==================== i2c_read_rdata
--- config.mk ---
export PLATFORM = sky130hd
export DESIGN_NAME = i2c_read_rdata
export DESIGN_NICKNAME = d
export VERILOG_FILES = /design/src/rtl/i2c_read_rdata.sv
export SDC_FILE = /design/constraint.sdc
export NUM_CORES = 1
export LEC_CHECK = 0
export ABC_AREA = 1
export CORE_MARGIN = 5
export CORE_UTILIZATION = 25
export DETAILED_ROUTE_END_ITERATION = 7
export HOLD_SLACK_MARGIN = 0.03
export PLACE_DENSITY_LB_ADDON = 0.05
export SLEW_MARGIN = 10
export SYNTH_ARGS = -nofsm -noshare
export SYNTH_HDL_FRONTEND = slang
export SYNTH_SLANG_ARGS = --single-unit
--- constraint.sdc ---
create_clock -name PT_CK -period 4.8 [get_ports PT_CK]
set_input_delay 0.96 -clock PT_CK [delete_from_list [all_inputs] [get_ports PT_CK]]
set_output_delay 0.96 -clock PT_CK [all_outputs]
set_load 0.03 [all_outputs]
--- src/rtl/i2c_read_rdata.sv ---
// Bit-banged I2C register read: START, addr+W, reg pointer, RSTART, addr+R, 1..2 data bytes, STOP.
// I2C_RD_NACK_ABORT_EN: a NACK on a written byte jumps straight to STOP and leaves REG_DATA untouched.
module i2c_read_rdata (
  input  logic        PT_CK,
  input  logic        RESET,
  input  logic        GO,
  input  logic [7:0]  SLAVE_ADDRESS,
  input  logic [7:0]  REG_ADDR,
  input  logic [1:0]  BYTE_NUM,
  input  logic        SDAI,
  output logic        SDAO,
  output logic        SCLO,
  output logic        END_OK,
  output logic [15:0] REG_DATA,
  output logic        NACK,
  output logic [7:0]  ST,
  output logic [3:0]  CNT
);

  typedef enum logic [3:0] {
    IDLE    = 4'd0,
    ARM     = 4'd1,
    LAUNCH  = 4'd2,
    START_A = 4'd3,
    START_B = 4'd4,
    WBYTE   = 4'd5,
    RSTART  = 4'd6,
    RBYTE   = 4'd7,
    STOP    = 4'd8,
    DONE    = 4'd9
  } state_t;

  state_t      state, state_d;
  logic [1:0]  phase, phase_d;
  logic [3:0]  cnt, cnt_d;
  logic [7:0]  sh, sh_d;
  logic [7:0]  rsh, rsh_d;
  logic [7:0]  reg_l, reg_l_d;
  logic [7:0]  byte0, byte0_d;
  logic [7:0]  byte1, byte1_d;
  logic [6:0]  addr_l, addr_l_d;
  logic [1:0]  wsel, wsel_d;
  logic        two, two_d;
  logic        ridx, ridx_d;
  logic        sdao_d, sclo_d, end_ok_d, nack_d;
  logic [15:0] reg_data_d;
  logic        last;
  logic        abort_now;
  logic        unused_bits;

  // R/W bit is forced internally; BYTE_NUM only matters through bit 1 (0,1 -> one byte; 2,3 -> two).
  assign unused_bits = ^{SLAVE_ADDRESS[0], BYTE_NUM[0]};

`ifdef I2C_RD_NACK_ABORT_EN
  assign abort_now = NACK;
`else
  assign abort_now = 1'b0;
`endif

  assign last = ~two | ridx;
  assign ST   = {4'h0, state};
  assign CNT  = cnt;

  always_ff @(posedge PT_CK) begin
    if (RESET) begin
      state    <= IDLE;
      phase    <= 2'd0;
      cnt      <= 4'd0;
      sh       <= 8'h00;
      rsh      <= 8'h00;
      reg_l    <= 8'h00;
      byte0    <= 8'h00;
      byte1    <= 8'h00;
      addr_l   <= 7'h00;
      wsel     <= 2'd0;
      two      <= 1'b0;
      ridx     <= 1'b0;
      SDAO     <= 1'b1;
      SCLO     <= 1'b1;
      END_OK   <= 1'b1;
      NACK     <= 1'b0;
      REG_DATA <= 16'h0000;
    end else begin
      state    <= state_d;
      phase    <= phase_d;
      cnt      <= cnt_d;
      sh       <= sh_d;
      rsh      <= rsh_d;
      reg_l    <= reg_l_d;
      byte0    <= byte0_d;
      byte1    <= byte1_d;
      addr_l   <= addr_l_d;
      wsel     <= wsel_d;
      two      <= two_d;
      ridx     <= ridx_d;
      SDAO     <= sdao_d;
      SCLO     <= sclo_d;
      END_OK   <= end_ok_d;
      NACK     <= nack_d;
      REG_DATA <= reg_data_d;
    end
  end

  always_comb begin
    state_d    = state;
    phase_d    = phase;
    cnt_d      = cnt;
    sh_d       = sh;
    rsh_d      = rsh;
    reg_l_d    = reg_l;
    byte0_d    = byte0;
    byte1_d    = byte1;
    addr_l_d   = addr_l;
    wsel_d     = wsel;
    two_d      = two;
    ridx_d     = ridx;
    sdao_d     = SDAO;
    sclo_d     = SCLO;
    end_ok_d   = END_OK;
    nack_d     = NACK;
    reg_data_d = REG_DATA;

    case (state)
      IDLE: begin
        sdao_d   = 1'b1;
        sclo_d   = 1'b1;
        end_ok_d = 1'b1;
        if (GO) state_d = ARM;
      end
      ARM: begin
        if (!GO) state_d = LAUNCH;
      end
      LAUNCH: begin
        end_ok_d = 1'b0;
        nack_d   = 1'b0;
        cnt_d    = 4'd0;
        phase_d  = 2'd0;
        addr_l_d = SLAVE_ADDRESS[7:1];
        reg_l_d  = REG_ADDR;
        two_d    = BYTE_NUM[1];
        sh_d     = {SLAVE_ADDRESS[7:1], 1'b0};
        wsel_d   = 2'd0;
        ridx_d   = 1'b0;
        state_d  = START_A;
      end
      START_A: begin
        sdao_d  = 1'b0;
        sclo_d  = 1'b1;
        state_d = START_B;
      end
      START_B: begin
        sclo_d  = 1'b0;
        state_d = WBYTE;
      end
      WBYTE: begin
        phase_d = phase + 2'd1;
        case (phase)
          2'd0: begin
            sclo_d = 1'b0;
            if (cnt == 4'd8) begin
              sdao_d = 1'b1;
            end else begin
              sdao_d = sh[7];
              sh_d   = {sh[6:0], 1'b0};
            end
          end
          2'd1: sclo_d = 1'b1;
          2'd2: if (cnt == 4'd8 && SDAI) nack_d = 1'b1;
          2'd3: begin
            sclo_d = 1'b0;
            if (cnt == 4'd8) begin
              cnt_d = 4'd0;
              if (abort_now) begin
                state_d = STOP;
              end else begin
                case (wsel)
                  2'd0: begin
                    sh_d   = reg_l;
                    wsel_d = 2'd1;
                  end
                  2'd1:    state_d = RSTART;
                  default: state_d = RBYTE;
                endcase
              end
            end else begin
              cnt_d = cnt + 4'd1;
            end
          end
        endcase
      end
      RSTART: begin
        phase_d = phase + 2'd1;
        case (phase)
          2'd0: begin
            sdao_d = 1'b1;
            sclo_d = 1'b0;
          end
          2'd1: sclo_d = 1'b1;
          2'd2: sdao_d = 1'b0;
          2'd3: begin
            sclo_d  = 1'b0;
            sh_d    = {addr_l, 1'b1};
            wsel_d  = 2'd2;
            state_d = WBYTE;
          end
        endcase
      end
      RBYTE: begin
        phase_d = phase + 2'd1;
        case (phase)
          2'd0: begin
            sclo_d = 1'b0;
            // Master ACK (0) keeps the slave talking; NACK (1) on the final byte.
            sdao_d = (cnt == 4'd8) ? last : 1'b1;
          end
          2'd1: sclo_d = 1'b1;
          2'd2: if (cnt != 4'd8) rsh_d = {rsh[6:0], SDAI};
          2'd3: begin
            sclo_d = 1'b0;
            if (cnt == 4'd8) begin
              cnt_d = 4'd0;
              if (ridx) byte1_d = rsh;
              else      byte0_d = rsh;
              if (last) state_d = STOP;
              else      ridx_d  = 1'b1;
            end else begin
              cnt_d = cnt + 4'd1;
            end
          end
        endcase
      end
      STOP: begin
        phase_d = phase + 2'd1;
        case (phase)
          2'd0: begin
            sdao_d = 1'b0;
            sclo_d = 1'b0;
          end
          2'd1: sclo_d = 1'b1;
          default: begin
            sdao_d  = 1'b1;
            phase_d = 2'd0;
            state_d = DONE;
          end
        endcase
      end
      DONE: begin
        end_ok_d = 1'b1;
        if (!abort_now) reg_data_d = two ? {byte0, byte1} : {8'h00, byte0};
        state_d = IDLE;
      end
      default: state_d = IDLE;
    endcase
  end

endmodule
==================== approx_adder_error_monitor
<file path="config.mk">
export PLATFORM = sky130hd
export DESIGN_NAME = approx_adder_error_monitor
export DESIGN_NICKNAME = d
export VERILOG_FILES = /design/src/rtl/approx_adder_error_monitor.sv
export SDC_FILE = /design/constraint.sdc
export NUM_CORES = 1
export LEC_CHECK = 0
export ABC_AREA = 1
export CAP_MARGIN = 20
export CORE_MARGIN = 2
export CORE_UTILIZATION = 35
export DETAILED_ROUTE_END_ITERATION = 10
export HOLD_SLACK_MARGIN = 0.12
export SLEW_MARGIN = 20
export SYNTH_ARGS = -nofsm -noshare
export SYNTH_HDL_FRONTEND = slang
export SYNTH_SLANG_ARGS = --single-unit
</file>
<file path="constraint.sdc">
create_clock -name clk -period 6.5 [get_ports clk]
set_input_delay 1.625 -clock clk [delete_from_list [all_inputs] [get_ports clk]]
set_output_delay 1.625 -clock clk [all_outputs]
set_load 0.01 [all_outputs]
</file>
<file path="src/rtl/approx_adder_error_monitor.sv">
// Error monitor for the approximate Brent-Kung adder: computes the exact sum and error
// distance per sample and accumulates count, saturating ED sum and max ED over a run.
module approx_adder_error_monitor #(
    parameter int WIDTH = 16,
    parameter int CNT_W = 16,
    parameter int ACC_W = 40
) (
    input  logic             clk,
    input  logic             rst,
    input  logic             start,
    input  logic [CNT_W-1:0] num_samples,
    input  logic             in_valid,
    output logic             in_ready,
    input  logic [WIDTH:1]   A,
    input  logic [WIDTH:1]   B,
    input  logic [WIDTH:1]   Approx_Sum,
    input  logic             Approx_Cout,
    output logic             busy,
    output logic             done,
    output logic [CNT_W-1:0] samples_seen,
    output logic [CNT_W-1:0] err_count,
    output logic [ACC_W-1:0] sum_ed,
    output logic [WIDTH:0]   max_ed
);

    typedef enum logic [1:0] {IDLE, RUN, DRAIN, DONE} state_t;

    state_t           state;
    logic [CNT_W-1:0] remaining;

    logic             s1_valid;
    logic [WIDTH:1]   s1_a;
    logic [WIDTH:1]   s1_b;
    logic [WIDTH:0]   s1_approx;
    logic             s2_valid;
    logic [WIDTH:0]   s2_ed;

    logic             accept;
    logic             start_ok;
    logic [WIDTH:0]   s1_exact;
    logic [WIDTH:0]   ed_next;
    logic [ACC_W:0]   sum_next;

    always_comb begin
        accept   = in_valid && in_ready;
        start_ok = start && (state == IDLE || state == DONE);
        s1_exact = {1'b0, s1_a} + {1'b0, s1_b};
        ed_next  = (s1_exact >= s1_approx) ? (s1_exact - s1_approx) : (s1_approx - s1_exact);
        // One extra bit catches the carry that signals saturation.
        sum_next = {1'b0, sum_ed} + {{(ACC_W - WIDTH){1'b0}}, s2_ed};
    end

    always_ff @(posedge clk or posedge rst) begin
        if (rst) begin
            s1_valid  <= 1'b0;
            s1_a      <= '0;
            s1_b      <= '0;
            s1_approx <= '0;
            s2_valid  <= 1'b0;
            s2_ed     <= '0;
        end else begin
            s1_valid <= accept;
            if (accept) begin
                s1_a      <= A;
                s1_b      <= B;
                s1_approx <= {Approx_Cout, Approx_Sum};
            end
            s2_valid <= s1_valid;
            if (s1_valid)
                s2_ed <= ed_next;
        end
    end

    always_ff @(posedge clk or posedge rst) begin
        if (rst) begin
            state     <= IDLE;
            remaining <= '0;
            in_ready  <= 1'b0;
            busy      <= 1'b0;
            done      <= 1'b0;
        end else begin
            case (state)
                IDLE, DONE: begin
                    if (start) begin
                        remaining <= num_samples;
                        if (num_samples != '0) begin
                            state    <= RUN;
                            in_ready <= 1'b1;
                            busy     <= 1'b1;
                            done     <= 1'b0;
                        end else begin
                            state    <= DONE;
                            in_ready <= 1'b0;
                            busy     <= 1'b0;
                            done     <= 1'b1;
                        end
                    end
                end
                RUN: begin
                    if (accept) begin
                        remaining <= remaining - CNT_W'(1);
                        if (remaining == CNT_W'(1)) begin
                            state    <= DRAIN;
                            in_ready <= 1'b0;
                        end
                    end
                end
                DRAIN: begin
                    // S1 empty means the last sample is in S2 and lands in the stats this edge.
                    if (!s1_valid) begin
                        state <= DONE;
                        busy  <= 1'b0;
                        done  <= 1'b1;
                    end
                end
                default: state <= IDLE;
            endcase
        end
    end

    always_ff @(posedge clk or posedge rst) begin
        if (rst) begin
            samples_seen <= '0;
            err_count    <= '0;
            sum_ed       <= '0;
            max_ed       <= '0;
        end else if (start_ok) begin
            samples_seen <= '0;
            err_count    <= '0;
            sum_ed       <= '0;
            max_ed       <= '0;
        end else if (s2_valid) begin
            samples_seen <= samples_seen + CNT_W'(1);
            if (s2_ed != '0)
                err_count <= err_count + CNT_W'(1);
            sum_ed <= sum_next[ACC_W] ? '1 : sum_next[ACC_W-1:0];
            if (s2_ed > max_ed)
                max_ed <= s2_ed;
        end
    end

endmodule

</file>
==================== insn_fetch_flat
==> src/rtl/insn_fetch_if.sv <==
// Fetch-stage bus bundle: opcode byte, bus ready, fetch request, interrupt pins
// and the delivered instruction with its source tag.
//   master : decoder/bus side (drives data_in, rdy, fetch_req, nmi, irq, i_flag)
//   slave  : insn_fetch side (drives insn, insn_valid, int_src, sync)
interface insn_fetch_if;
    logic [7:0] data_in;
    logic       rdy;
    logic       fetch_req;
    logic       nmi;
    logic       irq;
    logic       i_flag;
    logic [7:0] insn;
    logic       insn_valid;
    logic [1:0] int_src;
    logic       sync;

    modport master (
        output data_in, rdy, fetch_req, nmi, irq, i_flag,
        input  insn, insn_valid, int_src, sync
    );

    modport slave (
        input  data_in, rdy, fetch_req, nmi, irq, i_flag,
        output insn, insn_valid, int_src, sync
    );
endinterface

==> src/rtl/insn_fetch.sv <==
// Instruction fetch + interrupt injection: latches the opcode on a fetch,
// replacing it with BRK for reset/NMI/IRQ, and tags the source in int_src.
// Ports: clk, rst (sync, active-high), bus (insn_fetch_if.slave).
// Optional INSN_FETCH_SO_EN: adds so (active-low pin) and set_v (edge pulse).
module insn_fetch #(
    parameter int unsigned RESET_DELAY = 2,
    parameter logic [7:0]  BRK_OPCODE  = 8'h00
) (
    input  logic         clk,
    input  logic         rst,
    insn_fetch_if.slave  bus
`ifdef INSN_FETCH_SO_EN
    ,
    input  logic         so,
    output logic         set_v
`endif
);
    typedef enum logic [1:0] {
        RST_WAIT,
        IDLE,
        FETCH,
        DELIVER
    } state_e;

    localparam logic [1:0] SRC_NORM = 2'b00;
    localparam logic [1:0] SRC_IRQ  = 2'b01;
    localparam logic [1:0] SRC_NMI  = 2'b10;
    localparam logic [1:0] SRC_RST  = 2'b11;

    localparam logic [3:0] CNT_LAST = 4'(RESET_DELAY - 1);

    state_e     state_q, state_d;
    logic [3:0] cnt_q, cnt_d;
    logic [7:0] insn_q, insn_d;
    logic [1:0] src_q, src_d;
    logic       valid_q, valid_d;
    logic       nmi_pend_q, nmi_pend_d;
    logic       nmi_prev_q;
    logic       nmi_clr;
    logic       nmi_edge;

    assign nmi_edge = nmi_prev_q & ~bus.nmi;
    // A fresh edge beats the clear, so back-to-back NMIs are not lost.
    assign nmi_pend_d = nmi_edge | (nmi_pend_q & ~nmi_clr);

    always_comb begin
        state_d = state_q;
        cnt_d   = cnt_q;
        insn_d  = insn_q;
        src_d   = src_q;
        valid_d = 1'b0;
        nmi_clr = 1'b0;
        unique case (state_q)
            RST_WAIT: begin
                if (cnt_q == CNT_LAST) begin
                    state_d = DELIVER;
                    insn_d  = BRK_OPCODE;
                    src_d   = SRC_RST;
                    valid_d = 1'b1;
                end else begin
                    cnt_d = cnt_q + 4'd1;
                end
            end
            IDLE: begin
                if (bus.fetch_req) begin
                    state_d = FETCH;
                end
            end
            FETCH: begin
                if (bus.rdy) begin
                    state_d = IDLE;
                    valid_d = 1'b1;
                    if (nmi_pend_q) begin
                        insn_d  = BRK_OPCODE;
                        src_d   = SRC_NMI;
                        nmi_clr = 1'b1;
                    end else if (!bus.irq && !bus.i_flag) begin
                        insn_d = BRK_OPCODE;
                        src_d  = SRC_IRQ;
                    end else begin
                        insn_d = bus.data_in;
                        src_d  = SRC_NORM;
                    end
                end
            end
            DELIVER: begin
                state_d = IDLE;
            end
            default: begin
                state_d = RST_WAIT;
            end
        endcase
    end

    always_ff @(posedge clk) begin
        if (rst) begin
            state_q    <= RST_WAIT;
            cnt_q      <= 4'd0;
            insn_q     <= 8'h00;
            src_q      <= SRC_NORM;
            valid_q    <= 1'b0;
            nmi_pend_q <= 1'b0;
            nmi_prev_q <= 1'b1;
        end else begin
            state_q    <= state_d;
            cnt_q      <= cnt_d;
            insn_q     <= insn_d;
            src_q      <= src_d;
            valid_q    <= valid_d;
            nmi_pend_q <= nmi_pend_d;
            nmi_prev_q <= bus.nmi;
        end
    end

    assign bus.insn       = insn_q;
    assign bus.int_src    = src_q;
    assign bus.insn_valid = valid_q;
    assign bus.sync       = (state_q == FETCH);

`ifdef INSN_FETCH_SO_EN
    logic so_prev_q;
    logic set_v_q;

    always_ff @(posedge clk) begin
        if (rst) begin
            so_prev_q <= 1'b1;
            set_v_q   <= 1'b0;
        end else begin
            so_prev_q <= so;
            set_v_q   <= so_prev_q & ~so;
        end
    end

    assign set_v = set_v_q;
`endif
endmodule
==> src/flat_wrapper.sv <==
// flat-port wrapper written by rule: the top's interface ports become plain ports
module insn_fetch_flat 
#(
    parameter int unsigned RESET_DELAY = 2,
    parameter logic [7:0]  BRK_OPCODE  = 8'h00
)
  (clk, rst, bus_data_in, bus_rdy, bus_fetch_req, bus_nmi, bus_irq, bus_i_flag, bus_insn, bus_insn_valid, bus_int_src, bus_sync);
  insn_fetch_if bus_i ();
  input  logic clk;
  input  logic rst;
  input wire logic [$bits(bus_i.data_in)-1:0] bus_data_in;
  input wire logic [$bits(bus_i.rdy)-1:0] bus_rdy;
  input wire logic [$bits(bus_i.fetch_req)-1:0] bus_fetch_req;
  input wire logic [$bits(bus_i.nmi)-1:0] bus_nmi;
  input wire logic [$bits(bus_i.irq)-1:0] bus_irq;
  input wire logic [$bits(bus_i.i_flag)-1:0] bus_i_flag;
  output wire logic [$bits(bus_i.insn)-1:0] bus_insn;
  output wire logic [$bits(bus_i.insn_valid)-1:0] bus_insn_valid;
  output wire logic [$bits(bus_i.int_src)-1:0] bus_int_src;
  output wire logic [$bits(bus_i.sync)-1:0] bus_sync;
  assign bus_i.data_in = bus_data_in;
  assign bus_i.rdy = bus_rdy;
  assign bus_i.fetch_req = bus_fetch_req;
  assign bus_i.nmi = bus_nmi;
  assign bus_i.irq = bus_irq;
  assign bus_i.i_flag = bus_i_flag;
  assign bus_insn = bus_i.insn;
  assign bus_insn_valid = bus_i.insn_valid;
  assign bus_int_src = bus_i.int_src;
  assign bus_sync = bus_i.sync;
  insn_fetch #(.RESET_DELAY(RESET_DELAY), .BRK_OPCODE(BRK_OPCODE)) u_core (.clk(clk), .rst(rst), .bus(bus_i));
endmodule
==> config.mk <==
export PLATFORM = sky130hd
export DESIGN_NAME = insn_fetch_flat
export DESIGN_NICKNAME = d
export VERILOG_FILES = /design/src/rtl/insn_fetch_if.sv /design/src/rtl/insn_fetch.sv /design/src/flat_wrapper.sv
export SDC_FILE = /design/constraint.sdc
export NUM_CORES = 1
export LEC_CHECK = 0
export CAP_MARGIN = 10
export CORE_UTILIZATION = 50
export DETAILED_ROUTE_END_ITERATION = 10
export DONT_BUFFER_PORTS = 1
export GPL_ROUTABILITY_DRIVEN = 0
export PLACE_DENSITY = 0.72
export SLEW_MARGIN = 20
export SYNTH_ARGS = -nofsm -noshare
export SYNTH_HDL_FRONTEND = slang
export SYNTH_SLANG_ARGS = --single-unit
==> constraint.sdc <==
create_clock -name clk -period 1.5 [get_ports clk]
set_input_delay 0.3 -clock clk [delete_from_list [all_inputs] [get_ports clk]]
set_output_delay 0.3 -clock clk [all_outputs]
set_load 0.005 [all_outputs]
insn_fetch_flat/metal_stack.png
Drawn at 10 px/micron. Only two layers are drawn.
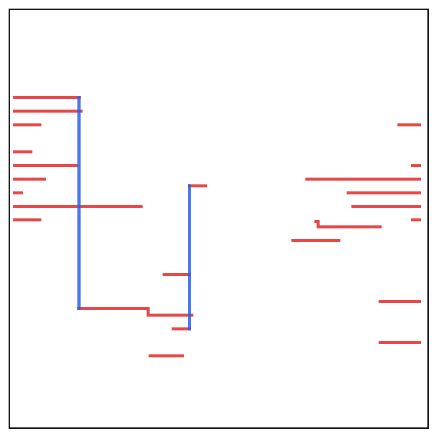
- met4: blue (wire length 35.4 microns)
- met3: red (wire length 111 microns)
wire length per cell after detailed routing: 14.96 microns
total via count after detailed routing: 603
total routed wirelength: 1496 microns
GRT Util Overall: 18.86%

==> flow_summary.toml, insn_fetch_flat <==
# physical design summary
[status]
outcome = "finished with violations"
violations = "negative setup slack"

[route]
drt-initial-drc-count = 10
route.top_layer_used = "met4"
wl_met2_microns = 767
m1WireLength_microns = 582

[die]
core_region_area_sq_um = 1383
chip_area_sq_um = 1742

[min_path]
hold_depth = 1

[worst_setup_path]
worstPathCellList = "inv_2, ha_4, or4b_4, a22o_4, a22o_1"
worst_path_largest_cell_delay_ns = 0.47
worst-path-stages = 5

[flow_run]
warnings = 30

[final_timing]
final_critical_path_setup_slack_ns = -0.05823
setup_viol = 9
final_period_minus_worst_setup_slack_ns = 1.558

[grt]
grt.met3_usage_pct = 5.217

[finish]
final_util_pct = 66.06

[placement]
pre_cts_ws_ns = -0.07222
## insn_fetch_flat: cell type report
class	count	share of cell area, %
multi-input combinational	49	43.29
sequential	19	42.19
timing repair buffer	10	8.219
clock buffer	3	2.466
tap	15	2.055
inverter	3	1.233
clock inverter	1	0.5479
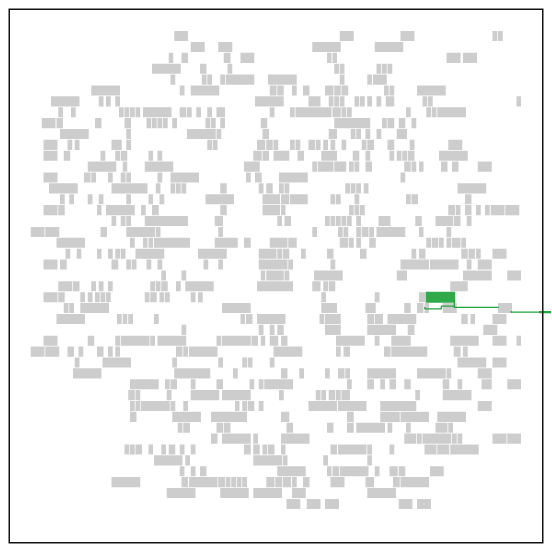
i2c_read_rdata/port_nets.png
Drawn at 4 px/micron.
- `END_OK`: green (bits 1; direction output; end cells 1; buffers 1; wire 28.9 microns)
PortBufs: 47
count of pins on the block boundary: 54

i2c_read_rdata/metal_stack.png
Drawn at 3 px/micron. Only two layers are drawn.
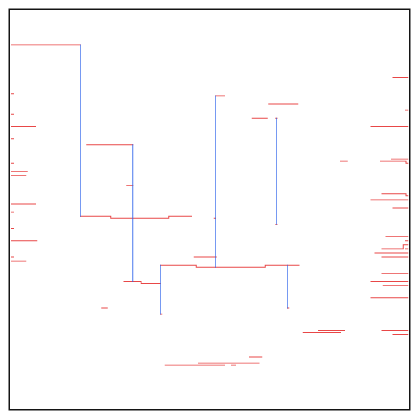
- met4: blue (wire length 226 microns)
- met3: red (wire length 434 microns)
total via count after detailed routing: 3472
GRT Util Overall: 12.67%
wire length per cell after detailed routing: 13.81 microns

==> flow_summary.toml, i2c_read_rdata <==
# physical design summary
[status]
outcome = "finished clean"

[worst_setup_path]
timing.rr.end = "byte0[5]"
critical_path_s_top_delay_family = "buffers and inverters"
critPathArrivalTime_ns = 1.58
cp_max_fo = 7
crit_end = "ST[1]"

[grt]
grt_first_pass_wirelength_microns = 18020

[final_timing]
finClkSkew_ns = 0.006534
finalClockPeriodUsage_pct = 52.96

[clocking]
tritoncts = "built"
cts.path.max_buffers = 2
clk_latency_ns = 0.34

[finish]
layoutNonFillerInstCount = 782
drive_gt1_share_pct = 6.566
final_common_cell = "nand2_1"
final_util_pct = 31.29
area_growth_syn_to_layout_pct = 24.35

[yosys]
synth.largest_area_cell = "dfxtp_1"
synth.top_cell.area_share_pct = 42.87
synthAdderAreaFrac_pct = 2.646

[min_path]
hold_depth = 2

[route]
drt-initial-drc-count = 211
met3WireLength_microns = 434

[placement]
place_area_sq_um = 4390
==> i2c_read_rdata: flip-flops by register name, indices dropped and copies added, names as in the netlist, 2 cells and up <==
name / count
reg_l: 8
CNT: 4
byte0: 8
byte1: 8
addr_l: 7
wsel: 2
rsh: 8
state: 4
phase: 2
REG_DATA: 16
sh: 8
==> i2c_read_rdata: final cells by class <==
class	instances	area (sq um)
Clock buffer	11	252.7
Clock inverter	5	60.06
Fill cell	1677	10330
Inverter	36	135.1
Multi-Input combinational cell	411	1906
Sequential cell	81	1622
Tap cell	188	235.2
Timing Repair Buffer	50	493.0
approx_adder_error_monitor/registers.png
Drawn at 3 px/micron. Other sequential cells in the stronger grey, the rest of the logic in the fainter grey.
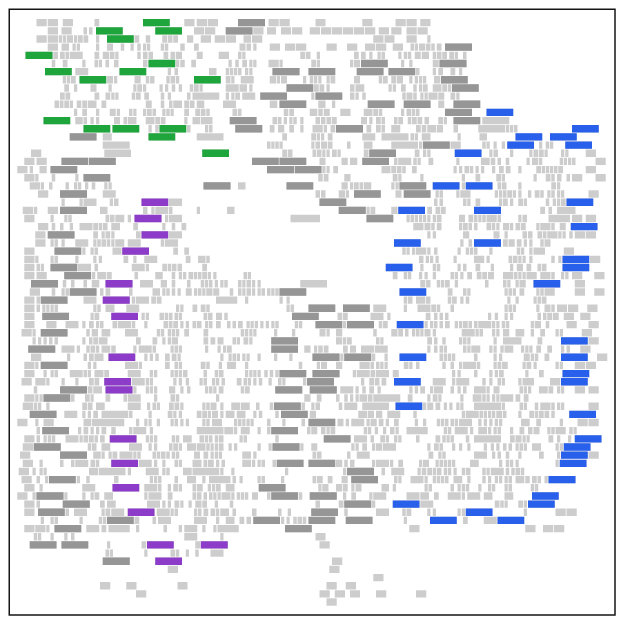
- `sum_ed`: blue (placed flops 40)
- `s1_approx`: purple (placed flops 17)
- `remaining`: green (placed flops 16; where upper left)
- not coloured: 105
end-of-flow core utilization: 42.24%
fraction of area in registers: 27.35%
flip-flop and latch area: 4454 sq um

==> flow_summary.toml, approx_adder_error_monitor <==
# physical design summary
[finish]
final_common_cell = "nand2_1"
drive_gt1_share_pct = 4.927

[worst_setup_path]
worstPathCellList = "clkdlybuf4s50_1, nand2_2, inv_1, nor4_1, nand4_1, nand2_1, inv_1, o21ai_0"
worstPathRequired_ns = 6.86

[yosys]
post_synth_tally_of_flip_flops_with_integrated_enable = 0
seq_area_frac_synth_pct = 32.65

[final_timing]
setup_viol = 0

[clocking]
ctsResizeCount = 0
cts-hold-fix-buffers = 0
ctsRootBufferMaster = "clkbuf_16"

[die]
core.rowCount = 72

[placement]
dp.cells = 2677
place_area_sq_um = 15690

[status]
outcome = "finished clean"
-- approx_adder_error_monitor: worst max-delay path: cells and delay by family --
| family | cells | cell delay [ns] |
|---|---|---|
| and+or+nand+nor | 4 | 1.87 |
| buffers and inverters | 3 | 1.13 |
| AOI/OAI and AO/OA | 1 | 0.23 |
-- approx_adder_error_monitor: metal layers --
layer  share of wire (%)  global-route usage [%]
met4                 2.9                   6.933
met3                 4.2                   3.239
met1                  45                   23.98
met5                   0                       0
met2                  48                   33.79

==> gallery <==
Cell outlines without signal wires.
shot_01.png
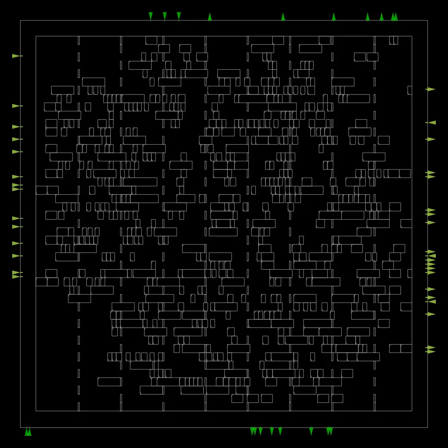
shot_02.png
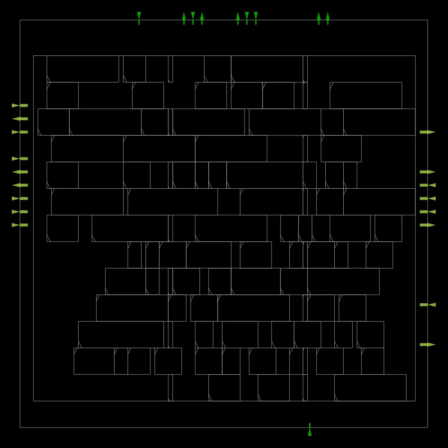
shot_03.png
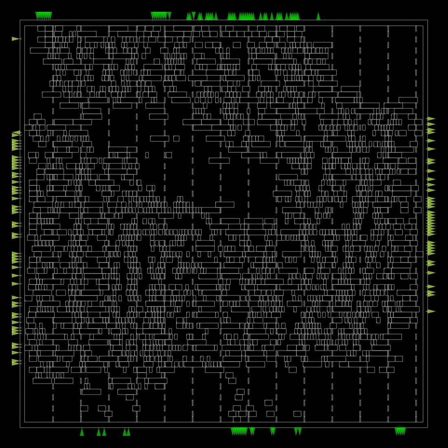
i2c_read_rdata is shot_01.png.
insn_fetch_flat is shot_02.png.
approx_adder_error_monitor is shot_03.png.
The one with the fewest sequential cells is shot_02.png.
The one with the most sequential cells is shot_03.png.


==================== time_keeper_flat
time_keeper_flat/wire_density.png
Drawn at 6 px/micron. The die is cut into 9 by 16 equal tiles; dark blue is low, red is high, scaled to the fullest tile. Values are wire area over tile area, all layers added.
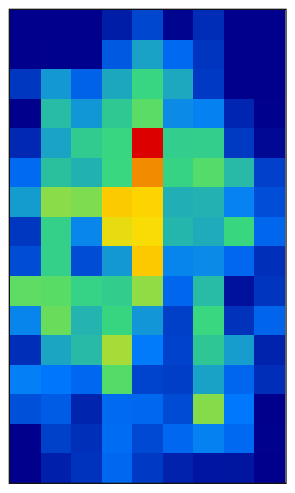

[src/rtl/time_keeper_if.sv]
// Signal bundle between the time keeper and its user: the 1 Hz input, the
// set-mode controls, and the registered BCD display outputs.
// None of these signals uses a valid/ready handshake. Inputs are levels or
// single-cycle pulses sampled on clk_100Mhz. Outputs are registered and
// change only on a clk_100Mhz edge.
interface time_keeper_if;
  logic       clk_1hz;
  logic       set_mode;
  logic       inc_min;
  logic       inc_hour;
  logic [3:0] sec_ones;
  logic [3:0] sec_tens;
  logic [3:0] min_ones;
  logic [3:0] min_tens;
  logic [3:0] hr_ones;
  logic [3:0] hr_tens;
  logic       pm;
  logic       sec_tick;

  modport master (
    output clk_1hz, set_mode, inc_min, inc_hour,
    input  sec_ones, sec_tens, min_ones, min_tens, hr_ones, hr_tens, pm, sec_tick
  );

  modport slave (
    input  clk_1hz, set_mode, inc_min, inc_hour,
    output sec_ones, sec_tens, min_ones, min_tens, hr_ones, hr_tens, pm, sec_tick
  );
endinterface

[src/rtl/time_keeper.sv]
// BCD clock counter. It counts seconds from a synchronized 1 Hz input and
// lets the user set the time with minute and hour increment pulses.
// MODE_24H=1 gives a 00..23 hour count. MODE_24H=0 gives 12,01..11 with an
// AM/PM flag.
module time_keeper #(
  parameter int unsigned MODE_24H = 1
) (
  input logic         clk_100Mhz,
  input logic         reset,
  time_keeper_if.slave bus
);

  localparam bit         IS_24H   = (MODE_24H != 0);
  localparam logic [3:0] HR_RST_T = IS_24H ? 4'd0 : 4'd1;
  localparam logic [3:0] HR_RST_O = IS_24H ? 4'd0 : 4'd2;

  logic       s1, s2, s3;
  logic       tick;
  logic [3:0] so, st, mo, mt, ho, ht;
  logic       pm_q, sec_tick_q;
  logic [3:0] so_n, st_n, mo_n, mt_n, ho_n, ht_n;
  logic       pm_n, sec_tick_n;
  logic [8:0] sec_inc, min_inc, hr_inc;

  // Add one to a 00..59 BCD pair. Result is {carry_out, tens, ones}.
  function automatic logic [8:0] inc_sexa(input logic [3:0] t, input logic [3:0] o);
    logic [8:0] r;
    if (o != 4'd9)      r = {1'b0, t, o + 4'd1};
    else if (t != 4'd5) r = {1'b0, t + 4'd1, 4'd0};
    else                r = {1'b1, 8'h00};
    return r;
  endfunction

  // Add one to the hour for the chosen mode. Result is {pm, tens, ones}.
  // In 12-hour mode, pm flips when the hour goes from 11 to 12.
  function automatic logic [8:0] inc_hr(input logic [3:0] t, input logic [3:0] o, input logic p);
    logic [8:0] r;
    if (IS_24H) begin
      if (t == 4'd2 && o == 4'd3) r = {1'b0, 4'd0, 4'd0};
      else if (o == 4'd9)         r = {1'b0, t + 4'd1, 4'd0};
      else                        r = {1'b0, t, o + 4'd1};
    end else begin
      if (t == 4'd1 && o == 4'd2)      r = {p, 4'd0, 4'd1};
      else if (t == 4'd1 && o == 4'd1) r = {~p, 4'd1, 4'd2};
      else if (o == 4'd9)              r = {p, 4'd1, 4'd0};
      else                             r = {p, t, o + 4'd1};
    end
    return r;
  endfunction

  // A tick is one cycle of high on s2 while s3 is still low, so each rising
  // edge of clk_1hz produces a single tick no matter how long it stays high.
  assign tick    = s2 & ~s3;
  assign sec_inc = inc_sexa(st, so);
  assign min_inc = inc_sexa(mt, mo);
  assign hr_inc  = inc_hr(ht, ho, pm_q);

  // Compute the next time. Set mode takes priority over a tick, and all
  // carries settle within one edge, so no illegal digit is ever registered.
  always_comb begin
    so_n       = so;
    st_n       = st;
    mo_n       = mo;
    mt_n       = mt;
    ho_n       = ho;
    ht_n       = ht;
    pm_n       = pm_q;
    sec_tick_n = 1'b0;
    if (bus.set_mode) begin
      so_n = 4'd0;
      st_n = 4'd0;
      if (bus.inc_min)  {mt_n, mo_n} = min_inc[7:0];
      if (bus.inc_hour) {pm_n, ht_n, ho_n} = hr_inc;
    end else if (tick) begin
      sec_tick_n   = 1'b1;
      {st_n, so_n} = sec_inc[7:0];
      if (sec_inc[8]) begin
        {mt_n, mo_n} = min_inc[7:0];
        if (min_inc[8]) {pm_n, ht_n, ho_n} = hr_inc;
      end
    end
  end

  // Synchronizer, edge history and time registers. The synchronizer keeps
  // running in set mode, so leaving set mode never counts a stale edge.
  always_ff @(posedge clk_100Mhz) begin
    if (reset) begin
      s1         <= 1'b0;
      s2         <= 1'b0;
      s3         <= 1'b0;
      so         <= 4'd0;
      st         <= 4'd0;
      mo         <= 4'd0;
      mt         <= 4'd0;
      ho         <= HR_RST_O;
      ht         <= HR_RST_T;
      pm_q       <= 1'b0;
      sec_tick_q <= 1'b0;
    end else begin
      s1         <= bus.clk_1hz;
      s2         <= s1;
      s3         <= s2;
      so         <= so_n;
      st         <= st_n;
      mo         <= mo_n;
      mt         <= mt_n;
      ho         <= ho_n;
      ht         <= ht_n;
      pm_q       <= pm_n;
      sec_tick_q <= sec_tick_n;
    end
  end

  assign bus.sec_ones = so;
  assign bus.sec_tens = st;
  assign bus.min_ones = mo;
  assign bus.min_tens = mt;
  assign bus.hr_ones  = ho;
  assign bus.hr_tens  = ht;
  assign bus.pm       = pm_q;
  assign bus.sec_tick = sec_tick_q;

endmodule

[src/flat_wrapper.sv]
// flat-port wrapper written by rule: the top's interface ports become plain ports
module time_keeper_flat 
#(
  parameter int unsigned MODE_24H = 1
)
  (clk_100Mhz, reset, bus_clk_1hz, bus_set_mode, bus_inc_min, bus_inc_hour, bus_sec_ones, bus_sec_tens, bus_min_ones, bus_min_tens, bus_hr_ones, bus_hr_tens, bus_pm, bus_sec_tick);
  time_keeper_if bus_i ();
  input logic clk_100Mhz;
  input logic reset;
  input wire logic [$bits(bus_i.clk_1hz)-1:0] bus_clk_1hz;
  input wire logic [$bits(bus_i.set_mode)-1:0] bus_set_mode;
  input wire logic [$bits(bus_i.inc_min)-1:0] bus_inc_min;
  input wire logic [$bits(bus_i.inc_hour)-1:0] bus_inc_hour;
  output wire logic [$bits(bus_i.sec_ones)-1:0] bus_sec_ones;
  output wire logic [$bits(bus_i.sec_tens)-1:0] bus_sec_tens;
  output wire logic [$bits(bus_i.min_ones)-1:0] bus_min_ones;
  output wire logic [$bits(bus_i.min_tens)-1:0] bus_min_tens;
  output wire logic [$bits(bus_i.hr_ones)-1:0] bus_hr_ones;
  output wire logic [$bits(bus_i.hr_tens)-1:0] bus_hr_tens;
  output wire logic [$bits(bus_i.pm)-1:0] bus_pm;
  output wire logic [$bits(bus_i.sec_tick)-1:0] bus_sec_tick;
  assign bus_i.clk_1hz = bus_clk_1hz;
  assign bus_i.set_mode = bus_set_mode;
  assign bus_i.inc_min = bus_inc_min;
  assign bus_i.inc_hour = bus_inc_hour;
  assign bus_sec_ones = bus_i.sec_ones;
  assign bus_sec_tens = bus_i.sec_tens;
  assign bus_min_ones = bus_i.min_ones;
  assign bus_min_tens = bus_i.min_tens;
  assign bus_hr_ones = bus_i.hr_ones;
  assign bus_hr_tens = bus_i.hr_tens;
  assign bus_pm = bus_i.pm;
  assign bus_sec_tick = bus_i.sec_tick;
  time_keeper #(.MODE_24H(MODE_24H)) u_core (.clk_100Mhz(clk_100Mhz), .reset(reset), .bus(bus_i));
endmodule
[config.mk]
export PLATFORM = sky130hd
export DESIGN_NAME = time_keeper_flat
export DESIGN_NICKNAME = d
export VERILOG_FILES = /design/src/rtl/time_keeper_if.sv /design/src/rtl/time_keeper.sv /design/src/flat_wrapper.sv
export SDC_FILE = /design/constraint.sdc
export NUM_CORES = 1
export LEC_CHECK = 0
export CORE_ASPECT_RATIO = 1.75
export CORE_UTILIZATION = 45
export DETAILED_ROUTE_END_ITERATION = 7
export GPL_TIMING_DRIVEN = 0
export PLACE_DENSITY = 0.72
export SYNTH_ARGS = -nofsm -noshare
export SYNTH_HDL_FRONTEND = slang
export SYNTH_SLANG_ARGS = --single-unit
export TNS_END_PERCENT = 30
[constraint.sdc]
create_clock -name clk_100Mhz -period 2.15 [get_ports clk_100Mhz]
set_clock_uncertainty 0.2 [all_clocks]
set_input_delay 0.43 -clock clk_100Mhz [delete_from_list [all_inputs] [get_ports clk_100Mhz]]
set_output_delay 0.43 -clock clk_100Mhz [all_outputs]
set_load 0.02 [all_outputs]
==================== fifo_uart_tx
[config.mk]
export PLATFORM = sky130hd
export DESIGN_NAME = fifo_uart_tx
export DESIGN_NICKNAME = d
export VERILOG_FILES = /design/src/rtl/fifo_uart_tx.sv
export SDC_FILE = /design/constraint.sdc
export NUM_CORES = 1
export LEC_CHECK = 0
export CAP_MARGIN = 30
export CELL_PAD_IN_SITES_DETAIL_PLACEMENT = 1
export CELL_PAD_IN_SITES_GLOBAL_PLACEMENT = 2
export CORE_ASPECT_RATIO = 0.75
export CORE_UTILIZATION = 40
export DETAILED_ROUTE_END_ITERATION = 8
export MAX_ROUTING_LAYER = met4
export PLACE_DENSITY = 0.93
export SLEW_MARGIN = 10
export SYNTH_ARGS = -nofsm -noshare
export SYNTH_HDL_FRONTEND = slang
export SYNTH_SLANG_ARGS = --single-unit
[constraint.sdc]
create_clock -name clk_i -period 3.64 [get_ports clk_i]
set_input_delay 0.546 -clock clk_i [delete_from_list [all_inputs] [get_ports clk_i]]
set_output_delay 0.546 -clock clk_i [all_outputs]
set_load 0.01 [all_outputs]
[src/rtl/fifo_uart_tx.sv]
// UART transmitter fed from a FIFO read port.
// Pops one word per frame and sends start, data LSB first, optional parity, stop.
module fifo_uart_tx #(
    parameter int WordLength = 8,
    parameter int ClkDiv     = 868,
    parameter int ParityEn   = 0,
    parameter int ParityOdd  = 0,
    parameter int StopBits   = 1
) (
    input  logic                  clk_i,
    input  logic                  rst_i,
    input  logic                  empty_i,
    input  logic [WordLength-1:0] data_i,
    output logic                  rd_o,
    output logic                  tx_o,
    output logic                  busy_o,
    output logic                  done_o
);

    localparam int BW = $clog2(ClkDiv);
    localparam int CW = 4;
    localparam logic [BW-1:0] BaudMax  = BW'(ClkDiv - 1);
    localparam logic [CW-1:0] DataLast = CW'(WordLength - 1);
    localparam logic [CW-1:0] StopLast = CW'(StopBits - 1);

    typedef enum logic [2:0] {
        IDLE,
        START,
        DATA,
        PARITY,
        STOP
    } state_e;

    state_e                state_q;
    logic                  tx_q;
    logic                  done_q;
    logic                  par_q;
    logic [WordLength-1:0] shift_q;
    logic [WordLength-1:0] shift_d;
    logic [BW-1:0]         baud_q;
    logic [CW-1:0]         bit_q;
    logic                  baud_end;
    logic                  last_stop;
    logic                  load;

    assign shift_d   = shift_q >> 1;
    assign baud_end  = (baud_q == BaudMax);
    assign last_stop = (state_q == STOP) && (bit_q == StopLast) && baud_end;
    // Reset gate keeps the pop strobe quiet while the FSM is held in IDLE.
    assign load      = ~rst_i & ~empty_i & ((state_q == IDLE) | last_stop);

    assign rd_o   = load;
    assign tx_o   = tx_q;
    assign busy_o = (state_q != IDLE);
    assign done_o = done_q;

    always_ff @(posedge clk_i or posedge rst_i) begin
        if (rst_i) begin
            state_q <= IDLE;
            tx_q    <= 1'b1;
            done_q  <= 1'b0;
            par_q   <= 1'b0;
            shift_q <= '0;
            baud_q  <= '0;
            bit_q   <= '0;
        end else begin
            done_q <= last_stop;
            if (load) begin
                shift_q <= data_i;
                par_q   <= (^data_i) ^ 1'(ParityOdd);
                state_q <= START;
                tx_q    <= 1'b0;
                baud_q  <= '0;
                bit_q   <= '0;
            end else if (state_q != IDLE) begin
                if (!baud_end) begin
                    baud_q <= baud_q + 1'b1;
                end else begin
                    baud_q <= '0;
                    case (state_q)
                        START: begin
                            state_q <= DATA;
                            tx_q    <= shift_q[0];
                            bit_q   <= '0;
                        end
                        DATA: begin
                            shift_q <= shift_d;
                            if (bit_q == DataLast) begin
                                bit_q <= '0;
                                if (ParityEn != 0) begin
                                    state_q <= PARITY;
                                    tx_q    <= par_q;
                                end else begin
                                    state_q <= STOP;
                                    tx_q    <= 1'b1;
                                end
                            end else begin
                                bit_q <= bit_q + 1'b1;
                                tx_q  <= shift_d[0];
                            end
                        end
                        PARITY: begin
                            state_q <= STOP;
                            tx_q    <= 1'b1;
                            bit_q   <= '0;
                        end
                        STOP: begin
                            tx_q <= 1'b1;
                            if (bit_q == StopLast) begin
                                state_q <= IDLE;
                                bit_q   <= '0;
                            end else begin
                                bit_q <= bit_q + 1'b1;
                            end
                        end
                        default: begin
                            state_q <= IDLE;
                            tx_q    <= 1'b1;
                        end
                    endcase
                end
            end
        end
    end

endmodule

==================== fu_wb_buffer
[config.mk]
export PLATFORM = sky130hd
export DESIGN_NAME = fu_wb_buffer
export DESIGN_NICKNAME = d
export VERILOG_FILES = /design/src/rtl/fu_wb_buffer.sv
export SDC_FILE = /design/constraint.sdc
export NUM_CORES = 1
export LEC_CHECK = 0
export CAP_MARGIN = 20
export CORE_AREA = 10 10 338 340
export DETAILED_ROUTE_END_ITERATION = 7
export DIE_AREA = 0 0 348 350
export PLACE_DENSITY_LB_ADDON = 0.12
export SLEW_MARGIN = 20
export SYNTH_ARGS = -nofsm -noshare
export SYNTH_HDL_FRONTEND = slang
export SYNTH_SLANG_ARGS = --single-unit
[constraint.sdc]
create_clock -name clk -period 4.86 [get_ports clk]
set_input_delay 1.458 -clock clk [delete_from_list [all_inputs] [get_ports clk]]
set_output_delay 1.458 -clock clk [all_outputs]
set_load 0.02 [all_outputs]
[src/rtl/fu_wb_buffer.sv]
// fu_wb_buffer: in-order completion FIFO between an FU and the shared writeback port.
// Optional same-cycle bypass when empty is enabled by defining FU_WB_BYPASS_EN.
`default_nettype none

module fu_wb_buffer #(
  parameter int INST_ID_BITS = 6,
  parameter int PRN_BITS     = 6,
  parameter int MAX_OPERANDS = 3,
  parameter int DEPTH        = 4
) (
  input  logic                       clk,
  input  logic                       rst,
  input  logic                       flush,
  input  logic                       fu_out_valid,
  input  logic [INST_ID_BITS-1:0]    fu_out_inst_id,
  input  logic [PRN_BITS-1:0]        fu_out_prn        [MAX_OPERANDS],
  input  logic [63:0]                fu_out_data       [MAX_OPERANDS],
  input  logic                       fu_out_data_valid [MAX_OPERANDS],
  output logic                       fu_ready,
  output logic                       wb_valid,
  input  logic                       wb_ready,
  output logic [INST_ID_BITS-1:0]    wb_inst_id,
  output logic [PRN_BITS-1:0]        wb_prn            [MAX_OPERANDS],
  output logic [63:0]                wb_data           [MAX_OPERANDS],
  output logic                       wb_data_valid     [MAX_OPERANDS],
  output logic [$clog2(DEPTH+1)-1:0] count,
  output logic                       overflow
);

  localparam int PTR_W = $clog2(DEPTH);
  localparam int CNT_W = $clog2(DEPTH+1);

  logic [PTR_W-1:0]        head_q, head_d;
  logic [PTR_W-1:0]        tail_q, tail_d;
  logic [CNT_W-1:0]        count_q, count_d;
  logic                    overflow_q, overflow_d;

  logic [INST_ID_BITS-1:0] id_q   [DEPTH];
  logic [PRN_BITS-1:0]     prn_q  [DEPTH][MAX_OPERANDS];
  logic [63:0]             data_q [DEPTH][MAX_OPERANDS];
  logic                    dv_q   [DEPTH][MAX_OPERANDS];

  logic w_full;
  logic w_empty;
  logic w_byp_take;
  logic w_byp_show;
  logic w_enq;
  logic w_deq;

  assign w_full  = (count_q == CNT_W'(DEPTH));
  assign w_empty = (count_q == '0);

`ifdef FU_WB_BYPASS_EN
  // An empty buffer forwards the FU result straight out; it is only stored if not consumed.
  assign w_byp_show = w_empty && fu_out_valid && !flush;
  assign w_byp_take = w_byp_show && wb_ready;
`else
  assign w_byp_show = 1'b0;
  assign w_byp_take = 1'b0;
`endif

  assign w_enq = fu_out_valid && !w_full && !flush && !w_byp_take;
  assign w_deq = !w_empty && wb_ready && !flush;

  always_comb begin
    head_d     = head_q;
    tail_d     = tail_q;
    count_d    = count_q;
    overflow_d = overflow_q | (fu_out_valid & w_full);
    if (flush) begin
      head_d  = '0;
      tail_d  = '0;
      count_d = '0;
    end else begin
      if (w_enq) tail_d = tail_q + PTR_W'(1);
      if (w_deq) head_d = head_q + PTR_W'(1);
      if (w_enq && !w_deq)      count_d = count_q + CNT_W'(1);
      else if (!w_enq && w_deq) count_d = count_q - CNT_W'(1);
    end
  end

  always_ff @(posedge clk or negedge rst) begin
    if (!rst) begin
      head_q     <= '0;
      tail_q     <= '0;
      count_q    <= '0;
      overflow_q <= 1'b0;
    end else begin
      head_q     <= head_d;
      tail_q     <= tail_d;
      count_q    <= count_d;
      overflow_q <= overflow_d;
    end
  end

  // Storage is reset so an empty buffer presents zeros rather than X.
  always_ff @(posedge clk or negedge rst) begin
    if (!rst) begin
      for (int e = 0; e < DEPTH; e++) begin
        id_q[e] <= '0;
        for (int k = 0; k < MAX_OPERANDS; k++) begin
          prn_q[e][k]  <= '0;
          data_q[e][k] <= '0;
          dv_q[e][k]   <= 1'b0;
        end
      end
    end else if (w_enq) begin
      id_q[tail_q] <= fu_out_inst_id;
      for (int k = 0; k < MAX_OPERANDS; k++) begin
        prn_q[tail_q][k]  <= fu_out_prn[k];
        data_q[tail_q][k] <= fu_out_data[k];
        dv_q[tail_q][k]   <= fu_out_data_valid[k];
      end
    end
  end

  always_comb begin
    wb_valid   = !w_empty || w_byp_show;
    wb_inst_id = w_byp_show ? fu_out_inst_id : id_q[head_q];
    for (int k = 0; k < MAX_OPERANDS; k++) begin
      wb_prn[k]        = w_byp_show ? fu_out_prn[k]        : prn_q[head_q][k];
      wb_data[k]       = w_byp_show ? fu_out_data[k]       : data_q[head_q][k];
      wb_data_valid[k] = w_byp_show ? fu_out_data_valid[k] : dv_q[head_q][k];
    end
  end

  assign fu_ready = !w_full;
  assign count    = count_q;
  assign overflow = overflow_q;

endmodule

`default_nettype wire

==================== wb_mem_arbiter_flat
$ cat src/rtl/wb_mem_arbiter_pkg.sv
`default_nettype none
// +----------------------------------------------------------------------+
// | wb_mem_arbiter_pkg : shared encodings and defaults for the arbiter   |
// | Revision 1.0                                                          |
// +----------------------------------------------------------------------+
package wb_mem_arbiter_pkg;

   localparam int VIRTUAL_ADDR_LEN   = 39;
   localparam int DCACHE_WB_DATA_LEN = 64;
   localparam int ARB_TIMEOUT_CYCLES = 255;

   localparam logic ARB_M_ICACHE = 1'b0;
   localparam logic ARB_M_DCACHE = 1'b1;

   typedef enum logic [1:0] {
      ARB_IDLE = 2'd0,
      ARB_GNT0 = 2'd1,
      ARB_GNT1 = 2'd2
   } arb_state_e;

endpackage
`default_nettype wire

$ cat src/rtl/wb_mem_arbiter_if.sv
`default_nettype none
// +----------------------------------------------------------------------+
// | wb_mem_arbiter_if : Wishbone classic port bundle with master/slave   |
// | Revision 1.0                                                          |
// +----------------------------------------------------------------------+
interface wb_mem_arbiter_if #(
   parameter int ADDR_WIDTH = 39,
   parameter int DATA_WIDTH = 64
);
   logic                      cyc;
   logic                      stb;
   logic                      we;
   logic [ADDR_WIDTH-1:0]     adr;
   logic [DATA_WIDTH-1:0]     dat_w;
   logic [DATA_WIDTH/8-1:0]   sel;
   logic                      ack;
   logic                      err;
   logic [DATA_WIDTH-1:0]     dat_r;

   modport master (
      output cyc, stb, we, adr, dat_w, sel,
      input  ack, err, dat_r
   );

   modport slave (
      input  cyc, stb, we, adr, dat_w, sel,
      output ack, err, dat_r
   );
endinterface
`default_nettype wire

$ cat src/rtl/wb_arb_watchdog.sv
`default_nettype none
// +----------------------------------------------------------------------+
// | wb_arb_watchdog : stb-without-ack counter with one-cycle err pulse   |
// | Revision 1.0                                                          |
// +----------------------------------------------------------------------+
module wb_arb_watchdog
   import wb_mem_arbiter_pkg::*;
#(
   parameter int TIMEOUT_CYCLES = ARB_TIMEOUT_CYCLES
) (
   input  logic clk,
   input  logic rst,
   input  logic active_i,
   input  logic stb_i,
   input  logic ack_i,
   output logic err_o
);
   localparam int CNT_W = $clog2(TIMEOUT_CYCLES);

   logic [CNT_W-1:0] wdog_q;
   logic [CNT_W-1:0] wdog_d;
   logic             expire;

   // An ack on the terminal cycle suppresses the error.
   assign expire = active_i && stb_i && !ack_i &&
                   (wdog_q == CNT_W'(TIMEOUT_CYCLES - 1));
   assign err_o  = expire;

   always_comb begin
      wdog_d = wdog_q;
      if (!active_i || !stb_i || ack_i || expire) begin
         wdog_d = '0;
      end else begin
         wdog_d = wdog_q + CNT_W'(1);
      end
   end

   always_ff @(posedge clk) begin
      if (rst) begin
         wdog_q <= '0;
      end else begin
         wdog_q <= wdog_d;
      end
   end
endmodule
`default_nettype wire

$ cat src/rtl/wb_mem_arbiter.sv
`default_nettype none
// +----------------------------------------------------------------------+
// | wb_mem_arbiter : round-robin icache/dcache arbiter onto one WB slave |
// | Revision 1.0                                                          |
// +----------------------------------------------------------------------+
module wb_mem_arbiter
   import wb_mem_arbiter_pkg::*;
#(
   parameter int ADDR_WIDTH     = VIRTUAL_ADDR_LEN,
   parameter int DATA_WIDTH     = DCACHE_WB_DATA_LEN,
   parameter int TIMEOUT_CYCLES = ARB_TIMEOUT_CYCLES
) (
   input  logic              clk,
   input  logic              rst,
   wb_mem_arbiter_if.slave   m0,
   wb_mem_arbiter_if.slave   m1,
   wb_mem_arbiter_if.master  wb,
   output logic [1:0]        grant_o
);
   arb_state_e state_q, state_d;
   logic       last_q, last_d;
   logic       wd_err;

   always_ff @(posedge clk) begin
      if (rst) begin
         state_q <= ARB_IDLE;
         last_q  <= ARB_M_DCACHE;
      end else begin
         state_q <= state_d;
         last_q  <= last_d;
      end
   end

   // Ties go to whichever master did not own the previous grant.
   always_comb begin
      state_d = state_q;
      last_d  = last_q;
      case (state_q)
         ARB_IDLE: begin
            if (m0.cyc && (!m1.cyc || last_q == ARB_M_DCACHE)) begin
               state_d = ARB_GNT0;
               last_d  = ARB_M_ICACHE;
            end else if (m1.cyc) begin
               state_d = ARB_GNT1;
               last_d  = ARB_M_DCACHE;
            end
         end
         ARB_GNT0: if (!m0.cyc) state_d = ARB_IDLE;
         ARB_GNT1: if (!m1.cyc) state_d = ARB_IDLE;
         default:  state_d = ARB_IDLE;
      endcase
   end

   always_comb begin
      wb.cyc   = 1'b0;
      wb.stb   = 1'b0;
      wb.we    = 1'b0;
      wb.adr   = {ADDR_WIDTH{1'b0}};
      wb.dat_w = {DATA_WIDTH{1'b0}};
      wb.sel   = {(DATA_WIDTH/8){1'b0}};
      m0.ack   = 1'b0;
      m0.dat_r = {DATA_WIDTH{1'b0}};
      m1.ack   = 1'b0;
      m1.dat_r = {DATA_WIDTH{1'b0}};
      case (state_q)
         ARB_GNT0: begin
            wb.cyc   = m0.cyc;
            wb.stb   = m0.stb;
            wb.we    = m0.we;
            wb.adr   = m0.adr;
            wb.dat_w = m0.dat_w;
            wb.sel   = m0.sel;
            m0.ack   = wb.ack;
            m0.dat_r = wb.dat_r;
         end
         ARB_GNT1: begin
            wb.cyc   = m1.cyc;
            wb.stb   = m1.stb;
            wb.we    = m1.we;
            wb.adr   = m1.adr;
            wb.dat_w = m1.dat_w;
            wb.sel   = m1.sel;
            m1.ack   = wb.ack;
            m1.dat_r = wb.dat_r;
         end
         default: ;
      endcase
   end

   wb_arb_watchdog #(
      .TIMEOUT_CYCLES (TIMEOUT_CYCLES)
   ) u_watchdog (
      .clk      (clk),
      .rst      (rst),
      .active_i (state_q != ARB_IDLE),
      .stb_i    (wb.stb),
      .ack_i    (wb.ack),
      .err_o    (wd_err)
   );

   assign m0.err  = (state_q == ARB_GNT0) && wd_err;
   assign m1.err  = (state_q == ARB_GNT1) && wd_err;
   assign grant_o = {state_q == ARB_GNT1, state_q == ARB_GNT0};
endmodule
`default_nettype wire
$ cat src/flat_wrapper.sv
// flat-port wrapper written by rule: the top's interface ports become plain ports
module wb_mem_arbiter_flat import wb_mem_arbiter_pkg::*;
#(
   parameter int ADDR_WIDTH     = VIRTUAL_ADDR_LEN,
   parameter int DATA_WIDTH     = DCACHE_WB_DATA_LEN,
   parameter int TIMEOUT_CYCLES = ARB_TIMEOUT_CYCLES
)
  (clk, rst, grant_o, m0_cyc, m0_stb, m0_we, m0_adr, m0_dat_w, m0_sel, m0_ack, m0_err, m0_dat_r, m1_cyc, m1_stb, m1_we, m1_adr, m1_dat_w, m1_sel, m1_ack, m1_err, m1_dat_r, wb_cyc, wb_stb, wb_we, wb_adr, wb_dat_w, wb_sel, wb_ack, wb_err, wb_dat_r);
  wb_mem_arbiter_if #(.ADDR_WIDTH(ADDR_WIDTH), .DATA_WIDTH(DATA_WIDTH)) m0_i ();
  wb_mem_arbiter_if #(.ADDR_WIDTH(ADDR_WIDTH), .DATA_WIDTH(DATA_WIDTH)) m1_i ();
  wb_mem_arbiter_if #(.ADDR_WIDTH(ADDR_WIDTH), .DATA_WIDTH(DATA_WIDTH)) wb_i ();
  input  logic clk;
  input  logic rst;
  output logic [1:0] grant_o;
  input wire logic [$bits(m0_i.cyc)-1:0] m0_cyc;
  input wire logic [$bits(m0_i.stb)-1:0] m0_stb;
  input wire logic [$bits(m0_i.we)-1:0] m0_we;
  input wire logic [$bits(m0_i.adr)-1:0] m0_adr;
  input wire logic [$bits(m0_i.dat_w)-1:0] m0_dat_w;
  input wire logic [$bits(m0_i.sel)-1:0] m0_sel;
  output wire logic [$bits(m0_i.ack)-1:0] m0_ack;
  output wire logic [$bits(m0_i.err)-1:0] m0_err;
  output wire logic [$bits(m0_i.dat_r)-1:0] m0_dat_r;
  input wire logic [$bits(m1_i.cyc)-1:0] m1_cyc;
  input wire logic [$bits(m1_i.stb)-1:0] m1_stb;
  input wire logic [$bits(m1_i.we)-1:0] m1_we;
  input wire logic [$bits(m1_i.adr)-1:0] m1_adr;
  input wire logic [$bits(m1_i.dat_w)-1:0] m1_dat_w;
  input wire logic [$bits(m1_i.sel)-1:0] m1_sel;
  output wire logic [$bits(m1_i.ack)-1:0] m1_ack;
  output wire logic [$bits(m1_i.err)-1:0] m1_err;
  output wire logic [$bits(m1_i.dat_r)-1:0] m1_dat_r;
  output wire logic [$bits(wb_i.cyc)-1:0] wb_cyc;
  output wire logic [$bits(wb_i.stb)-1:0] wb_stb;
  output wire logic [$bits(wb_i.we)-1:0] wb_we;
  output wire logic [$bits(wb_i.adr)-1:0] wb_adr;
  output wire logic [$bits(wb_i.dat_w)-1:0] wb_dat_w;
  output wire logic [$bits(wb_i.sel)-1:0] wb_sel;
  input wire logic [$bits(wb_i.ack)-1:0] wb_ack;
  input wire logic [$bits(wb_i.err)-1:0] wb_err;
  input wire logic [$bits(wb_i.dat_r)-1:0] wb_dat_r;
  assign m0_i.cyc = m0_cyc;
  assign m0_i.stb = m0_stb;
  assign m0_i.we = m0_we;
  assign m0_i.adr = m0_adr;
  assign m0_i.dat_w = m0_dat_w;
  assign m0_i.sel = m0_sel;
  assign m0_ack = m0_i.ack;
  assign m0_err = m0_i.err;
  assign m0_dat_r = m0_i.dat_r;
  assign m1_i.cyc = m1_cyc;
  assign m1_i.stb = m1_stb;
  assign m1_i.we = m1_we;
  assign m1_i.adr = m1_adr;
  assign m1_i.dat_w = m1_dat_w;
  assign m1_i.sel = m1_sel;
  assign m1_ack = m1_i.ack;
  assign m1_err = m1_i.err;
  assign m1_dat_r = m1_i.dat_r;
  assign wb_cyc = wb_i.cyc;
  assign wb_stb = wb_i.stb;
  assign wb_we = wb_i.we;
  assign wb_adr = wb_i.adr;
  assign wb_dat_w = wb_i.dat_w;
  assign wb_sel = wb_i.sel;
  assign wb_i.ack = wb_ack;
  assign wb_i.err = wb_err;
  assign wb_i.dat_r = wb_dat_r;
  wb_mem_arbiter #(.ADDR_WIDTH(ADDR_WIDTH), .DATA_WIDTH(DATA_WIDTH), .TIMEOUT_CYCLES(TIMEOUT_CYCLES)) u_core (.clk(clk), .rst(rst), .m0(m0_i), .m1(m1_i), .wb(wb_i), .grant_o(grant_o));
endmodule
$ cat config.mk
export PLATFORM = sky130hd
export DESIGN_NAME = wb_mem_arbiter_flat
export DESIGN_NICKNAME = d
export VERILOG_FILES = /design/src/rtl/wb_mem_arbiter_pkg.sv /design/src/rtl/wb_mem_arbiter_if.sv /design/src/rtl/wb_arb_watchdog.sv /design/src/rtl/wb_mem_arbiter.sv /design/src/flat_wrapper.sv
export SDC_FILE = /design/constraint.sdc
export NUM_CORES = 1
export LEC_CHECK = 0
export CORE_AREA = 2 2 212 214
export CTS_CLUSTER_DIAMETER = 150
export CTS_CLUSTER_SIZE = 30
export DETAILED_ROUTE_END_ITERATION = 10
export DIE_AREA = 0 0 214 216
export HOLD_SLACK_MARGIN = 0.06
export MAX_ROUTING_LAYER = met4
export PLACE_DENSITY = 0.46
export SLEW_MARGIN = 10
export SYNTH_ARGS = -nofsm -noshare
export SYNTH_HDL_FRONTEND = slang
export SYNTH_SLANG_ARGS = --single-unit
$ cat constraint.sdc
create_clock -name clk -period 3.1 [get_ports clk]
set_clock_uncertainty 0.1 [all_clocks]
set_input_delay 0.62 -clock clk [delete_from_list [all_inputs] [get_ports clk]]
set_output_delay 0.62 -clock clk [all_outputs]
set_load 0.01 [all_outputs]
fifo_uart_tx/registers.png
Drawn at 8 px/micron. Other sequential cells in the stronger grey, the rest of the logic in the fainter grey.
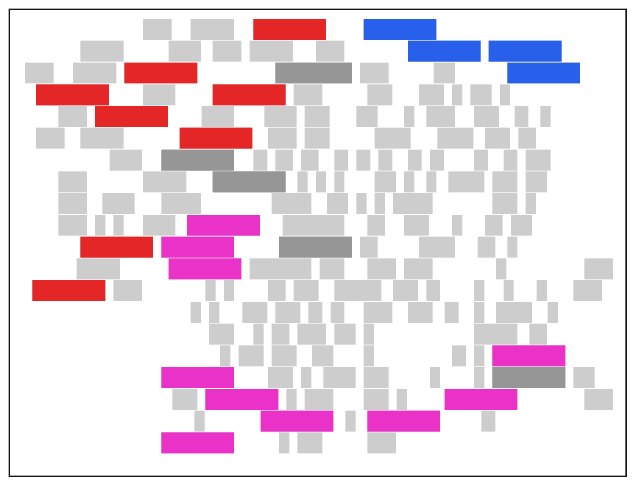
- `baud_q`: magenta (placed flops 10)
- `bit_q`: blue (placed flops 4; where upper right)
- `shift_q`: red (placed flops 8)
- not coloured: 5
fraction of area in registers: 35.29%
flip-flop and latch area: 676.9 sq um
Seq power: 0.000497 W
end-of-flow core utilization: 47.31%

==> flow_summary.toml, fifo_uart_tx <==
# physical design summary
[finish]
final_cell_mix = "26 x dfrtp_1, 15 x nor2_1, 14 x nand2_1, 14 x clkdlybuf4s50_1, 9 x inv_1"
comb_share_pct = 48.14
largest_register = "baud_q"

[route]
wl_per_cell_microns = 16.96
first_pass_iters = 4
routed_wl_microns = 3900

[yosys]
synth-main-ff-cell = "dfrtp_1"
synth.top_cell.area_share_pct = 38.63
topCombFamilyByArea = "simple AND/OR/NAND/NOR gates"

[min_path]
hold_depth = 2

[grt]
grt_first_pass_wirelength_microns = 6796
grt.met2_usage_pct = 32.78

[final_timing]
unrepaired_setup_endpoints_after_global_routing = "no"

[power]
largestPowerGroup = "registers"
netSwitchingFraction_pct = 38.03

[status]
outcome = "finished clean"

[die]
die_height_microns = 58.20
fp_util_pct = 41.54

[worst_setup_path]
worst_path_largest_cell_delay_ns = 0.54
==> fifo_uart_tx: stage by stage <==
step,worst slack (ns),power [W]
5_1_grt,0.4607,0.001193
4_1_cts,0.6247,0.001117
6_report,0.6171,0.001114
2_1_floorplan,1.798,0.0008032
3_3_place_gp,0.7497,0.0009057
3_5_place_dp,0.6235,0.0009364
==> fifo_uart_tx: how the worst max path moves through the flow <==
stage                    from  slack [ns]    to
floorplan           baud_q[0]        1.80  rd_o
global placement        rst_i        0.75  rd_o
detailed placement      rst_i        0.62  rd_o
CTS                     rst_i        0.62  rd_o
global route            rst_i        0.46  rd_o
finish                  rst_i        0.62  rd_o
fu_wb_buffer/metal_stack.png
Drawn at 1 px/micron. Only two layers are drawn.
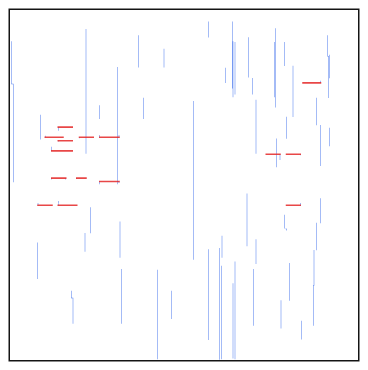
- met4: blue (wire length 2610 microns)
- met5: red (wire length 232 microns)
GRT Util Overall: 17.81%
total via count after detailed routing: 21430
total routed wirelength: 108600 microns

fu_wb_buffer/port_nets.png
Drawn at 1.5 px/micron.
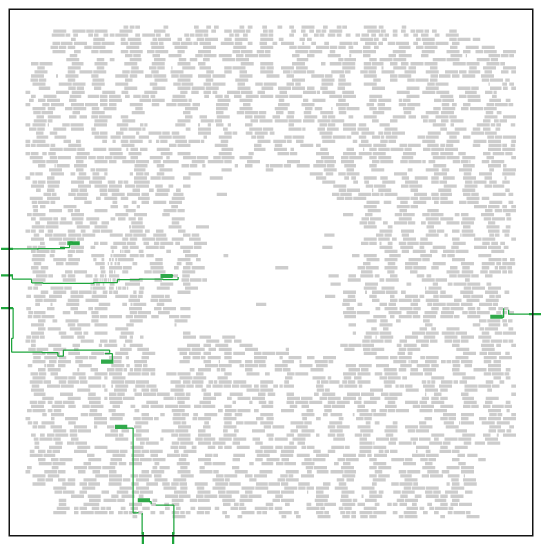
- `wb_inst_id`: green (bits 6; direction output; end cells 6; buffers 6; wire 432 microns)
count of pins on the block boundary: 449
PortBufs: 448

==> flow_summary.toml, fu_wb_buffer <==
# physical design summary
[status]
outcome = "finished clean"

[flow_run]
warnings = 29

[route]
final_ant_viol_nets = 0
wl_met2_microns = 51780
route.top_layer_used = "met5"

[power]
power.sequential.total_w = 0.0124
power.share.sequential_pct = 34.9

[finish]
layout.nonclk_buf_share_pct = 11.32
clock_buffer_cells = 145
antenna_cells_inserted = 6
dominant_cells = "registers"
largest_register = "data_q"

[yosys]
aoi_share_pct = 0.2613
synthAdderAreaFrac_pct = 0.1644

[worst_setup_path]
worstPathCellList = "buf_12, buf_4, mux4_2, clkdlybuf4s50_1"

[grt]
grt_first_pass_wirelength_microns = 167400
pin_count_of_the_biggest_net_entering_global_routing = 85
antenna_violations_before_repair = 21

[die]
core_region_area_sq_um = 107800

[placement]
dp.cells = 3999

[final_timing]
setup_viol = 0
timing.fmax_ghz = 0.2198

[clocking]
cts-hold-fix-buffers = 0
## fu_wb_buffer: worst max-delay path, delay by kind of cell, from the launching register on
kind	cells	cell delay, ns
flip-flops	1	0.64
buffers and inverters	3	1.16
multiplexers	1	0.60
## fu_wb_buffer: Yosys cell counts (all sizes together) (2+ instances only)
master  instances
a21oi           2
buf           137
clkbuf         14
dfrtp         884
ha              4
inv             7
mux2          877
mux2i           2
mux4          219
nand3           6
nand3b          2
nor2            7
o21ai           3
o31ai           2
xor2            2
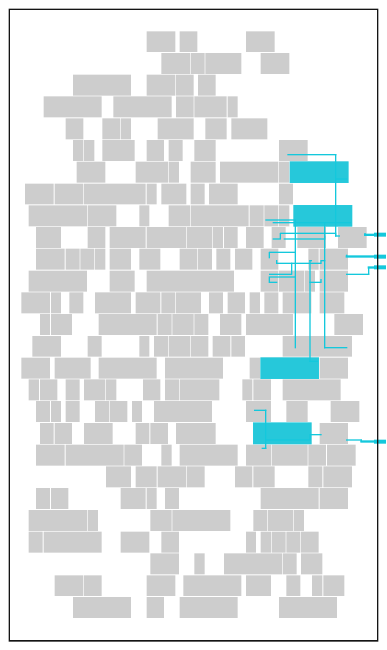
time_keeper_flat/port_nets.png
Drawn at 8 px/micron.
- `bus_sec_tens`: cyan (bits 4; direction output; end cells 4; buffers 4; wire 142 microns)
PortBufs: 29
count of pins on the block boundary: 32

Notes on time_keeper_flat/wire_density.png above:
- nearly empty tiles: 15%
- densest ninth of the die: centre
- emptiest ninth of the die: upper right
- tiles over half the peak: 13%
- mean over tiles: 0.16
total routed wirelength: 3609 microns
total via count after detailed routing: 1409

==> flow_summary.toml, time_keeper_flat <==
# physical design summary
[status]
outcome = "finished clean"

[route]
drt_drc_violations_left = 0
route.top_layer_used = "met4"

[clocking]
ctsResizeCount = 1
tritoncts = "built"
h-tree-depth = 1
cts.sink_count = 28

[power]
comb_power_w = 0.000123
power.share.sequential_pct = 50.0

[yosys]
synth.mux.area_fraction_pct = 3.468
syn-mean-instance-area_sq_um = 8.658
synth-async-reset-ratio_pct = 0
topCombFamilyByArea = "simple AND/OR/NAND/NOR gates"
synth-main-ff-cell = "dfxtp_1"

[worst_setup_path]
crit_end = "bus_hr_ones[2]"
rr_worst_depth = 6
critical_path.n_buffers_inverters = 1
timing.rr.end = "u_core.bus.hr_tens[3]"

[finish]
final_area_sq_um = 1936
clk_share_pct = 3.685

[final_timing]
final-hold-violation-count = 0

[min_path]
hold_class = "reg -> reg"

[die]
core.rowCount = 27

[grt]
grt.met2_usage_pct = 37.61
time_keeper_flat: sequential cells by signal (all words and copies together) (netlist names):
name / count
u_core.bus.min_ones: 4
u_core.bus.min_tens: 4
u_core.bus.sec_ones: 4
u_core.bus.hr_ones: 4
u_core.s2: 1
u_core.bus.hr_tens: 4
u_core.s1: 1
u_core.bus.sec_tick: 1
u_core.bus.sec_tens: 4
u_core.s3: 1
wb_mem_arbiter_flat/metal_stack.png
Drawn at 1.5 px/micron. Only two layers are drawn.
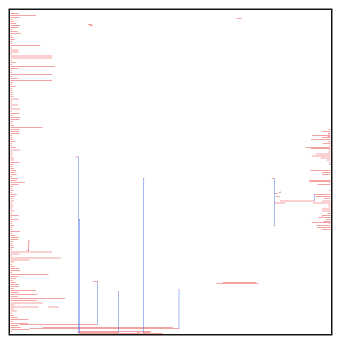
- met3: red (wire length 1600 microns)
- met4: blue (wire length 412 microns)
total via count after detailed routing: 5448
wire length per cell after detailed routing: 16.49 microns

==> flow_summary.toml, wb_mem_arbiter_flat <==
# physical design summary
[grt]
grt.met3_usage_pct = 2.326
grt_usage_pct = 10.42
via_count_of_the_first_global_routing_pass = 5609
pin_count_of_the_biggest_net_entering_global_routing = 85

[die]
ioPinCount = 544
die_height_microns = 216

[yosys]
post_synth_main_area_contributors = "a22oi_1 27%, and2_1 26%, nor2b_1 23%"
synthAdderAreaFrac_pct = 1.964
synth_cell_type_count = 28
mappedNetlistArea_sq_um = 3186
yosys.stat.chipArea_sq_um = 3186

[worst_setup_path]
cp_capture_type = "primary output"
worst-path-stages = 6
worstPathRequired_ns = 2.38

[min_path]
hold_depth = 1

[clocking]
tritoncts = "built"

[final_timing]
timing.fmax_ghz = 0.3311
max_slew.worst_pin.slew_ns = 0.5100

[status]
outcome = "finished clean"

[route]
first_pass_iters = 4
-- wb_mem_arbiter_flat: final cells by class --
class                   count  area share [%]
well taps                 592           7.753
inverters                   6          0.2357
multi-input cells         403           28.94
diodes                      2         0.05238
clock inverters             1         0.05238
clock buffers               3          0.7858
flip-flops and latches     11           2.305
repair buffers            563           59.87
-- wb_mem_arbiter_flat: cells by family after synthesis --
logic type	after synthesis
XOR/XNOR	3
buffers and inverters	59
AND-OR/OR-AND	128
adder cells (fa/ha/maj)	5
flip-flops	11
AND/OR/NAND/NOR	267

==> notes/layouts.md <==
Pictures saved along the way, in no particular order.

Wiring heat map.
panel A
Drawn at 1.5 px/micron. The die is cut into 21 by 22 equal tiles; dark blue is low, red is high, scaled to the fullest tile. Values are wire area over tile area, all layers added.
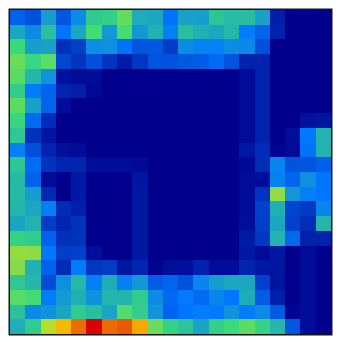
panel B
Drawn at 1 px/micron. The die is cut into 35 by 35 equal tiles; dark blue is low, red is high, scaled to the fullest tile. Values are wire area over tile area, all layers added.
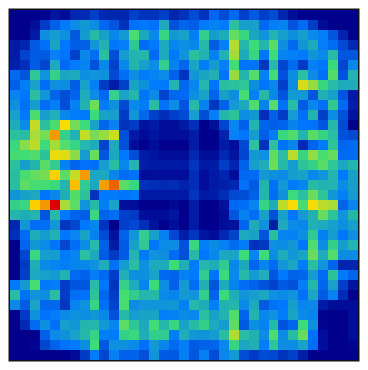
panel C
Drawn at 4 px/micron. The die is cut into 15 by 12 equal tiles; dark blue is low, red is high, scaled to the fullest tile. Values are wire area over tile area, all layers added.
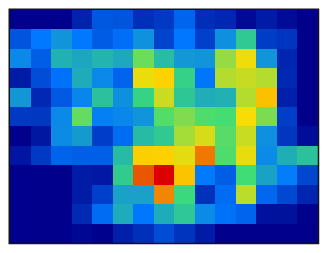
- largest die: panel B
- smallest die: panel C
fu_wb_buffer is panel B.
fifo_uart_tx is panel C.
wb_mem_arbiter_flat is panel A.

Key to panel B:
- mean over tiles: 0.14
- tiles over half the peak: 7.4%
- emptiest ninth of the die: centre
- densest ninth of the die: middle left


==================== led_bank_arbiter_flat
===== src/rtl/led_arb_pkg.sv =====
// led_arb_pkg: shared types, FSM encodings and the round-robin picker used
// by the LED bank arbiter.
//   LED_W_DEFAULT : default LED bank width
//   state_t/ST_*  : arbiter FSM encodings (2-bit, legacy-compatible constants)
//   rr_pick()     : round-robin scan starting just after the last owner
package led_arb_pkg;

  localparam int LED_W_DEFAULT = 12;

  // The picker works on a fixed 32-entry request vector so one function
  // serves every N_REQ up to 32; unused upper requests are tied low.
  localparam int RR_MAX   = 32;
  localparam int RR_IDX_W = 5;

  typedef logic [1:0] state_t;
  localparam state_t ST_IDLE = 2'd0;
  localparam state_t ST_ARB  = 2'd1;
  localparam state_t ST_OWN  = 2'd2;

  typedef struct packed {
    logic                valid;
    logic [RR_IDX_W-1:0] idx;
  } rr_pick_t;

  // First set request scanning last+1, last+2, ... modulo n (n = live requesters).
  function automatic rr_pick_t rr_pick(input logic [RR_MAX-1:0]   req,
                                       input logic [RR_IDX_W-1:0] last,
                                       input logic [RR_IDX_W:0]   n);
    rr_pick_t          res;
    logic [RR_IDX_W:0] cand;
    res.valid = 1'b0;
    res.idx   = '0;
    for (int i = 1; i <= RR_MAX; i++) begin
      cand = {1'b0, last} + 6'(i);
      if (cand >= n) begin
        cand = cand - n;
      end else begin
        cand = cand;
      end
      if ((i <= int'(n)) && !res.valid && req[cand[RR_IDX_W-1:0]]) begin
        res.valid = 1'b1;
        res.idx   = cand[RR_IDX_W-1:0];
      end else begin
        res.valid = res.valid;
      end
    end
    return res;
  endfunction

endpackage


===== src/rtl/led_bank_arbiter_if.sv =====
// led_bank_arbiter_if: bundle between the pattern sources and the arbiter.
//   req_i  : per-source level request
//   pat_i  : per-source pattern, source s at [s*LED_W +: LED_W]
//   gnt_o  : registered one-hot grant (zero when nobody owns the bank)
//   led_o  : registered LED drive
//   tick_o : one-cycle prescaler tick for the pattern generators
//   busy_o : high while the bank is owned
// master = pattern-source side, slave = arbiter side.
interface led_bank_arbiter_if
  import led_arb_pkg::*;
#(
  parameter int N_REQ = 4,
  parameter int LED_W = LED_W_DEFAULT
) ();
  logic [N_REQ-1:0]       req_i;
  logic [N_REQ*LED_W-1:0] pat_i;
  logic [N_REQ-1:0]       gnt_o;
  logic [LED_W-1:0]       led_o;
  logic                   tick_o;
  logic                   busy_o;

  modport master (output req_i, output pat_i,
                  input  gnt_o, input  led_o, input tick_o, input busy_o);
  modport slave  (input  req_i, input  pat_i,
                  output gnt_o, output led_o, output tick_o, output busy_o);
endinterface


===== src/rtl/led_tick_gen.sv =====
// led_tick_gen: free-running DIV_W-bit prescaler.
//   clk_i  : fabric clock
//   rst_ni : asynchronous active-low reset
//   tick_o : high for the one cycle after the counter wraps all-ones -> 0,
//            so the first tick follows clock edge 2**DIV_W after reset release
module led_tick_gen #(
  parameter int DIV_W = 23
) (
  input  logic clk_i,
  input  logic rst_ni,
  output logic tick_o
);
  logic [DIV_W-1:0] cnt_r;
  logic             tick_r;

  // Prescaler count and registered wrap tick.
  always_ff @(posedge clk_i or negedge rst_ni) begin
    if (!rst_ni) begin
      cnt_r  <= '0;
      tick_r <= 1'b0;
    end else begin
      cnt_r  <= cnt_r + DIV_W'(1'b1);
      tick_r <= &cnt_r;
    end
  end

  assign tick_o = tick_r;
endmodule


===== src/rtl/led_bank_arbiter.sv =====
// led_bank_arbiter: time-shares the LED bank between N_REQ pattern sources.
// Round-robin arbiter with a prescaled ownership slice: the owner keeps the
// bank for at least HOLD_TICKS ticks and then yields if someone else waits.
// Every handover passes through one ARB cycle with grant and LEDs cleared.
//   clk_i  : fabric clock (buffered)
//   rst_ni : asynchronous active-low reset, clears outputs without a clock
//   bus    : led_bank_arbiter_if slave (req_i, pat_i in; gnt_o, led_o,
//            tick_o, busy_o out)
module led_bank_arbiter
  import led_arb_pkg::*;
#(
  parameter int N_REQ      = 4,
  parameter int LED_W      = LED_W_DEFAULT,
  parameter int DIV_W      = 23,
  parameter int HOLD_TICKS = 4
) (
  input  logic                clk_i,
  input  logic                rst_ni,
  led_bank_arbiter_if.slave   bus
);
  localparam int IDX_W = (N_REQ > 1) ? $clog2(N_REQ) : 1;
  localparam int SL_W  = $clog2(HOLD_TICKS + 1);
  localparam logic [N_REQ-1:0] ONE_HOT0 = N_REQ'(1'b1);
  localparam logic [SL_W-1:0]  SLICE_MAX = SL_W'(HOLD_TICKS);

  state_t              state_r, state_nxt_s;
  logic [N_REQ-1:0]    gnt_r, gnt_nxt_s;
  logic [LED_W-1:0]    led_r, led_nxt_s;
  logic                busy_r, busy_nxt_s;
  logic [IDX_W-1:0]    last_r, last_nxt_s;
  logic [SL_W-1:0]     slice_r, slice_nxt_s;

  logic                tick_s;
  logic [RR_MAX-1:0]   req_ext_s;
  logic [RR_IDX_W-1:0] last_ext_s;
  rr_pick_t            pick_s;
  logic                pick_ok_s;
  logic                owner_req_s;
  logic                others_s;
  logic [LED_W-1:0]    owner_pat_s;

  led_tick_gen #(.DIV_W(DIV_W)) u_tick_gen (
    .clk_i  (clk_i),
    .rst_ni (rst_ni),
    .tick_o (tick_s)
  );

  // Owner view (last winner is the current owner) and round-robin pick.
  always_comb begin
    req_ext_s                 = '0;
    req_ext_s[N_REQ-1:0]      = bus.req_i;
    last_ext_s                = '0;
    last_ext_s[IDX_W-1:0]     = last_r;
    pick_s                    = rr_pick(req_ext_s, last_ext_s, 6'(N_REQ));
    pick_ok_s   = pick_s.valid && ({1'b0, pick_s.idx} < 6'(N_REQ));
    owner_req_s = bus.req_i[last_r];
    others_s    = |(bus.req_i & ~(ONE_HOT0 << last_r));
    owner_pat_s = bus.pat_i[int'(last_r)*LED_W +: LED_W];
  end

  // Next-state, grant, LED and slice logic of the arbiter FSM.
  always_comb begin
    state_nxt_s = state_r;
    gnt_nxt_s   = gnt_r;
    led_nxt_s   = led_r;
    busy_nxt_s  = busy_r;
    last_nxt_s  = last_r;
    slice_nxt_s = slice_r;
    case (state_r)
      ST_IDLE: begin
        gnt_nxt_s   = '0;
        led_nxt_s   = '0;
        busy_nxt_s  = 1'b0;
        slice_nxt_s = '0;
        if (|bus.req_i) begin
          state_nxt_s = ST_ARB;
        end else begin
          state_nxt_s = ST_IDLE;
        end
      end
      ST_ARB: begin
        // LEDs stay dark for the grant edge; the pattern appears one edge later.
        led_nxt_s   = '0;
        slice_nxt_s = '0;
        if (pick_ok_s) begin
          state_nxt_s = ST_OWN;
          gnt_nxt_s   = ONE_HOT0 << pick_s.idx[IDX_W-1:0];
          last_nxt_s  = pick_s.idx[IDX_W-1:0];
          busy_nxt_s  = 1'b1;
        end else begin
          state_nxt_s = ST_IDLE;
          gnt_nxt_s   = '0;
          busy_nxt_s  = 1'b0;
        end
      end
      ST_OWN: begin
        if (!owner_req_s) begin
          // Owner let go: takes priority over slice expiry.
          gnt_nxt_s  = '0;
          led_nxt_s  = '0;
          busy_nxt_s = 1'b0;
          if (others_s) begin
            state_nxt_s = ST_ARB;
          end else begin
            state_nxt_s = ST_IDLE;
          end
        end else if ((slice_r == SLICE_MAX) && others_s) begin
          gnt_nxt_s   = '0;
          led_nxt_s   = '0;
          busy_nxt_s  = 1'b0;
          state_nxt_s = ST_ARB;
        end else begin
          led_nxt_s = owner_pat_s;
          if (tick_s && (slice_r != SLICE_MAX)) begin
            slice_nxt_s = slice_r + SL_W'(1'b1);
          end else begin
            slice_nxt_s = slice_r;
          end
        end
      end
      default: begin
        state_nxt_s = ST_IDLE;
        gnt_nxt_s   = '0;
        led_nxt_s   = '0;
        busy_nxt_s  = 1'b0;
        slice_nxt_s = '0;
      end
    endcase
  end

  // Arbiter state and registered outputs.
  always_ff @(posedge clk_i or negedge rst_ni) begin
    if (!rst_ni) begin
      state_r <= ST_IDLE;
      gnt_r   <= '0;
      led_r   <= '0;
      busy_r  <= 1'b0;
      last_r  <= IDX_W'(N_REQ - 1);
      slice_r <= '0;
    end else begin
      state_r <= state_nxt_s;
      gnt_r   <= gnt_nxt_s;
      led_r   <= led_nxt_s;
      busy_r  <= busy_nxt_s;
      last_r  <= last_nxt_s;
      slice_r <= slice_nxt_s;
    end
  end

  assign bus.gnt_o  = gnt_r;
  assign bus.led_o  = led_r;
  assign bus.busy_o = busy_r;
  assign bus.tick_o = tick_s;
endmodule


===== src/flat_wrapper.sv =====
// flat-port wrapper written by rule: the top's interface ports become plain ports
module led_bank_arbiter_flat import led_arb_pkg::*;
#(
  parameter int N_REQ      = 4,
  parameter int LED_W      = LED_W_DEFAULT,
  parameter int DIV_W      = 23,
  parameter int HOLD_TICKS = 4
)
  (clk_i, rst_ni, bus_req_i, bus_pat_i, bus_gnt_o, bus_led_o, bus_tick_o, bus_busy_o);
  led_bank_arbiter_if #(.N_REQ(N_REQ), .LED_W(LED_W)) bus_i ();
  input  logic clk_i;
  input  logic rst_ni;
  input wire logic [$bits(bus_i.req_i)-1:0] bus_req_i;
  input wire logic [$bits(bus_i.pat_i)-1:0] bus_pat_i;
  output wire logic [$bits(bus_i.gnt_o)-1:0] bus_gnt_o;
  output wire logic [$bits(bus_i.led_o)-1:0] bus_led_o;
  output wire logic [$bits(bus_i.tick_o)-1:0] bus_tick_o;
  output wire logic [$bits(bus_i.busy_o)-1:0] bus_busy_o;
  assign bus_i.req_i = bus_req_i;
  assign bus_i.pat_i = bus_pat_i;
  assign bus_gnt_o = bus_i.gnt_o;
  assign bus_led_o = bus_i.led_o;
  assign bus_tick_o = bus_i.tick_o;
  assign bus_busy_o = bus_i.busy_o;
  led_bank_arbiter #(.N_REQ(N_REQ), .LED_W(LED_W), .DIV_W(DIV_W), .HOLD_TICKS(HOLD_TICKS)) u_core (.clk_i(clk_i), .rst_ni(rst_ni), .bus(bus_i));
endmodule

===== config.mk =====
export PLATFORM = sky130hd
export DESIGN_NAME = led_bank_arbiter_flat
export DESIGN_NICKNAME = d
export VERILOG_FILES = /design/src/rtl/led_arb_pkg.sv /design/src/rtl/led_bank_arbiter_if.sv /design/src/rtl/led_tick_gen.sv /design/src/rtl/led_bank_arbiter.sv /design/src/flat_wrapper.sv
export SDC_FILE = /design/constraint.sdc
export NUM_CORES = 1
export LEC_CHECK = 0
export CORE_MARGIN = 5
export CORE_UTILIZATION = 35
export CTS_CLUSTER_SIZE = 28
export DETAILED_ROUTE_END_ITERATION = 10
export GPL_TIMING_DRIVEN = 1
export MAX_ROUTING_LAYER = met4
export PLACE_DENSITY = 0.6
export SYNTH_ARGS = -nofsm -noshare
export SYNTH_HDL_FRONTEND = slang
export SYNTH_SLANG_ARGS = --single-unit

===== constraint.sdc =====
create_clock -name clk_i -period 2.74 [get_ports clk_i]
set_input_delay 0.548 -clock clk_i [delete_from_list [all_inputs] [get_ports clk_i]]
set_output_delay 0.548 -clock clk_i [all_outputs]
set_load 0.05 [all_outputs]

==================== mac_accumulator
`src/rtl/mac_acc_pkg.sv`:
```
// Shared state encodings and default widths for the MAC accumulator.
package mac_acc_pkg;

  localparam int ACC_W_DEF = 12;
  localparam int LEN_W_DEF = 4;
  localparam int PROD_W    = 8;

  typedef enum logic [1:0] {
    S_IDLE  = 2'd0,
    S_ACCUM = 2'd1,
    S_DRAIN = 2'd2,
    S_DONE  = 2'd3
  } state_t;

endpackage

```
`src/rtl/mac_acc_pipe_reg.sv`:
```
// One-entry product stage sitting between the accept point and the adder.
// Only instantiated when MAC_ACC_PIPE_EN is defined.
module mac_acc_pipe_reg
  import mac_acc_pkg::*;
(
  input  logic              clk,
  input  logic              rst_n,
  input  logic              clear,
  input  logic              load,
  input  logic [PROD_W-1:0] d,
  output logic [PROD_W-1:0] q,
  output logic              vld
);

  // Capture an accepted product for exactly one cycle; clear/reset empty it.
  always_ff @(posedge clk) begin
    if (!rst_n || clear) begin
      q   <= '0;
      vld <= 1'b0;
    end else begin
      vld <= load;
      if (load) q <= d;
    end
  end

endmodule

```
`src/rtl/mac_accumulator.sv`:
```
// Run-length multiply-accumulate sink: sums len_i+1 unsigned 8-bit products
// and presents the total until downstream takes it.
// Optional feature macro: MAC_ACC_PIPE_EN (registers each product before the
// adder, adding one DRAIN cycle of latency).
// Width rule: ACC_W must be >= 8 + LEN_W so the sum can never wrap.
module mac_accumulator
  import mac_acc_pkg::*;
#(
  parameter int ACC_W = ACC_W_DEF,
  parameter int LEN_W = LEN_W_DEF
) (
  input  logic              clk,
  input  logic              rst_n,
  input  logic              clear_i,
  input  logic              start_i,
  input  logic [LEN_W-1:0]  len_i,
  input  logic [PROD_W-1:0] prod_i,
  input  logic              prod_valid_i,
  output logic              prod_ready_o,
  output logic [ACC_W-1:0]  res_o,
  output logic              res_valid_o,
  input  logic              res_ready_i,
  output logic              busy_o
);

  state_t              state, state_nxt;
  logic [ACC_W-1:0]    acc;
  logic [LEN_W-1:0]    remaining;
  logic                accept, last;
  logic                add_en;
  logic [PROD_W-1:0]   add_val;

  assign accept = prod_valid_i && prod_ready_o;
  assign last   = accept && (remaining == '0);

`ifdef MAC_ACC_PIPE_EN
  logic [PROD_W-1:0] stg_q;
  logic              stg_vld;

  mac_acc_pipe_reg u_stg (
    .clk   (clk),
    .rst_n (rst_n),
    .clear (clear_i),
    .load  (accept),
    .d     (prod_i),
    .q     (stg_q),
    .vld   (stg_vld)
  );

  assign add_en  = stg_vld;
  assign add_val = stg_q;
`else
  assign add_en  = accept;
  assign add_val = prod_i;
`endif

  // State register.
  always_ff @(posedge clk) begin
    if (!rst_n) state <= S_IDLE;
    else        state <= state_nxt;
  end

  // Next-state: clear aborts from anywhere; start only counts in IDLE.
  always_comb begin
    state_nxt = state;
    case (state)
      S_IDLE:  if (start_i) state_nxt = S_ACCUM;
`ifdef MAC_ACC_PIPE_EN
      S_ACCUM: if (last) state_nxt = S_DRAIN;
`else
      S_ACCUM: if (last) state_nxt = S_DONE;
`endif
      S_DRAIN: state_nxt = S_DONE;
      S_DONE:  if (res_ready_i) state_nxt = S_IDLE;
      default: state_nxt = S_IDLE;
    endcase
    if (clear_i) state_nxt = S_IDLE;
  end

  // Outputs are pure functions of state; result is masked outside DONE.
  always_comb begin
    prod_ready_o = 1'b0;
    res_valid_o  = 1'b0;
    res_o        = '0;
    busy_o       = (state != S_IDLE);
    case (state)
      S_ACCUM: prod_ready_o = 1'b1;
      S_DONE: begin
        res_valid_o = 1'b1;
        res_o       = acc;
      end
      default: ;
    endcase
  end

  // Accumulator and run counter.
  always_ff @(posedge clk) begin
    if (!rst_n || clear_i) begin
      acc       <= '0;
      remaining <= '0;
    end else if (state == S_IDLE && start_i) begin
      acc       <= '0;
      remaining <= len_i;
    end else begin
      if (add_en) acc <= acc + ACC_W'(add_val);
      if (accept && remaining != '0) remaining <= remaining - 1'b1;
    end
  end

endmodule

```
`config.mk`:
```
export PLATFORM = sky130hd
export DESIGN_NAME = mac_accumulator
export DESIGN_NICKNAME = d
export VERILOG_FILES = /design/src/rtl/mac_acc_pkg.sv /design/src/rtl/mac_acc_pipe_reg.sv /design/src/rtl/mac_accumulator.sv
export SDC_FILE = /design/constraint.sdc
export NUM_CORES = 1
export LEC_CHECK = 0
export CORE_MARGIN = 1.5
export CORE_UTILIZATION = 46
export CTS_BUF_LIST = sky130_fd_sc_hd__clkbuf_4 sky130_fd_sc_hd__clkbuf_8
export DETAILED_ROUTE_END_ITERATION = 6
export HOLD_SLACK_MARGIN = 0.15
export PLACE_DENSITY = 0.79
export SETUP_SLACK_MARGIN = 0.3
export SYNTH_ARGS = -nofsm -noshare
export SYNTH_HDL_FRONTEND = slang
export SYNTH_SLANG_ARGS = --single-unit
```
`constraint.sdc`:
```
create_clock -name clk -period 1.69 [get_ports clk]
set_clock_uncertainty 0.15 [all_clocks]
set_input_delay 0.2535 -clock clk [delete_from_list [all_inputs] [get_ports clk]]
set_output_delay 0.2535 -clock clk [all_outputs]
set_load 0.05 [all_outputs]
```
==================== regfile_sb
[config.mk]
export PLATFORM = sky130hd
export DESIGN_NAME = regfile_sb
export DESIGN_NICKNAME = d
export VERILOG_FILES = /design/src/rtl/regfile_pkg.sv /design/src/rtl/regfile_scoreboard.sv /design/src/rtl/regfile_sb.sv
export SDC_FILE = /design/constraint.sdc
export NUM_CORES = 2
export LEC_CHECK = 0
export CELL_PAD_IN_SITES_DETAIL_PLACEMENT = 1
export CELL_PAD_IN_SITES_GLOBAL_PLACEMENT = 1
export CORE_ASPECT_RATIO = 0.7
export CORE_MARGIN = 4
export CORE_UTILIZATION = 32
export DETAILED_ROUTE_END_ITERATION = 16
export HOLD_SLACK_MARGIN = 0.1
export PLACE_DENSITY_LB_ADDON = 0.1
export SYNTH_ARGS = -nofsm -noshare
export SYNTH_HDL_FRONTEND = slang
export SYNTH_HIERARCHICAL = 1
export SYNTH_SLANG_ARGS = --single-unit
[constraint.sdc]
create_clock -name clk_i -period 8.2 [get_ports clk_i]
set_input_delay 1.64 -clock clk_i [delete_from_list [all_inputs] [get_ports clk_i]]
set_output_delay 1.64 -clock clk_i [all_outputs]
set_load 0.02 [all_outputs]
[src/rtl/regfile_pkg.sv]
// Shared types and default sizing for the regfile_sb register file slice.
package regfile_pkg;

    localparam int DATA_W_DEF = 32;
    localparam int ADDR_W_DEF = 5;
    localparam int NUM_RD_DEF = 2;

    typedef enum logic [0:0] {
        ST_IDLE  = 1'b0,
        ST_CLEAR = 1'b1
    } clr_state_e;

endpackage

[src/rtl/regfile_scoreboard.sv]
// Pending-writer scoreboard: one bit per register, set on issue, cleared on writeback,
// wiped on flush or bulk clear, with combinational lookups for every read port.
module regfile_scoreboard #(
    parameter int ADDR_W   = 5,
    parameter int NUM_RD   = 2,
    parameter bit ZERO_REG = 1'b1
) (
    input  logic                     clk_i,
    input  logic                     rst_ni,
    input  logic                     clear_all_i,
    input  logic                     iss_en_i,
    input  logic [ADDR_W-1:0]        iss_addr_i,
    input  logic                     wr_en_i,
    input  logic [ADDR_W-1:0]        wr_addr_i,
    input  logic [NUM_RD*ADDR_W-1:0] rd_addr_i,
    output logic [NUM_RD-1:0]        rd_pend_o
);

    localparam int DEPTH = 1 << ADDR_W;

    logic [DEPTH-1:0] sb_q;
    logic [DEPTH-1:0] sb_d;

    // Per-entry next state; issue outranks writeback so a fresh writer stays pending.
    always_comb begin
        sb_d = sb_q;
        if (clear_all_i) begin
            sb_d = {DEPTH{1'b0}};
        end else begin
            for (int e = 0; e < DEPTH; e++) begin
                if (iss_en_i && (iss_addr_i == ADDR_W'(e))) begin
                    sb_d[e] = 1'b1;
                end else if (wr_en_i && (wr_addr_i == ADDR_W'(e))) begin
                    sb_d[e] = 1'b0;
                end else begin
                    sb_d[e] = sb_q[e];
                end
            end
        end
        sb_d[0] = sb_d[0] & ~ZERO_REG;
    end

    // Scoreboard state register.
    always_ff @(posedge clk_i or negedge rst_ni) begin
        if (!rst_ni) begin
            sb_q <= {DEPTH{1'b0}};
        end else begin
            sb_q <= sb_d;
        end
    end

    // Read-port lookups.
    always_comb begin
        rd_pend_o = {NUM_RD{1'b0}};
        for (int i = 0; i < NUM_RD; i++) begin
            rd_pend_o[i] = sb_q[rd_addr_i[i*ADDR_W +: ADDR_W]];
        end
    end

endmodule

[src/rtl/regfile_sb.sv]
// Register file with write-through bypass, RAW scoreboard and a sequential bulk-clear engine.
module regfile_sb
    import regfile_pkg::*;
#(
    parameter int DATA_W   = DATA_W_DEF,
    parameter int ADDR_W   = ADDR_W_DEF,
    parameter int NUM_RD   = NUM_RD_DEF,
    parameter bit ZERO_REG = 1'b1
) (
    input  logic                     clk_i,
    input  logic                     rst_ni,
    input  logic [NUM_RD*ADDR_W-1:0] rd_addr_i,
    output logic [NUM_RD*DATA_W-1:0] rd_data_o,
    output logic [NUM_RD-1:0]        rd_busy_o,
    input  logic                     wr_en_i,
    input  logic [ADDR_W-1:0]        wr_addr_i,
    input  logic [DATA_W-1:0]        wr_data_i,
    input  logic                     iss_en_i,
    input  logic [ADDR_W-1:0]        iss_addr_i,
    input  logic                     flush_i,
    input  logic                     clr_req_i,
    output logic                     clr_busy_o
);

    localparam int DEPTH = 1 << ADDR_W;
    localparam logic [ADDR_W-1:0] LAST_IDX = ADDR_W'(DEPTH - 1);

    logic [DATA_W-1:0] mem_q [DEPTH];
    clr_state_e        state_q;
    clr_state_e        state_d;
    logic [ADDR_W-1:0] idx_q;
    logic [ADDR_W-1:0] idx_d;
    logic              in_clear_s;
    logic              wr_ok_s;
    logic              iss_ok_s;
    logic [NUM_RD-1:0] pend_s;
    logic [ADDR_W-1:0] ra_s;
    logic              byp_s;

    function automatic logic is_zero_reg(input logic [ADDR_W-1:0] a);
        return ZERO_REG && (a == {ADDR_W{1'b0}});
    endfunction

    assign in_clear_s = (state_q == ST_CLEAR);
    assign wr_ok_s    = wr_en_i && !in_clear_s && !is_zero_reg(wr_addr_i);
    assign iss_ok_s   = iss_en_i && !in_clear_s && !is_zero_reg(iss_addr_i);
    assign clr_busy_o = in_clear_s;

    regfile_scoreboard #(
        .ADDR_W   (ADDR_W),
        .NUM_RD   (NUM_RD),
        .ZERO_REG (ZERO_REG)
    ) u_sb (
        .clk_i       (clk_i),
        .rst_ni      (rst_ni),
        .clear_all_i (flush_i || in_clear_s),
        .iss_en_i    (iss_ok_s),
        .iss_addr_i  (iss_addr_i),
        .wr_en_i     (wr_ok_s),
        .wr_addr_i   (wr_addr_i),
        .rd_addr_i   (rd_addr_i),
        .rd_pend_o   (pend_s)
    );

    // Bulk-clear FSM next state; idx wraps to 0 on the final step as the FSM leaves CLEAR.
    always_comb begin
        state_d = state_q;
        idx_d   = idx_q;
        case (state_q)
            ST_IDLE: begin
                if (clr_req_i) begin
                    state_d = ST_CLEAR;
                    idx_d   = {ADDR_W{1'b0}};
                end else begin
                    state_d = ST_IDLE;
                    idx_d   = idx_q;
                end
            end
            ST_CLEAR: begin
                idx_d = idx_q + ADDR_W'(1'b1);
                if (idx_q == LAST_IDX) begin
                    state_d = ST_IDLE;
                end else begin
                    state_d = ST_CLEAR;
                end
            end
            default: begin
                state_d = ST_IDLE;
                idx_d   = {ADDR_W{1'b0}};
            end
        endcase
    end

    // FSM state and clear index registers.
    always_ff @(posedge clk_i or negedge rst_ni) begin
        if (!rst_ni) begin
            state_q <= ST_IDLE;
            idx_q   <= {ADDR_W{1'b0}};
        end else begin
            state_q <= state_d;
            idx_q   <= idx_d;
        end
    end

    // Storage array: the clear engine owns the write port while active.
    always_ff @(posedge clk_i or negedge rst_ni) begin
        if (!rst_ni) begin
            for (int e = 0; e < DEPTH; e++) begin
                mem_q[e] <= {DATA_W{1'b0}};
            end
        end else if (in_clear_s) begin
            mem_q[idx_q] <= {DATA_W{1'b0}};
        end else if (wr_ok_s) begin
            mem_q[wr_addr_i] <= wr_data_i;
        end
    end

    // Read ports; bypass is held off during reset so outputs stay zero while rst_ni is low.
    always_comb begin
        rd_data_o = {(NUM_RD*DATA_W){1'b0}};
        rd_busy_o = {NUM_RD{1'b0}};
        ra_s      = {ADDR_W{1'b0}};
        byp_s     = 1'b0;
        for (int i = 0; i < NUM_RD; i++) begin
            ra_s  = rd_addr_i[i*ADDR_W +: ADDR_W];
            byp_s = rst_ni && wr_ok_s && (wr_addr_i == ra_s);
            if (is_zero_reg(ra_s)) begin
                rd_data_o[i*DATA_W +: DATA_W] = {DATA_W{1'b0}};
                rd_busy_o[i]                  = 1'b0;
            end else if (byp_s) begin
                rd_data_o[i*DATA_W +: DATA_W] = wr_data_i;
                rd_busy_o[i]                  = 1'b0;
            end else begin
                rd_data_o[i*DATA_W +: DATA_W] = mem_q[ra_s];
                rd_busy_o[i]                  = pend_s[i] && !in_clear_s;
            end
        end
    end

endmodule

==================== pipe_scroller
==> src/rtl/pipe_scroller.sv <==
// Playfield engine: scrolls three pipe gaps left, recycles them with random bounds, scores passes and detects collisions.
// Latency: every output is registered; a step or a crash shows on the clock edge after the cycle that caused it.
// Backpressure: none; the block free-runs and the view samples gaps directly.
module pipe_scroller #(
  parameter int          HEIGHT     = 40,
  parameter int          WIDTH      = 80,
  parameter int          SCROLL_DIV = 2,
  parameter int          GAP_SIZE   = 10,
  parameter int          SPACING    = 26,
  parameter int          BIRD_COL   = 4,
  parameter logic [7:0]  LFSR_SEED  = 8'hA5
) (
  input  logic        clk,
  input  logic        rst_n,
  input  logic        start,
  input  logic [7:0]  altitude,
  output logic [71:0] gaps,
  output logic [7:0]  score,
  output logic        running,
  output logic        dead
);

  typedef enum logic [1:0] {IDLE, RUN, DEAD} state_t;

  localparam int DW = (SCROLL_DIV > 1) ? $clog2(SCROLL_DIV) : 1;
  localparam logic [DW-1:0] DIV_LAST = DW'(SCROLL_DIV - 1);
  localparam logic [7:0] POS_NEW  = 8'(3 * SPACING);
  localparam logic [7:0] MIN_INIT = 8'd15;
  localparam logic [7:0] MAX_INIT = 8'd25;
  localparam logic [7:0] GAP      = 8'(GAP_SIZE);
  localparam logic [7:0] LIM      = 8'(HEIGHT - GAP_SIZE - 4);
  localparam logic [7:0] BCOL     = 8'(BIRD_COL);
  localparam logic [8:0] BCOL9    = 9'(BIRD_COL);
  localparam logic [8:0] BCOL_HI9 = 9'(BIRD_COL + 2);
  localparam logic [7:0] POS_INIT [3] = '{8'(WIDTH), 8'(WIDTH + SPACING), 8'(WIDTH + 2 * SPACING)};

  state_t          state_q, state_d;
  logic [7:0]      pos_q [3];
  logic [7:0]      pos_d [3];
  logic [7:0]      min_q [3];
  logic [7:0]      min_d [3];
  logic [7:0]      max_q [3];
  logic [7:0]      max_d [3];
  logic [7:0]      score_q, score_d;
  logic [7:0]      lfsr_q, lfsr_d;
  logic [DW-1:0]   div_q, div_d;
  logic            running_q, running_d;
  logic            dead_q, dead_d;

  logic            crash;
  logic            step;
  logic [1:0]      n_pass;
  logic [8:0]      score_sum;
  logic [7:0]      rnd;
  logic [7:0]      min_new;
  logic [7:0]      max_new;

  // Collision test on the registered gaps; 9-bit compares avoid underflow near column 0
  always_comb begin
    crash = (altitude == 8'd0);
    for (int i = 0; i < 3; i++) begin
      if (({1'b0, pos_q[i]} + 9'd2 >= BCOL9) && ({1'b0, pos_q[i]} <= BCOL_HI9) &&
          (({1'b0, altitude} >= {1'b0, max_q[i]}) || ({1'b0, altitude} <= {1'b0, min_q[i]}))) begin
        crash = 1'b1;
      end
    end
  end

  // New gap bounds for any pipe recycled this step; folds the top of the 5-bit range back down
  always_comb begin
    rnd     = {3'b000, lfsr_q[4:0]};
    min_new = 8'd2 + ((rnd > LIM) ? (rnd - 8'd16) : rnd);
    max_new = min_new + GAP;
  end

  // Next-state logic: FSM, scroll divider, per-pipe scroll/recycle and saturating score
  always_comb begin
    state_d   = state_q;
    score_d   = score_q;
    div_d     = div_q;
    lfsr_d    = {lfsr_q[6:0], lfsr_q[7] ^ lfsr_q[5] ^ lfsr_q[4] ^ lfsr_q[3]};
    step      = 1'b0;
    n_pass    = 2'd0;
    score_sum = 9'd0;
    for (int i = 0; i < 3; i++) begin
      pos_d[i] = pos_q[i];
      min_d[i] = min_q[i];
      max_d[i] = max_q[i];
    end
    case (state_q)
      IDLE: begin
        if (start) begin
          state_d = RUN;
          div_d   = '0;
        end
      end
      RUN: begin
        // A crash freezes the playfield on this edge even if a step was due
        if (crash) begin
          state_d = DEAD;
        end else begin
          step  = (div_q == DIV_LAST);
          div_d = step ? '0 : div_q + 1'b1;
          if (step) begin
            for (int i = 0; i < 3; i++) begin
              n_pass = n_pass + {1'b0, (pos_q[i] == BCOL)};
              if (pos_q[i] == 8'd1) begin
                pos_d[i] = POS_NEW;
                min_d[i] = min_new;
                max_d[i] = max_new;
              end else begin
                pos_d[i] = pos_q[i] - 8'd1;
              end
            end
            score_sum = {1'b0, score_q} + {7'd0, n_pass};
            score_d   = score_sum[8] ? 8'hFF : score_sum[7:0];
          end
        end
      end
      DEAD: begin
        // Re-arm: playfield returns to its power-on layout, LFSR keeps running
        if (start) begin
          state_d = IDLE;
          score_d = 8'd0;
          div_d   = '0;
          for (int i = 0; i < 3; i++) begin
            pos_d[i] = POS_INIT[i];
            min_d[i] = MIN_INIT;
            max_d[i] = MAX_INIT;
          end
        end
      end
      default: state_d = IDLE;
    endcase
    running_d = (state_d == RUN);
    dead_d    = (state_d == DEAD);
  end

  // State register with asynchronous reset to the initial playfield
  always_ff @(posedge clk or negedge rst_n) begin
    if (!rst_n) begin
      state_q   <= IDLE;
      score_q   <= 8'd0;
      div_q     <= '0;
      lfsr_q    <= LFSR_SEED;
      running_q <= 1'b0;
      dead_q    <= 1'b0;
      for (int i = 0; i < 3; i++) begin
        pos_q[i] <= POS_INIT[i];
        min_q[i] <= MIN_INIT;
        max_q[i] <= MAX_INIT;
      end
    end else begin
      state_q   <= state_d;
      score_q   <= score_d;
      div_q     <= div_d;
      lfsr_q    <= lfsr_d;
      running_q <= running_d;
      dead_q    <= dead_d;
      for (int i = 0; i < 3; i++) begin
        pos_q[i] <= pos_d[i];
        min_q[i] <= min_d[i];
        max_q[i] <= max_d[i];
      end
    end
  end

  assign gaps    = {pos_q[0], max_q[0], min_q[0],
                    pos_q[1], max_q[1], min_q[1],
                    pos_q[2], max_q[2], min_q[2]};
  assign score   = score_q;
  assign running = running_q;
  assign dead    = dead_q;

endmodule

==> config.mk <==
export PLATFORM = sky130hd
export DESIGN_NAME = pipe_scroller
export DESIGN_NICKNAME = d
export VERILOG_FILES = /design/src/rtl/pipe_scroller.sv
export SDC_FILE = /design/constraint.sdc
export NUM_CORES = 1
export LEC_CHECK = 0
export CORE_UTILIZATION = 55
export CTS_CLUSTER_DIAMETER = 200
export DETAILED_ROUTE_END_ITERATION = 10
export GPL_ROUTABILITY_DRIVEN = 0
export HOLD_SLACK_MARGIN = 0.02
export PLACE_DENSITY = 0.81
export SLEW_MARGIN = 20
export SYNTH_ARGS = -nofsm -noshare
export SYNTH_HDL_FRONTEND = slang
export SYNTH_SLANG_ARGS = --single-unit
==> constraint.sdc <==
create_clock -name clk -period 4.5 [get_ports clk]
set_clock_uncertainty 0.2 [all_clocks]
set_input_delay 0.9 -clock clk [delete_from_list [all_inputs] [get_ports clk]]
set_output_delay 0.9 -clock clk [all_outputs]
set_load 0.005 [all_outputs]
led_bank_arbiter_flat/port_nets.png
Drawn at 4 px/micron.
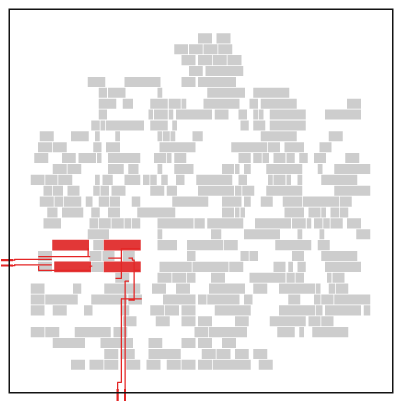
- `bus_gnt_o`: red (bits 4; direction output; end cells 4; buffers 4; wire 138 microns)
PortBufs: 71
count of pins on the block boundary: 72

led_bank_arbiter_flat/metal_stack.png
Drawn at 4 px/micron. Only two layers are drawn.
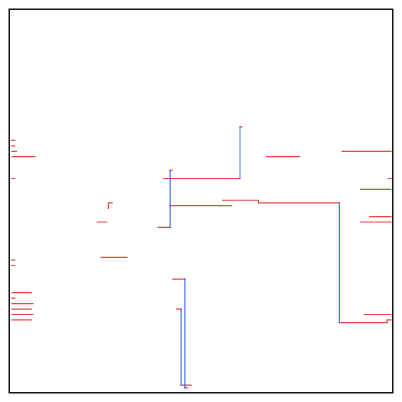
- met3: red (wire length 184 microns)
- met4: blue (wire length 103 microns)
GRT Util Overall: 13.95%
total routed wirelength: 5626 microns

==> flow_summary.toml, led_bank_arbiter_flat <==
# physical design summary
[status]
outcome = "finished clean"

[final_timing]
unrepaired_setup_endpoints_after_global_routing = "no"
setup_viol = 0

[die]
die_height_microns = 95.50
nWellTaps = 99

[yosys]
post_synth_main_area_contributors = "dfrtp_1 44%, mux4_2 7.0%, xnor2_1 5.5%"
synth.mux.area_fraction_pct = 15.01
synth.top_cell.area_share_pct = 44.01

[power]
netSwitchingFraction_pct = 39.38
power.internal_w = 0.001628
netSwitchingPower_w = 0.001058

[clocking]
ctsResizeCount = 0
h-tree-depth = 2
cts-buffers-inserted = 5

[grt]
pin_count_of_the_biggest_net_entering_global_routing = 29
grt.met2_usage_pct = 23.91

[finish]
layout.filler_cells = 659
antenna_cells_inserted = 0
final_area_sq_um = 3485
clock_buffer_cells = 7

[flow_run]
drv_cap = 0
led_bank_arbiter_flat: registers in the layout, summed over array words and instances, names as in the netlist:
signal                    flops
u_core.u_tick_gen.cnt_r      23
u_core.bus.led_o             12
u_core.bus.gnt_o              4
u_core.slice_r                3
u_core.last_r                 2
u_core.state_r                2
u_core.u_tick_gen.tick_o      1
led_bank_arbiter_flat: worst max-delay path, stage by stage (launching register included):
cell,delay (ns)
dfstp_2,0.65
inv_2,0.13
ha_1,0.39
a21bo_2,0.24
o22ai_1,0.30
nor3_1,0.13
a311oi_2,0.38
a22o_1,0.18
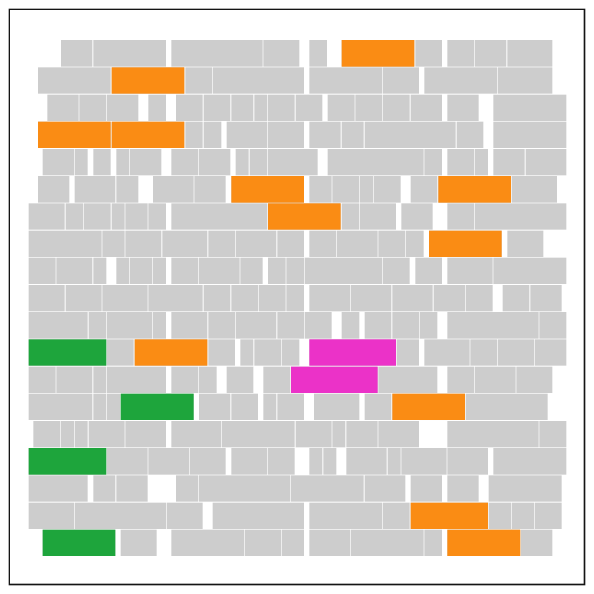
mac_accumulator/registers.png
Drawn at 10 px/micron. Other cells in grey.
- `acc`: orange (placed flops 12)
- `remaining`: green (placed flops 4; where lower left)
- `state`: magenta (placed flops 2)
flip-flop and latch area: 371.6 sq um
Seq power: 0.000443 W
end-of-flow core utilization: 94.11%
fraction of area in registers: 14.20%

==> flow_summary.toml, mac_accumulator <==
# physical design summary
[final_timing]
final_critical_path_setup_slack_ns = -0.2714
setup_tns_ns = -2.330
setup_viol = 22

[die]
ioPinCount = 33
chip_area_sq_um = 3292

[clocking]
h-tree-depth = 1

[yosys]
synth-main-ff-cell = "dfxtp_1"
synth-async-reset-ratio_pct = 0
yosysCellCount = 158
post_synth_xor_area_fraction_pct = 3.220
mappedNetlistArea_sq_um = 1360

[worst_setup_path]
critical_path.n_buffers_inverters = 0
worst_path_largest_cell_delay_ns = 0.36

[route]
met3WireLength_microns = 380
wl_per_cell_microns = 22.57
route.top_layer_used = "met4"
drt-initial-drc-count = 105
wl_met2_microns = 3210

[placement]
place_area_sq_um = 2286
portbufs = 32
pre_cts_ws_ns = -0.6648

[finish]
non_clock_inverter_count = 7
drive_gt1_share_pct = 57.08
flop-count = 18

[grt]
via_count_of_the_first_global_routing_pass = 1829
pin_count_of_the_biggest_net_entering_global_routing = 11

[status]
violations = "negative setup slack"
outcome = "finished with violations"

[min_path]
hold_class = "in -> reg"

[power]
power_density_nw_per_um2 = 394.2
[mac_accumulator: placed cells by master (no fill, tap or decap), drive strengths merged, types with 2 or more instances in the layout]
cell           count
clkdlybuf4s50     15
a21o               4
inv                7
and2              14
o211ai             2
a2111o             3
o21ai              5
nor3               2
nand2             15
nand4              2
mux2i              4
or3                3
xor2               3
xnor2              2
a211oi             6
buf               66
clkbuf             3
a21oi             11
nand2b             2
ha                14
a221oi             2
dfxtp             18
and3               3
nor2               9
nand3             11
[mac_accumulator: state kept, by name, summed over array words and instances (netlist names)]
register / flops
acc: 12
remaining: 4
state: 2
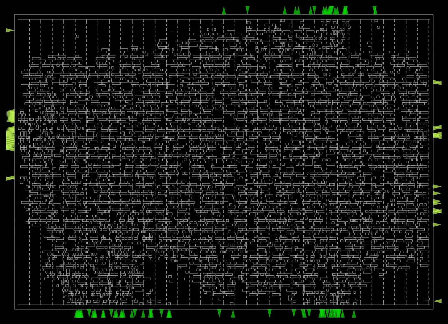
regfile_sb/final_placement.png
well tap count: 2322
fill count: 17600

==> flow_summary.toml, regfile_sb <==
# physical design summary
[status]
outcome = "finished clean"

[finish]
area_growth_syn_to_layout_pct = 14.84
final_common_cell = "dfrtp_1"
antenna_cells_inserted = 0
drive_gt1_share_pct = 24.13

[final_timing]
finClkSkew_ns = 0.03551
report.final.slew_viol_count = 0
timing.fmax_ghz = 0.1337

[power]
largestPowerGroup = "registers"
p_clk_share_pct = 38.8
power.sequential.total_w = 0.00608
power_density_nw_per_um2 = 228.1

[route]
first_pass_iters = 6
drt-initial-drc-count = 4827
final_ant_viol_nets = 0

[yosys]
ys.flops = 1061
post_synth_main_area_contributors = "dfrtp_1 48%, mux4_2 21%, a22o_1 16%"
aoi_share_pct = 20.55
synth-main-ff-cell = "dfrtp_1"

[die]
fp_util_pct = 32.33
ioPinCount = 125

[worst_setup_path]
critPathArrivalTime_ns = 5.84
crit_end = "rd_data_o[48]"
worst_path_largest_cell_delay_ns = 1.03
critical_path_s_top_delay_family = "AND-OR/OR-AND gates"
critical_path.n_buffers_inverters = 3

[min_path]
hold_depth = 1

[clocking]
cts.path.max_buffers = 3
tritoncts = "built"
[regfile_sb: stage by stage]
stage / setup slack [ns] / hold WS, ns / cell area, sq um
2_1_floorplan: 3.135 / 0.4666 / 55630
3_3_place_gp: 0.8255 / 0.4909 / 59830
3_5_place_dp: 0.8375 / 0.4925 / 59830
4_1_cts: 0.8288 / 0.5143 / 63870
5_1_grt: 0.6974 / 0.5252 / 63890
6_report: 0.7191 / 0.5047 / 63890
[regfile_sb: flip-flops by register name, indices dropped and copies added, names as in the netlist]
| register | count |
|---|---|
| mem_q | 1024 |
| u_sb/sb_q | 31 |
| idx_q | 5 |
| clr_busy_o | 1 |
pipe_scroller/metal_stack.png
Drawn at 3 px/micron. Only two layers are drawn.
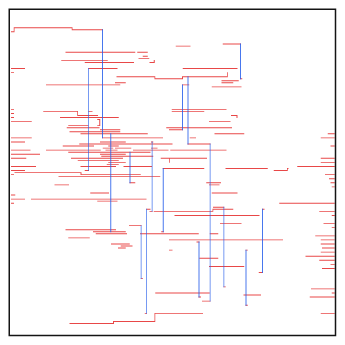
- met3: red (wire length 1330 microns)
- met4: blue (wire length 395 microns)
wire length per cell after detailed routing: 19.67 microns
total routed wirelength: 17220 microns
total via count after detailed routing: 5467

==> flow_summary.toml, pipe_scroller <==
# physical design summary
[worst_setup_path]
cp_max_fo = 6
startpoint_type = "register"
rr_worst_depth = 11
critical_path.reg2reg.startpoint = "gaps[20]"

[grt]
via_count_of_the_first_global_routing_pass = 5291
grt_usage_pct = 31.19

[yosys]
synth-async-reset-ratio_pct = 100.0
ys.flops = 90
synth.cells.most_frequent = "68 x ha_1, 60 x dfrtp_1, 56 x inv_1, 54 x nand2_1, 51 x nor2_1"
mappedNetlistArea_sq_um = 6210
post_synth_xor_area_fraction_pct = 0.8463
syn-mean-instance-area_sq_um = 9.613

[final_timing]
final_critical_path_setup_slack_ns = 0.4296
final_period_minus_worst_setup_slack_ns = 4.070

[placement]
pre_cts_ws_ns = 0.2132

[clocking]
cts.sink_count = 90
ctsRootBufferMaster = "clkbuf_16"

[finish]
drive_gt1_share_pct = 11.97
flip_flop_and_latch_area_sq_um = 2290
final_area_sq_um = 7468
dominant_cells = "combinational gates"
mi_logic_area_sq_um = 3487

[power]
power_clock_w = 0.000762
power_w = 0.003662

[route]
drt-initial-drc-count = 452

[die]
ioPinCount = 93

[status]
outcome = "finished clean"

[min_path]
min-delay-start = "lfsr_q[6]"
[pipe_scroller: critical path: stages (launching register included)]
cell and delay [ns]:
dfrtp_1 0.44, or3_4 0.43, nor3_2 0.22, and3_1 0.27, fa_1 0.43, ha_1 0.24
fa_1 0.42, and3_1 0.19, nor2b_1 0.17, and3_1 0.26, nor3_1 0.46, a311oi_1 0.18
[pipe_scroller: layer usage]
metal | share of wire (%) | up-vias
met4 | 2.3 | 0
met3 | 7.7 | 34
met5 | 0 | -
li1 | - | 2499
met2 | 48 | 264
met1 | 42 | 2670

==================== sipo_load_ctrl_flat
sipo_load_ctrl_flat/wire_density.png
Drawn at 8 px/micron. The die is cut into 8 by 9 equal tiles; dark blue is low, red is high, scaled to the fullest tile. Values are wire area over tile area, all layers added.
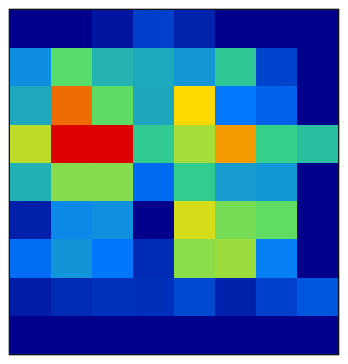
sipo_load_ctrl_flat/registers.png
Drawn at 12 px/micron. Other sequential cells in the stronger grey, the rest of the logic in the fainter grey.
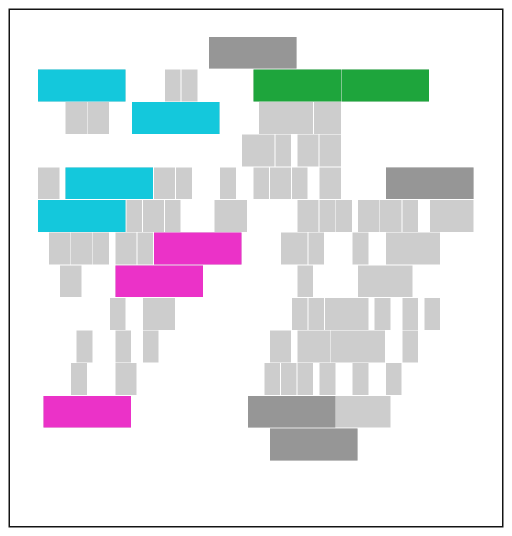
sipo_load_ctrl_flat/metal_stack.png
Drawn at 8 px/micron. Only two layers are drawn.
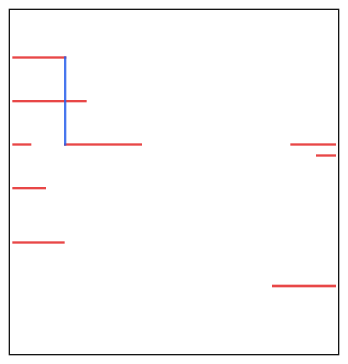
===== config.mk =====
export PLATFORM = sky130hd
export DESIGN_NAME = sipo_load_ctrl_flat
export DESIGN_NICKNAME = d
export VERILOG_FILES = /design/src/rtl/sipo_load_ctrl_if.sv /design/src/rtl/sipo_load_ctrl.sv /design/src/flat_wrapper.sv
export SDC_FILE = /design/constraint.sdc
export NUM_CORES = 1
export LEC_CHECK = 0
export ABC_AREA = 1
export CAP_MARGIN = 20
export CORE_AREA = 2 2 39 41
export DETAILED_ROUTE_END_ITERATION = 6
export DIE_AREA = 0 0 41 43
export DONT_BUFFER_PORTS = 1
export HOLD_SLACK_MARGIN = 0.02
export SYNTH_ARGS = -nofsm -noshare
export SYNTH_HDL_FRONTEND = slang
export SYNTH_SLANG_ARGS = --single-unit

===== constraint.sdc =====
create_clock -name clk -period 2.3 [get_ports clk]
set_clock_uncertainty 0.2 [all_clocks]
set_input_delay 0.345 -clock clk [delete_from_list [all_inputs] [get_ports clk]]
set_output_delay 0.345 -clock clk [all_outputs]
set_load 0.005 [all_outputs]

===== src/rtl/sipo_load_ctrl_if.sv =====
// Handshake/bus bundle for the serial-in/parallel-out loader.
//   start   : frame start strobe (upstream -> loader)
//   sin     : serial data bit    (upstream -> loader)
//   d_out   : last complete word (loader -> downstream d)
//   load    : one-cycle new-word strobe (loader -> downstream en)
//   busy    : frame in progress
//   par_err : parity failure pulse (only when PARITY_CHECK_EN is defined)
interface sipo_load_ctrl_if #(
    parameter int unsigned WIDTH = 4
);
    logic             start;
    logic             sin;
    logic [WIDTH-1:0] d_out;
    logic             load;
    logic             busy;
`ifdef PARITY_CHECK_EN
    logic             par_err;

    modport master (output start, output sin, input d_out, input load, input busy, input par_err);
    modport slave  (input start, input sin, output d_out, output load, output busy, output par_err);
`else
    modport master (output start, output sin, input d_out, input load, input busy);
    modport slave  (input start, input sin, output d_out, output load, output busy);
`endif
endinterface


===== src/rtl/sipo_load_ctrl.sv =====
// Serial-in/parallel-out loader feeding an enabled storage register.
// A start strobe opens a frame of WIDTH serial bits; the assembled word is
// published on d_out with a one-cycle load strobe. Frames may run back-to-back.
// Optional feature macro: PARITY_CHECK_EN (adds an even-parity bit per frame
// and a par_err pulse; a bad frame returns to IDLE without loading).
// Ports:
//   clk   : rising-edge clock
//   reset : synchronous, active-high reset
//   bus   : sipo_load_ctrl_if.slave (start, sin in; d_out, load, busy[, par_err] out)
module sipo_load_ctrl #(
    parameter int unsigned WIDTH     = 4,
    parameter bit          MSB_FIRST = 1'b1
) (
    input  logic              clk,
    input  logic              reset,
    sipo_load_ctrl_if.slave   bus
);
    localparam int unsigned CNT_W = $clog2(WIDTH);

    typedef enum logic [1:0] {
        S_IDLE   = 2'd0,
        S_SHIFT  = 2'd1,
        S_PARITY = 2'd2,
        S_DONE   = 2'd3
    } state_t;

    state_t           state_q;
    logic [WIDTH-1:0] sr_q;
    logic [WIDTH-1:0] sr_d;
    logic [CNT_W-1:0] cnt_q;
    logic [WIDTH-1:0] d_out_q;
    logic             load_q;
    logic             busy_q;
    logic             last_bit_c;
`ifdef PARITY_CHECK_EN
    logic             par_err_q;
    logic             parity_ok_c;
`endif

    // Shift register next value with the incoming serial bit
    always_comb begin
        sr_d = sr_q;
        if (MSB_FIRST) begin
            sr_d = {sr_q[WIDTH-2:0], bus.sin};
        end else begin
            sr_d = {bus.sin, sr_q[WIDTH-1:1]};
        end
    end

    assign last_bit_c = (cnt_q == CNT_W'(WIDTH - 1));

`ifdef PARITY_CHECK_EN
    // Even parity across the data word plus the parity bit
    assign parity_ok_c = ~((^sr_q) ^ bus.sin);
`endif

    // Frame sequencer; load/busy/par_err are registered alongside the state
    always_ff @(posedge clk) begin
        if (reset) begin
            state_q   <= S_IDLE;
            sr_q      <= '0;
            cnt_q     <= '0;
            d_out_q   <= '0;
            load_q    <= 1'b0;
            busy_q    <= 1'b0;
`ifdef PARITY_CHECK_EN
            par_err_q <= 1'b0;
`endif
        end else begin
            load_q    <= 1'b0;
`ifdef PARITY_CHECK_EN
            par_err_q <= 1'b0;
`endif
            case (state_q)
                S_IDLE: begin
                    if (bus.start) begin
                        state_q <= S_SHIFT;
                        cnt_q   <= '0;
                        busy_q  <= 1'b1;
                    end
                end
                S_SHIFT: begin
                    sr_q <= sr_d;
                    if (last_bit_c) begin
                        cnt_q <= '0;
`ifdef PARITY_CHECK_EN
                        state_q <= S_PARITY;
`else
                        state_q <= S_DONE;
                        d_out_q <= sr_d;
                        load_q  <= 1'b1;
                        busy_q  <= 1'b0;
`endif
                    end else begin
                        cnt_q <= cnt_q + CNT_W'(1);
                    end
                end
`ifdef PARITY_CHECK_EN
                S_PARITY: begin
                    busy_q <= 1'b0;
                    if (parity_ok_c) begin
                        state_q <= S_DONE;
                        d_out_q <= sr_q;
                        load_q  <= 1'b1;
                    end else begin
                        // Bad frame is dropped; start is not honoured on this edge
                        state_q   <= S_IDLE;
                        par_err_q <= 1'b1;
                    end
                end
`endif
                S_DONE: begin
                    if (bus.start) begin
                        state_q <= S_SHIFT;
                        cnt_q   <= '0;
                        busy_q  <= 1'b1;
                    end else begin
                        state_q <= S_IDLE;
                    end
                end
                default: begin
                    state_q <= S_IDLE;
                    busy_q  <= 1'b0;
                end
            endcase
        end
    end

    assign bus.d_out   = d_out_q;
    assign bus.load    = load_q;
    assign bus.busy    = busy_q;
`ifdef PARITY_CHECK_EN
    assign bus.par_err = par_err_q;
`endif

endmodule

===== src/flat_wrapper.sv =====
// flat-port wrapper written by rule: the top's interface ports become plain ports
module sipo_load_ctrl_flat 
#(
    parameter int unsigned WIDTH     = 4,
    parameter bit          MSB_FIRST = 1'b1
)
  (clk, reset, bus_start, bus_sin, bus_d_out, bus_load, bus_busy);
  sipo_load_ctrl_if #(.WIDTH(WIDTH)) bus_i ();
  input  logic clk;
  input  logic reset;
  input wire logic [$bits(bus_i.start)-1:0] bus_start;
  input wire logic [$bits(bus_i.sin)-1:0] bus_sin;
  output wire logic [$bits(bus_i.d_out)-1:0] bus_d_out;
  output wire logic [$bits(bus_i.load)-1:0] bus_load;
  output wire logic [$bits(bus_i.busy)-1:0] bus_busy;
  assign bus_i.start = bus_start;
  assign bus_i.sin = bus_sin;
  assign bus_d_out = bus_i.d_out;
  assign bus_load = bus_i.load;
  assign bus_busy = bus_i.busy;
  sipo_load_ctrl #(.WIDTH(WIDTH), .MSB_FIRST(MSB_FIRST)) u_core (.clk(clk), .reset(reset), .bus(bus_i));
endmodule

==> flow_summary.toml <==
# physical design summary
[status]
outcome = "finished clean"

[worst_setup_path]
crit_path_start = "u_core.state_q[0]"
rr_worst_depth = 6
worst_path_largest_cell_delay_ns = 0.40

[flow_run]
drv_cap = 0

[final_timing]
maxSlewHeadroom_pct = 82.26
timing.fmax_ghz = 0.6792
finalClockPeriodUsage_pct = 64.01

[yosys]
simple_gate_area_share_pct = 22.96
yosysCellCount = 73
synthAdderAreaFrac_pct = 11.04
syn-mean-instance-area_sq_um = 7.764
post_synth_tally_of_flip_flops_with_integrated_enable = 0

[finish]
clk_share_pct = 4.217
antenna_cells_inserted = 0
final_common_cell = "dfxtp_1"
mi_logic_area_sq_um = 272.8
layoutNonFillerInstCount = 94

[die]
ioPinCount = 10
core_region_area_sq_um = 1384
die_width_microns = 41
chip_area_sq_um = 1763

[min_path]
timing.hold.worst_endpoint = "u_core.sr_q[0]"

[grt]
pin_count_of_the_biggest_net_entering_global_routing = 11
antenna_violations_before_repair = 0
About sipo_load_ctrl_flat/wire_density.png:
- nearly empty tiles: 26%
- emptiest ninth of the die: upper right
- densest ninth of the die: middle left
wire length per cell after detailed routing: 10.98 microns
GRT Util Overall: 14.16%
total routed wirelength: 1032 microns
total via count after detailed routing: 457

About sipo_load_ctrl_flat/registers.png:
- `u_core.sr_q`: magenta (placed flops 3)
- `u_core.bus.d_out`: cyan (placed flops 4; where upper left)
- `u_core.cnt_q`: green (placed flops 2)
- not coloured: 4
Seq power: 0.000315 W
fraction of area in registers: 41.77%

About sipo_load_ctrl_flat/metal_stack.png:
- met3: red (wire length 52.3 microns)
- met4: blue (wire length 10.9 microns)

cell families after synthesis:
group	count (synthesis)
simple gates	30
compound gates	16
flops	13
buf+inv	9
fa+ha+maj	5
where the power goes:
group	leakage, nW	internal [W]	total, W	switching [W]
Clock	0.0150	0.0000670	0.000136	0.0000694
Combinational	0.180	0.0000967	0.000250	0.000154
Sequential	0.106	0.000278	0.000315	0.0000375
state kept, by name (all words and copies together) (netlist names):
| name | flops |
|---|---|
| u_core.bus.d_out | 4 |
| u_core.sr_q | 3 |
| u_core.cnt_q | 2 |
| u_core.state_q | 2 |
| u_core.bus.busy | 1 |
| u_core.bus.load | 1 |


==> gallery <==
I/O nets highlighted.
picture 1
Drawn at 6 px/micron.
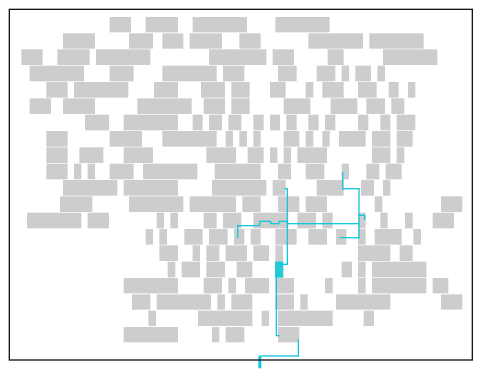
picture 2
Drawn at 8 px/micron.
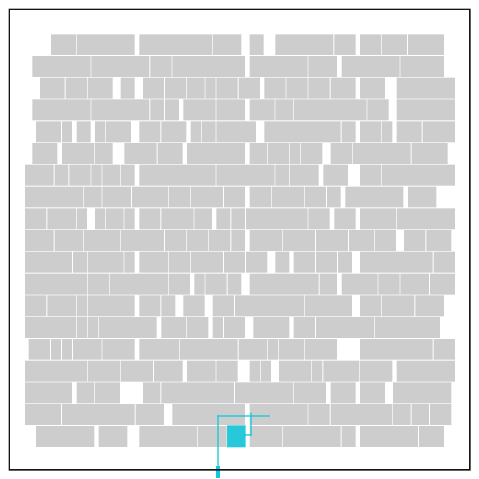
picture 3
Drawn at 2 px/micron.
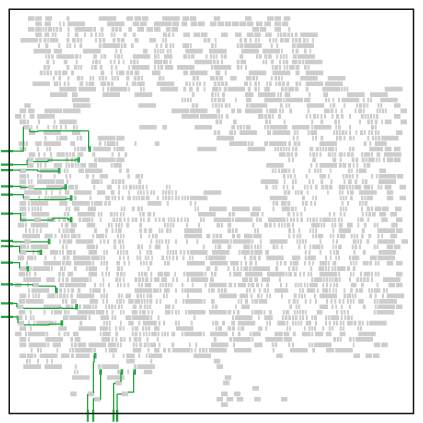
picture 4
Drawn at 12 px/micron.
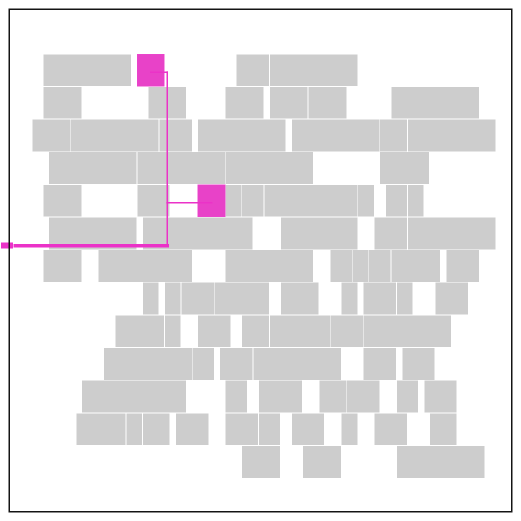
picture 5
Drawn at 1 px/micron.
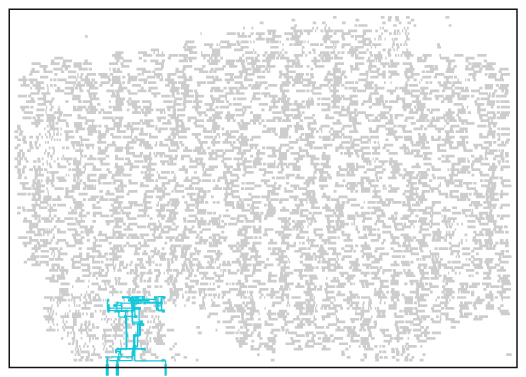
picture 6
Drawn at 12 px/micron.
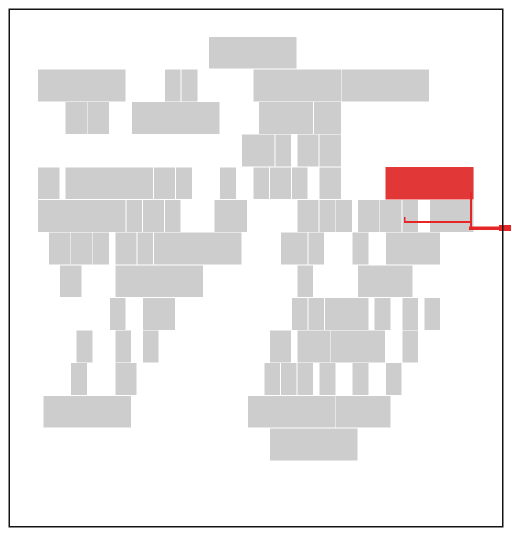
sipo_load_ctrl_flat -> picture 6
fifo_uart_tx -> picture 1
insn_fetch_flat -> picture 4
regfile_sb -> picture 5
mac_accumulator -> picture 2
approx_adder_error_monitor -> picture 3
Of these, largest die: picture 5


==> gallery <==
Routed metal, one colour a layer.
(a)
Drawn at 1 px/micron. Only two layers are drawn.
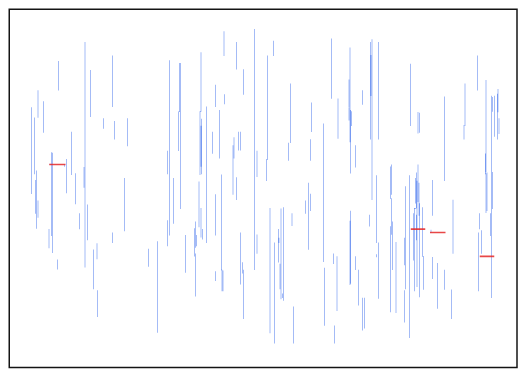
(b)
Drawn at 6 px/micron. Only two layers are drawn.
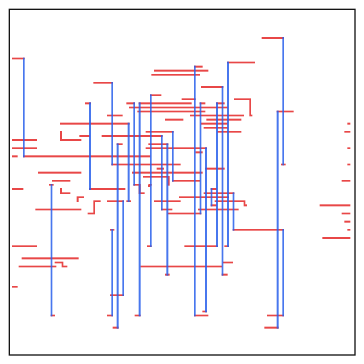
(c)
Drawn at 6 px/micron. Only two layers are drawn.
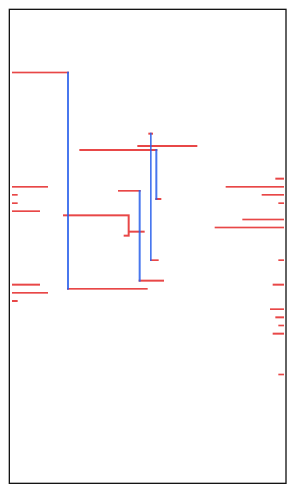
(d)
Drawn at 2 px/micron. Only two layers are drawn.
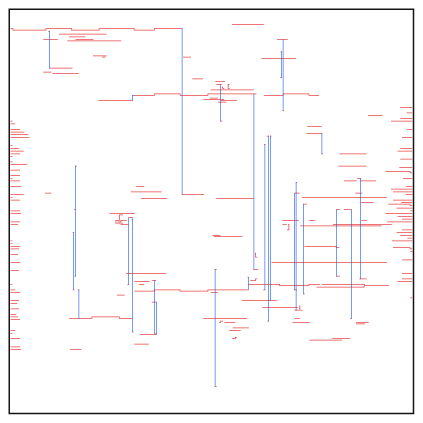
(e)
Drawn at 4 px/micron. Only two layers are drawn.
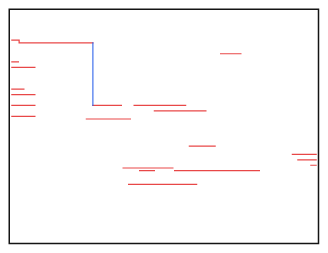
(a) is regfile_sb.
(d) is approx_adder_error_monitor.
(b) is mac_accumulator.
(e) is fifo_uart_tx.
(c) is time_keeper_flat.
- largest die: (a)
- most wire: (a)

Key to (d):
- met3: red (wire length 1620 microns)
- met4: blue (wire length 1110 microns)

Power is estimated from default activity; no workload was simulated.
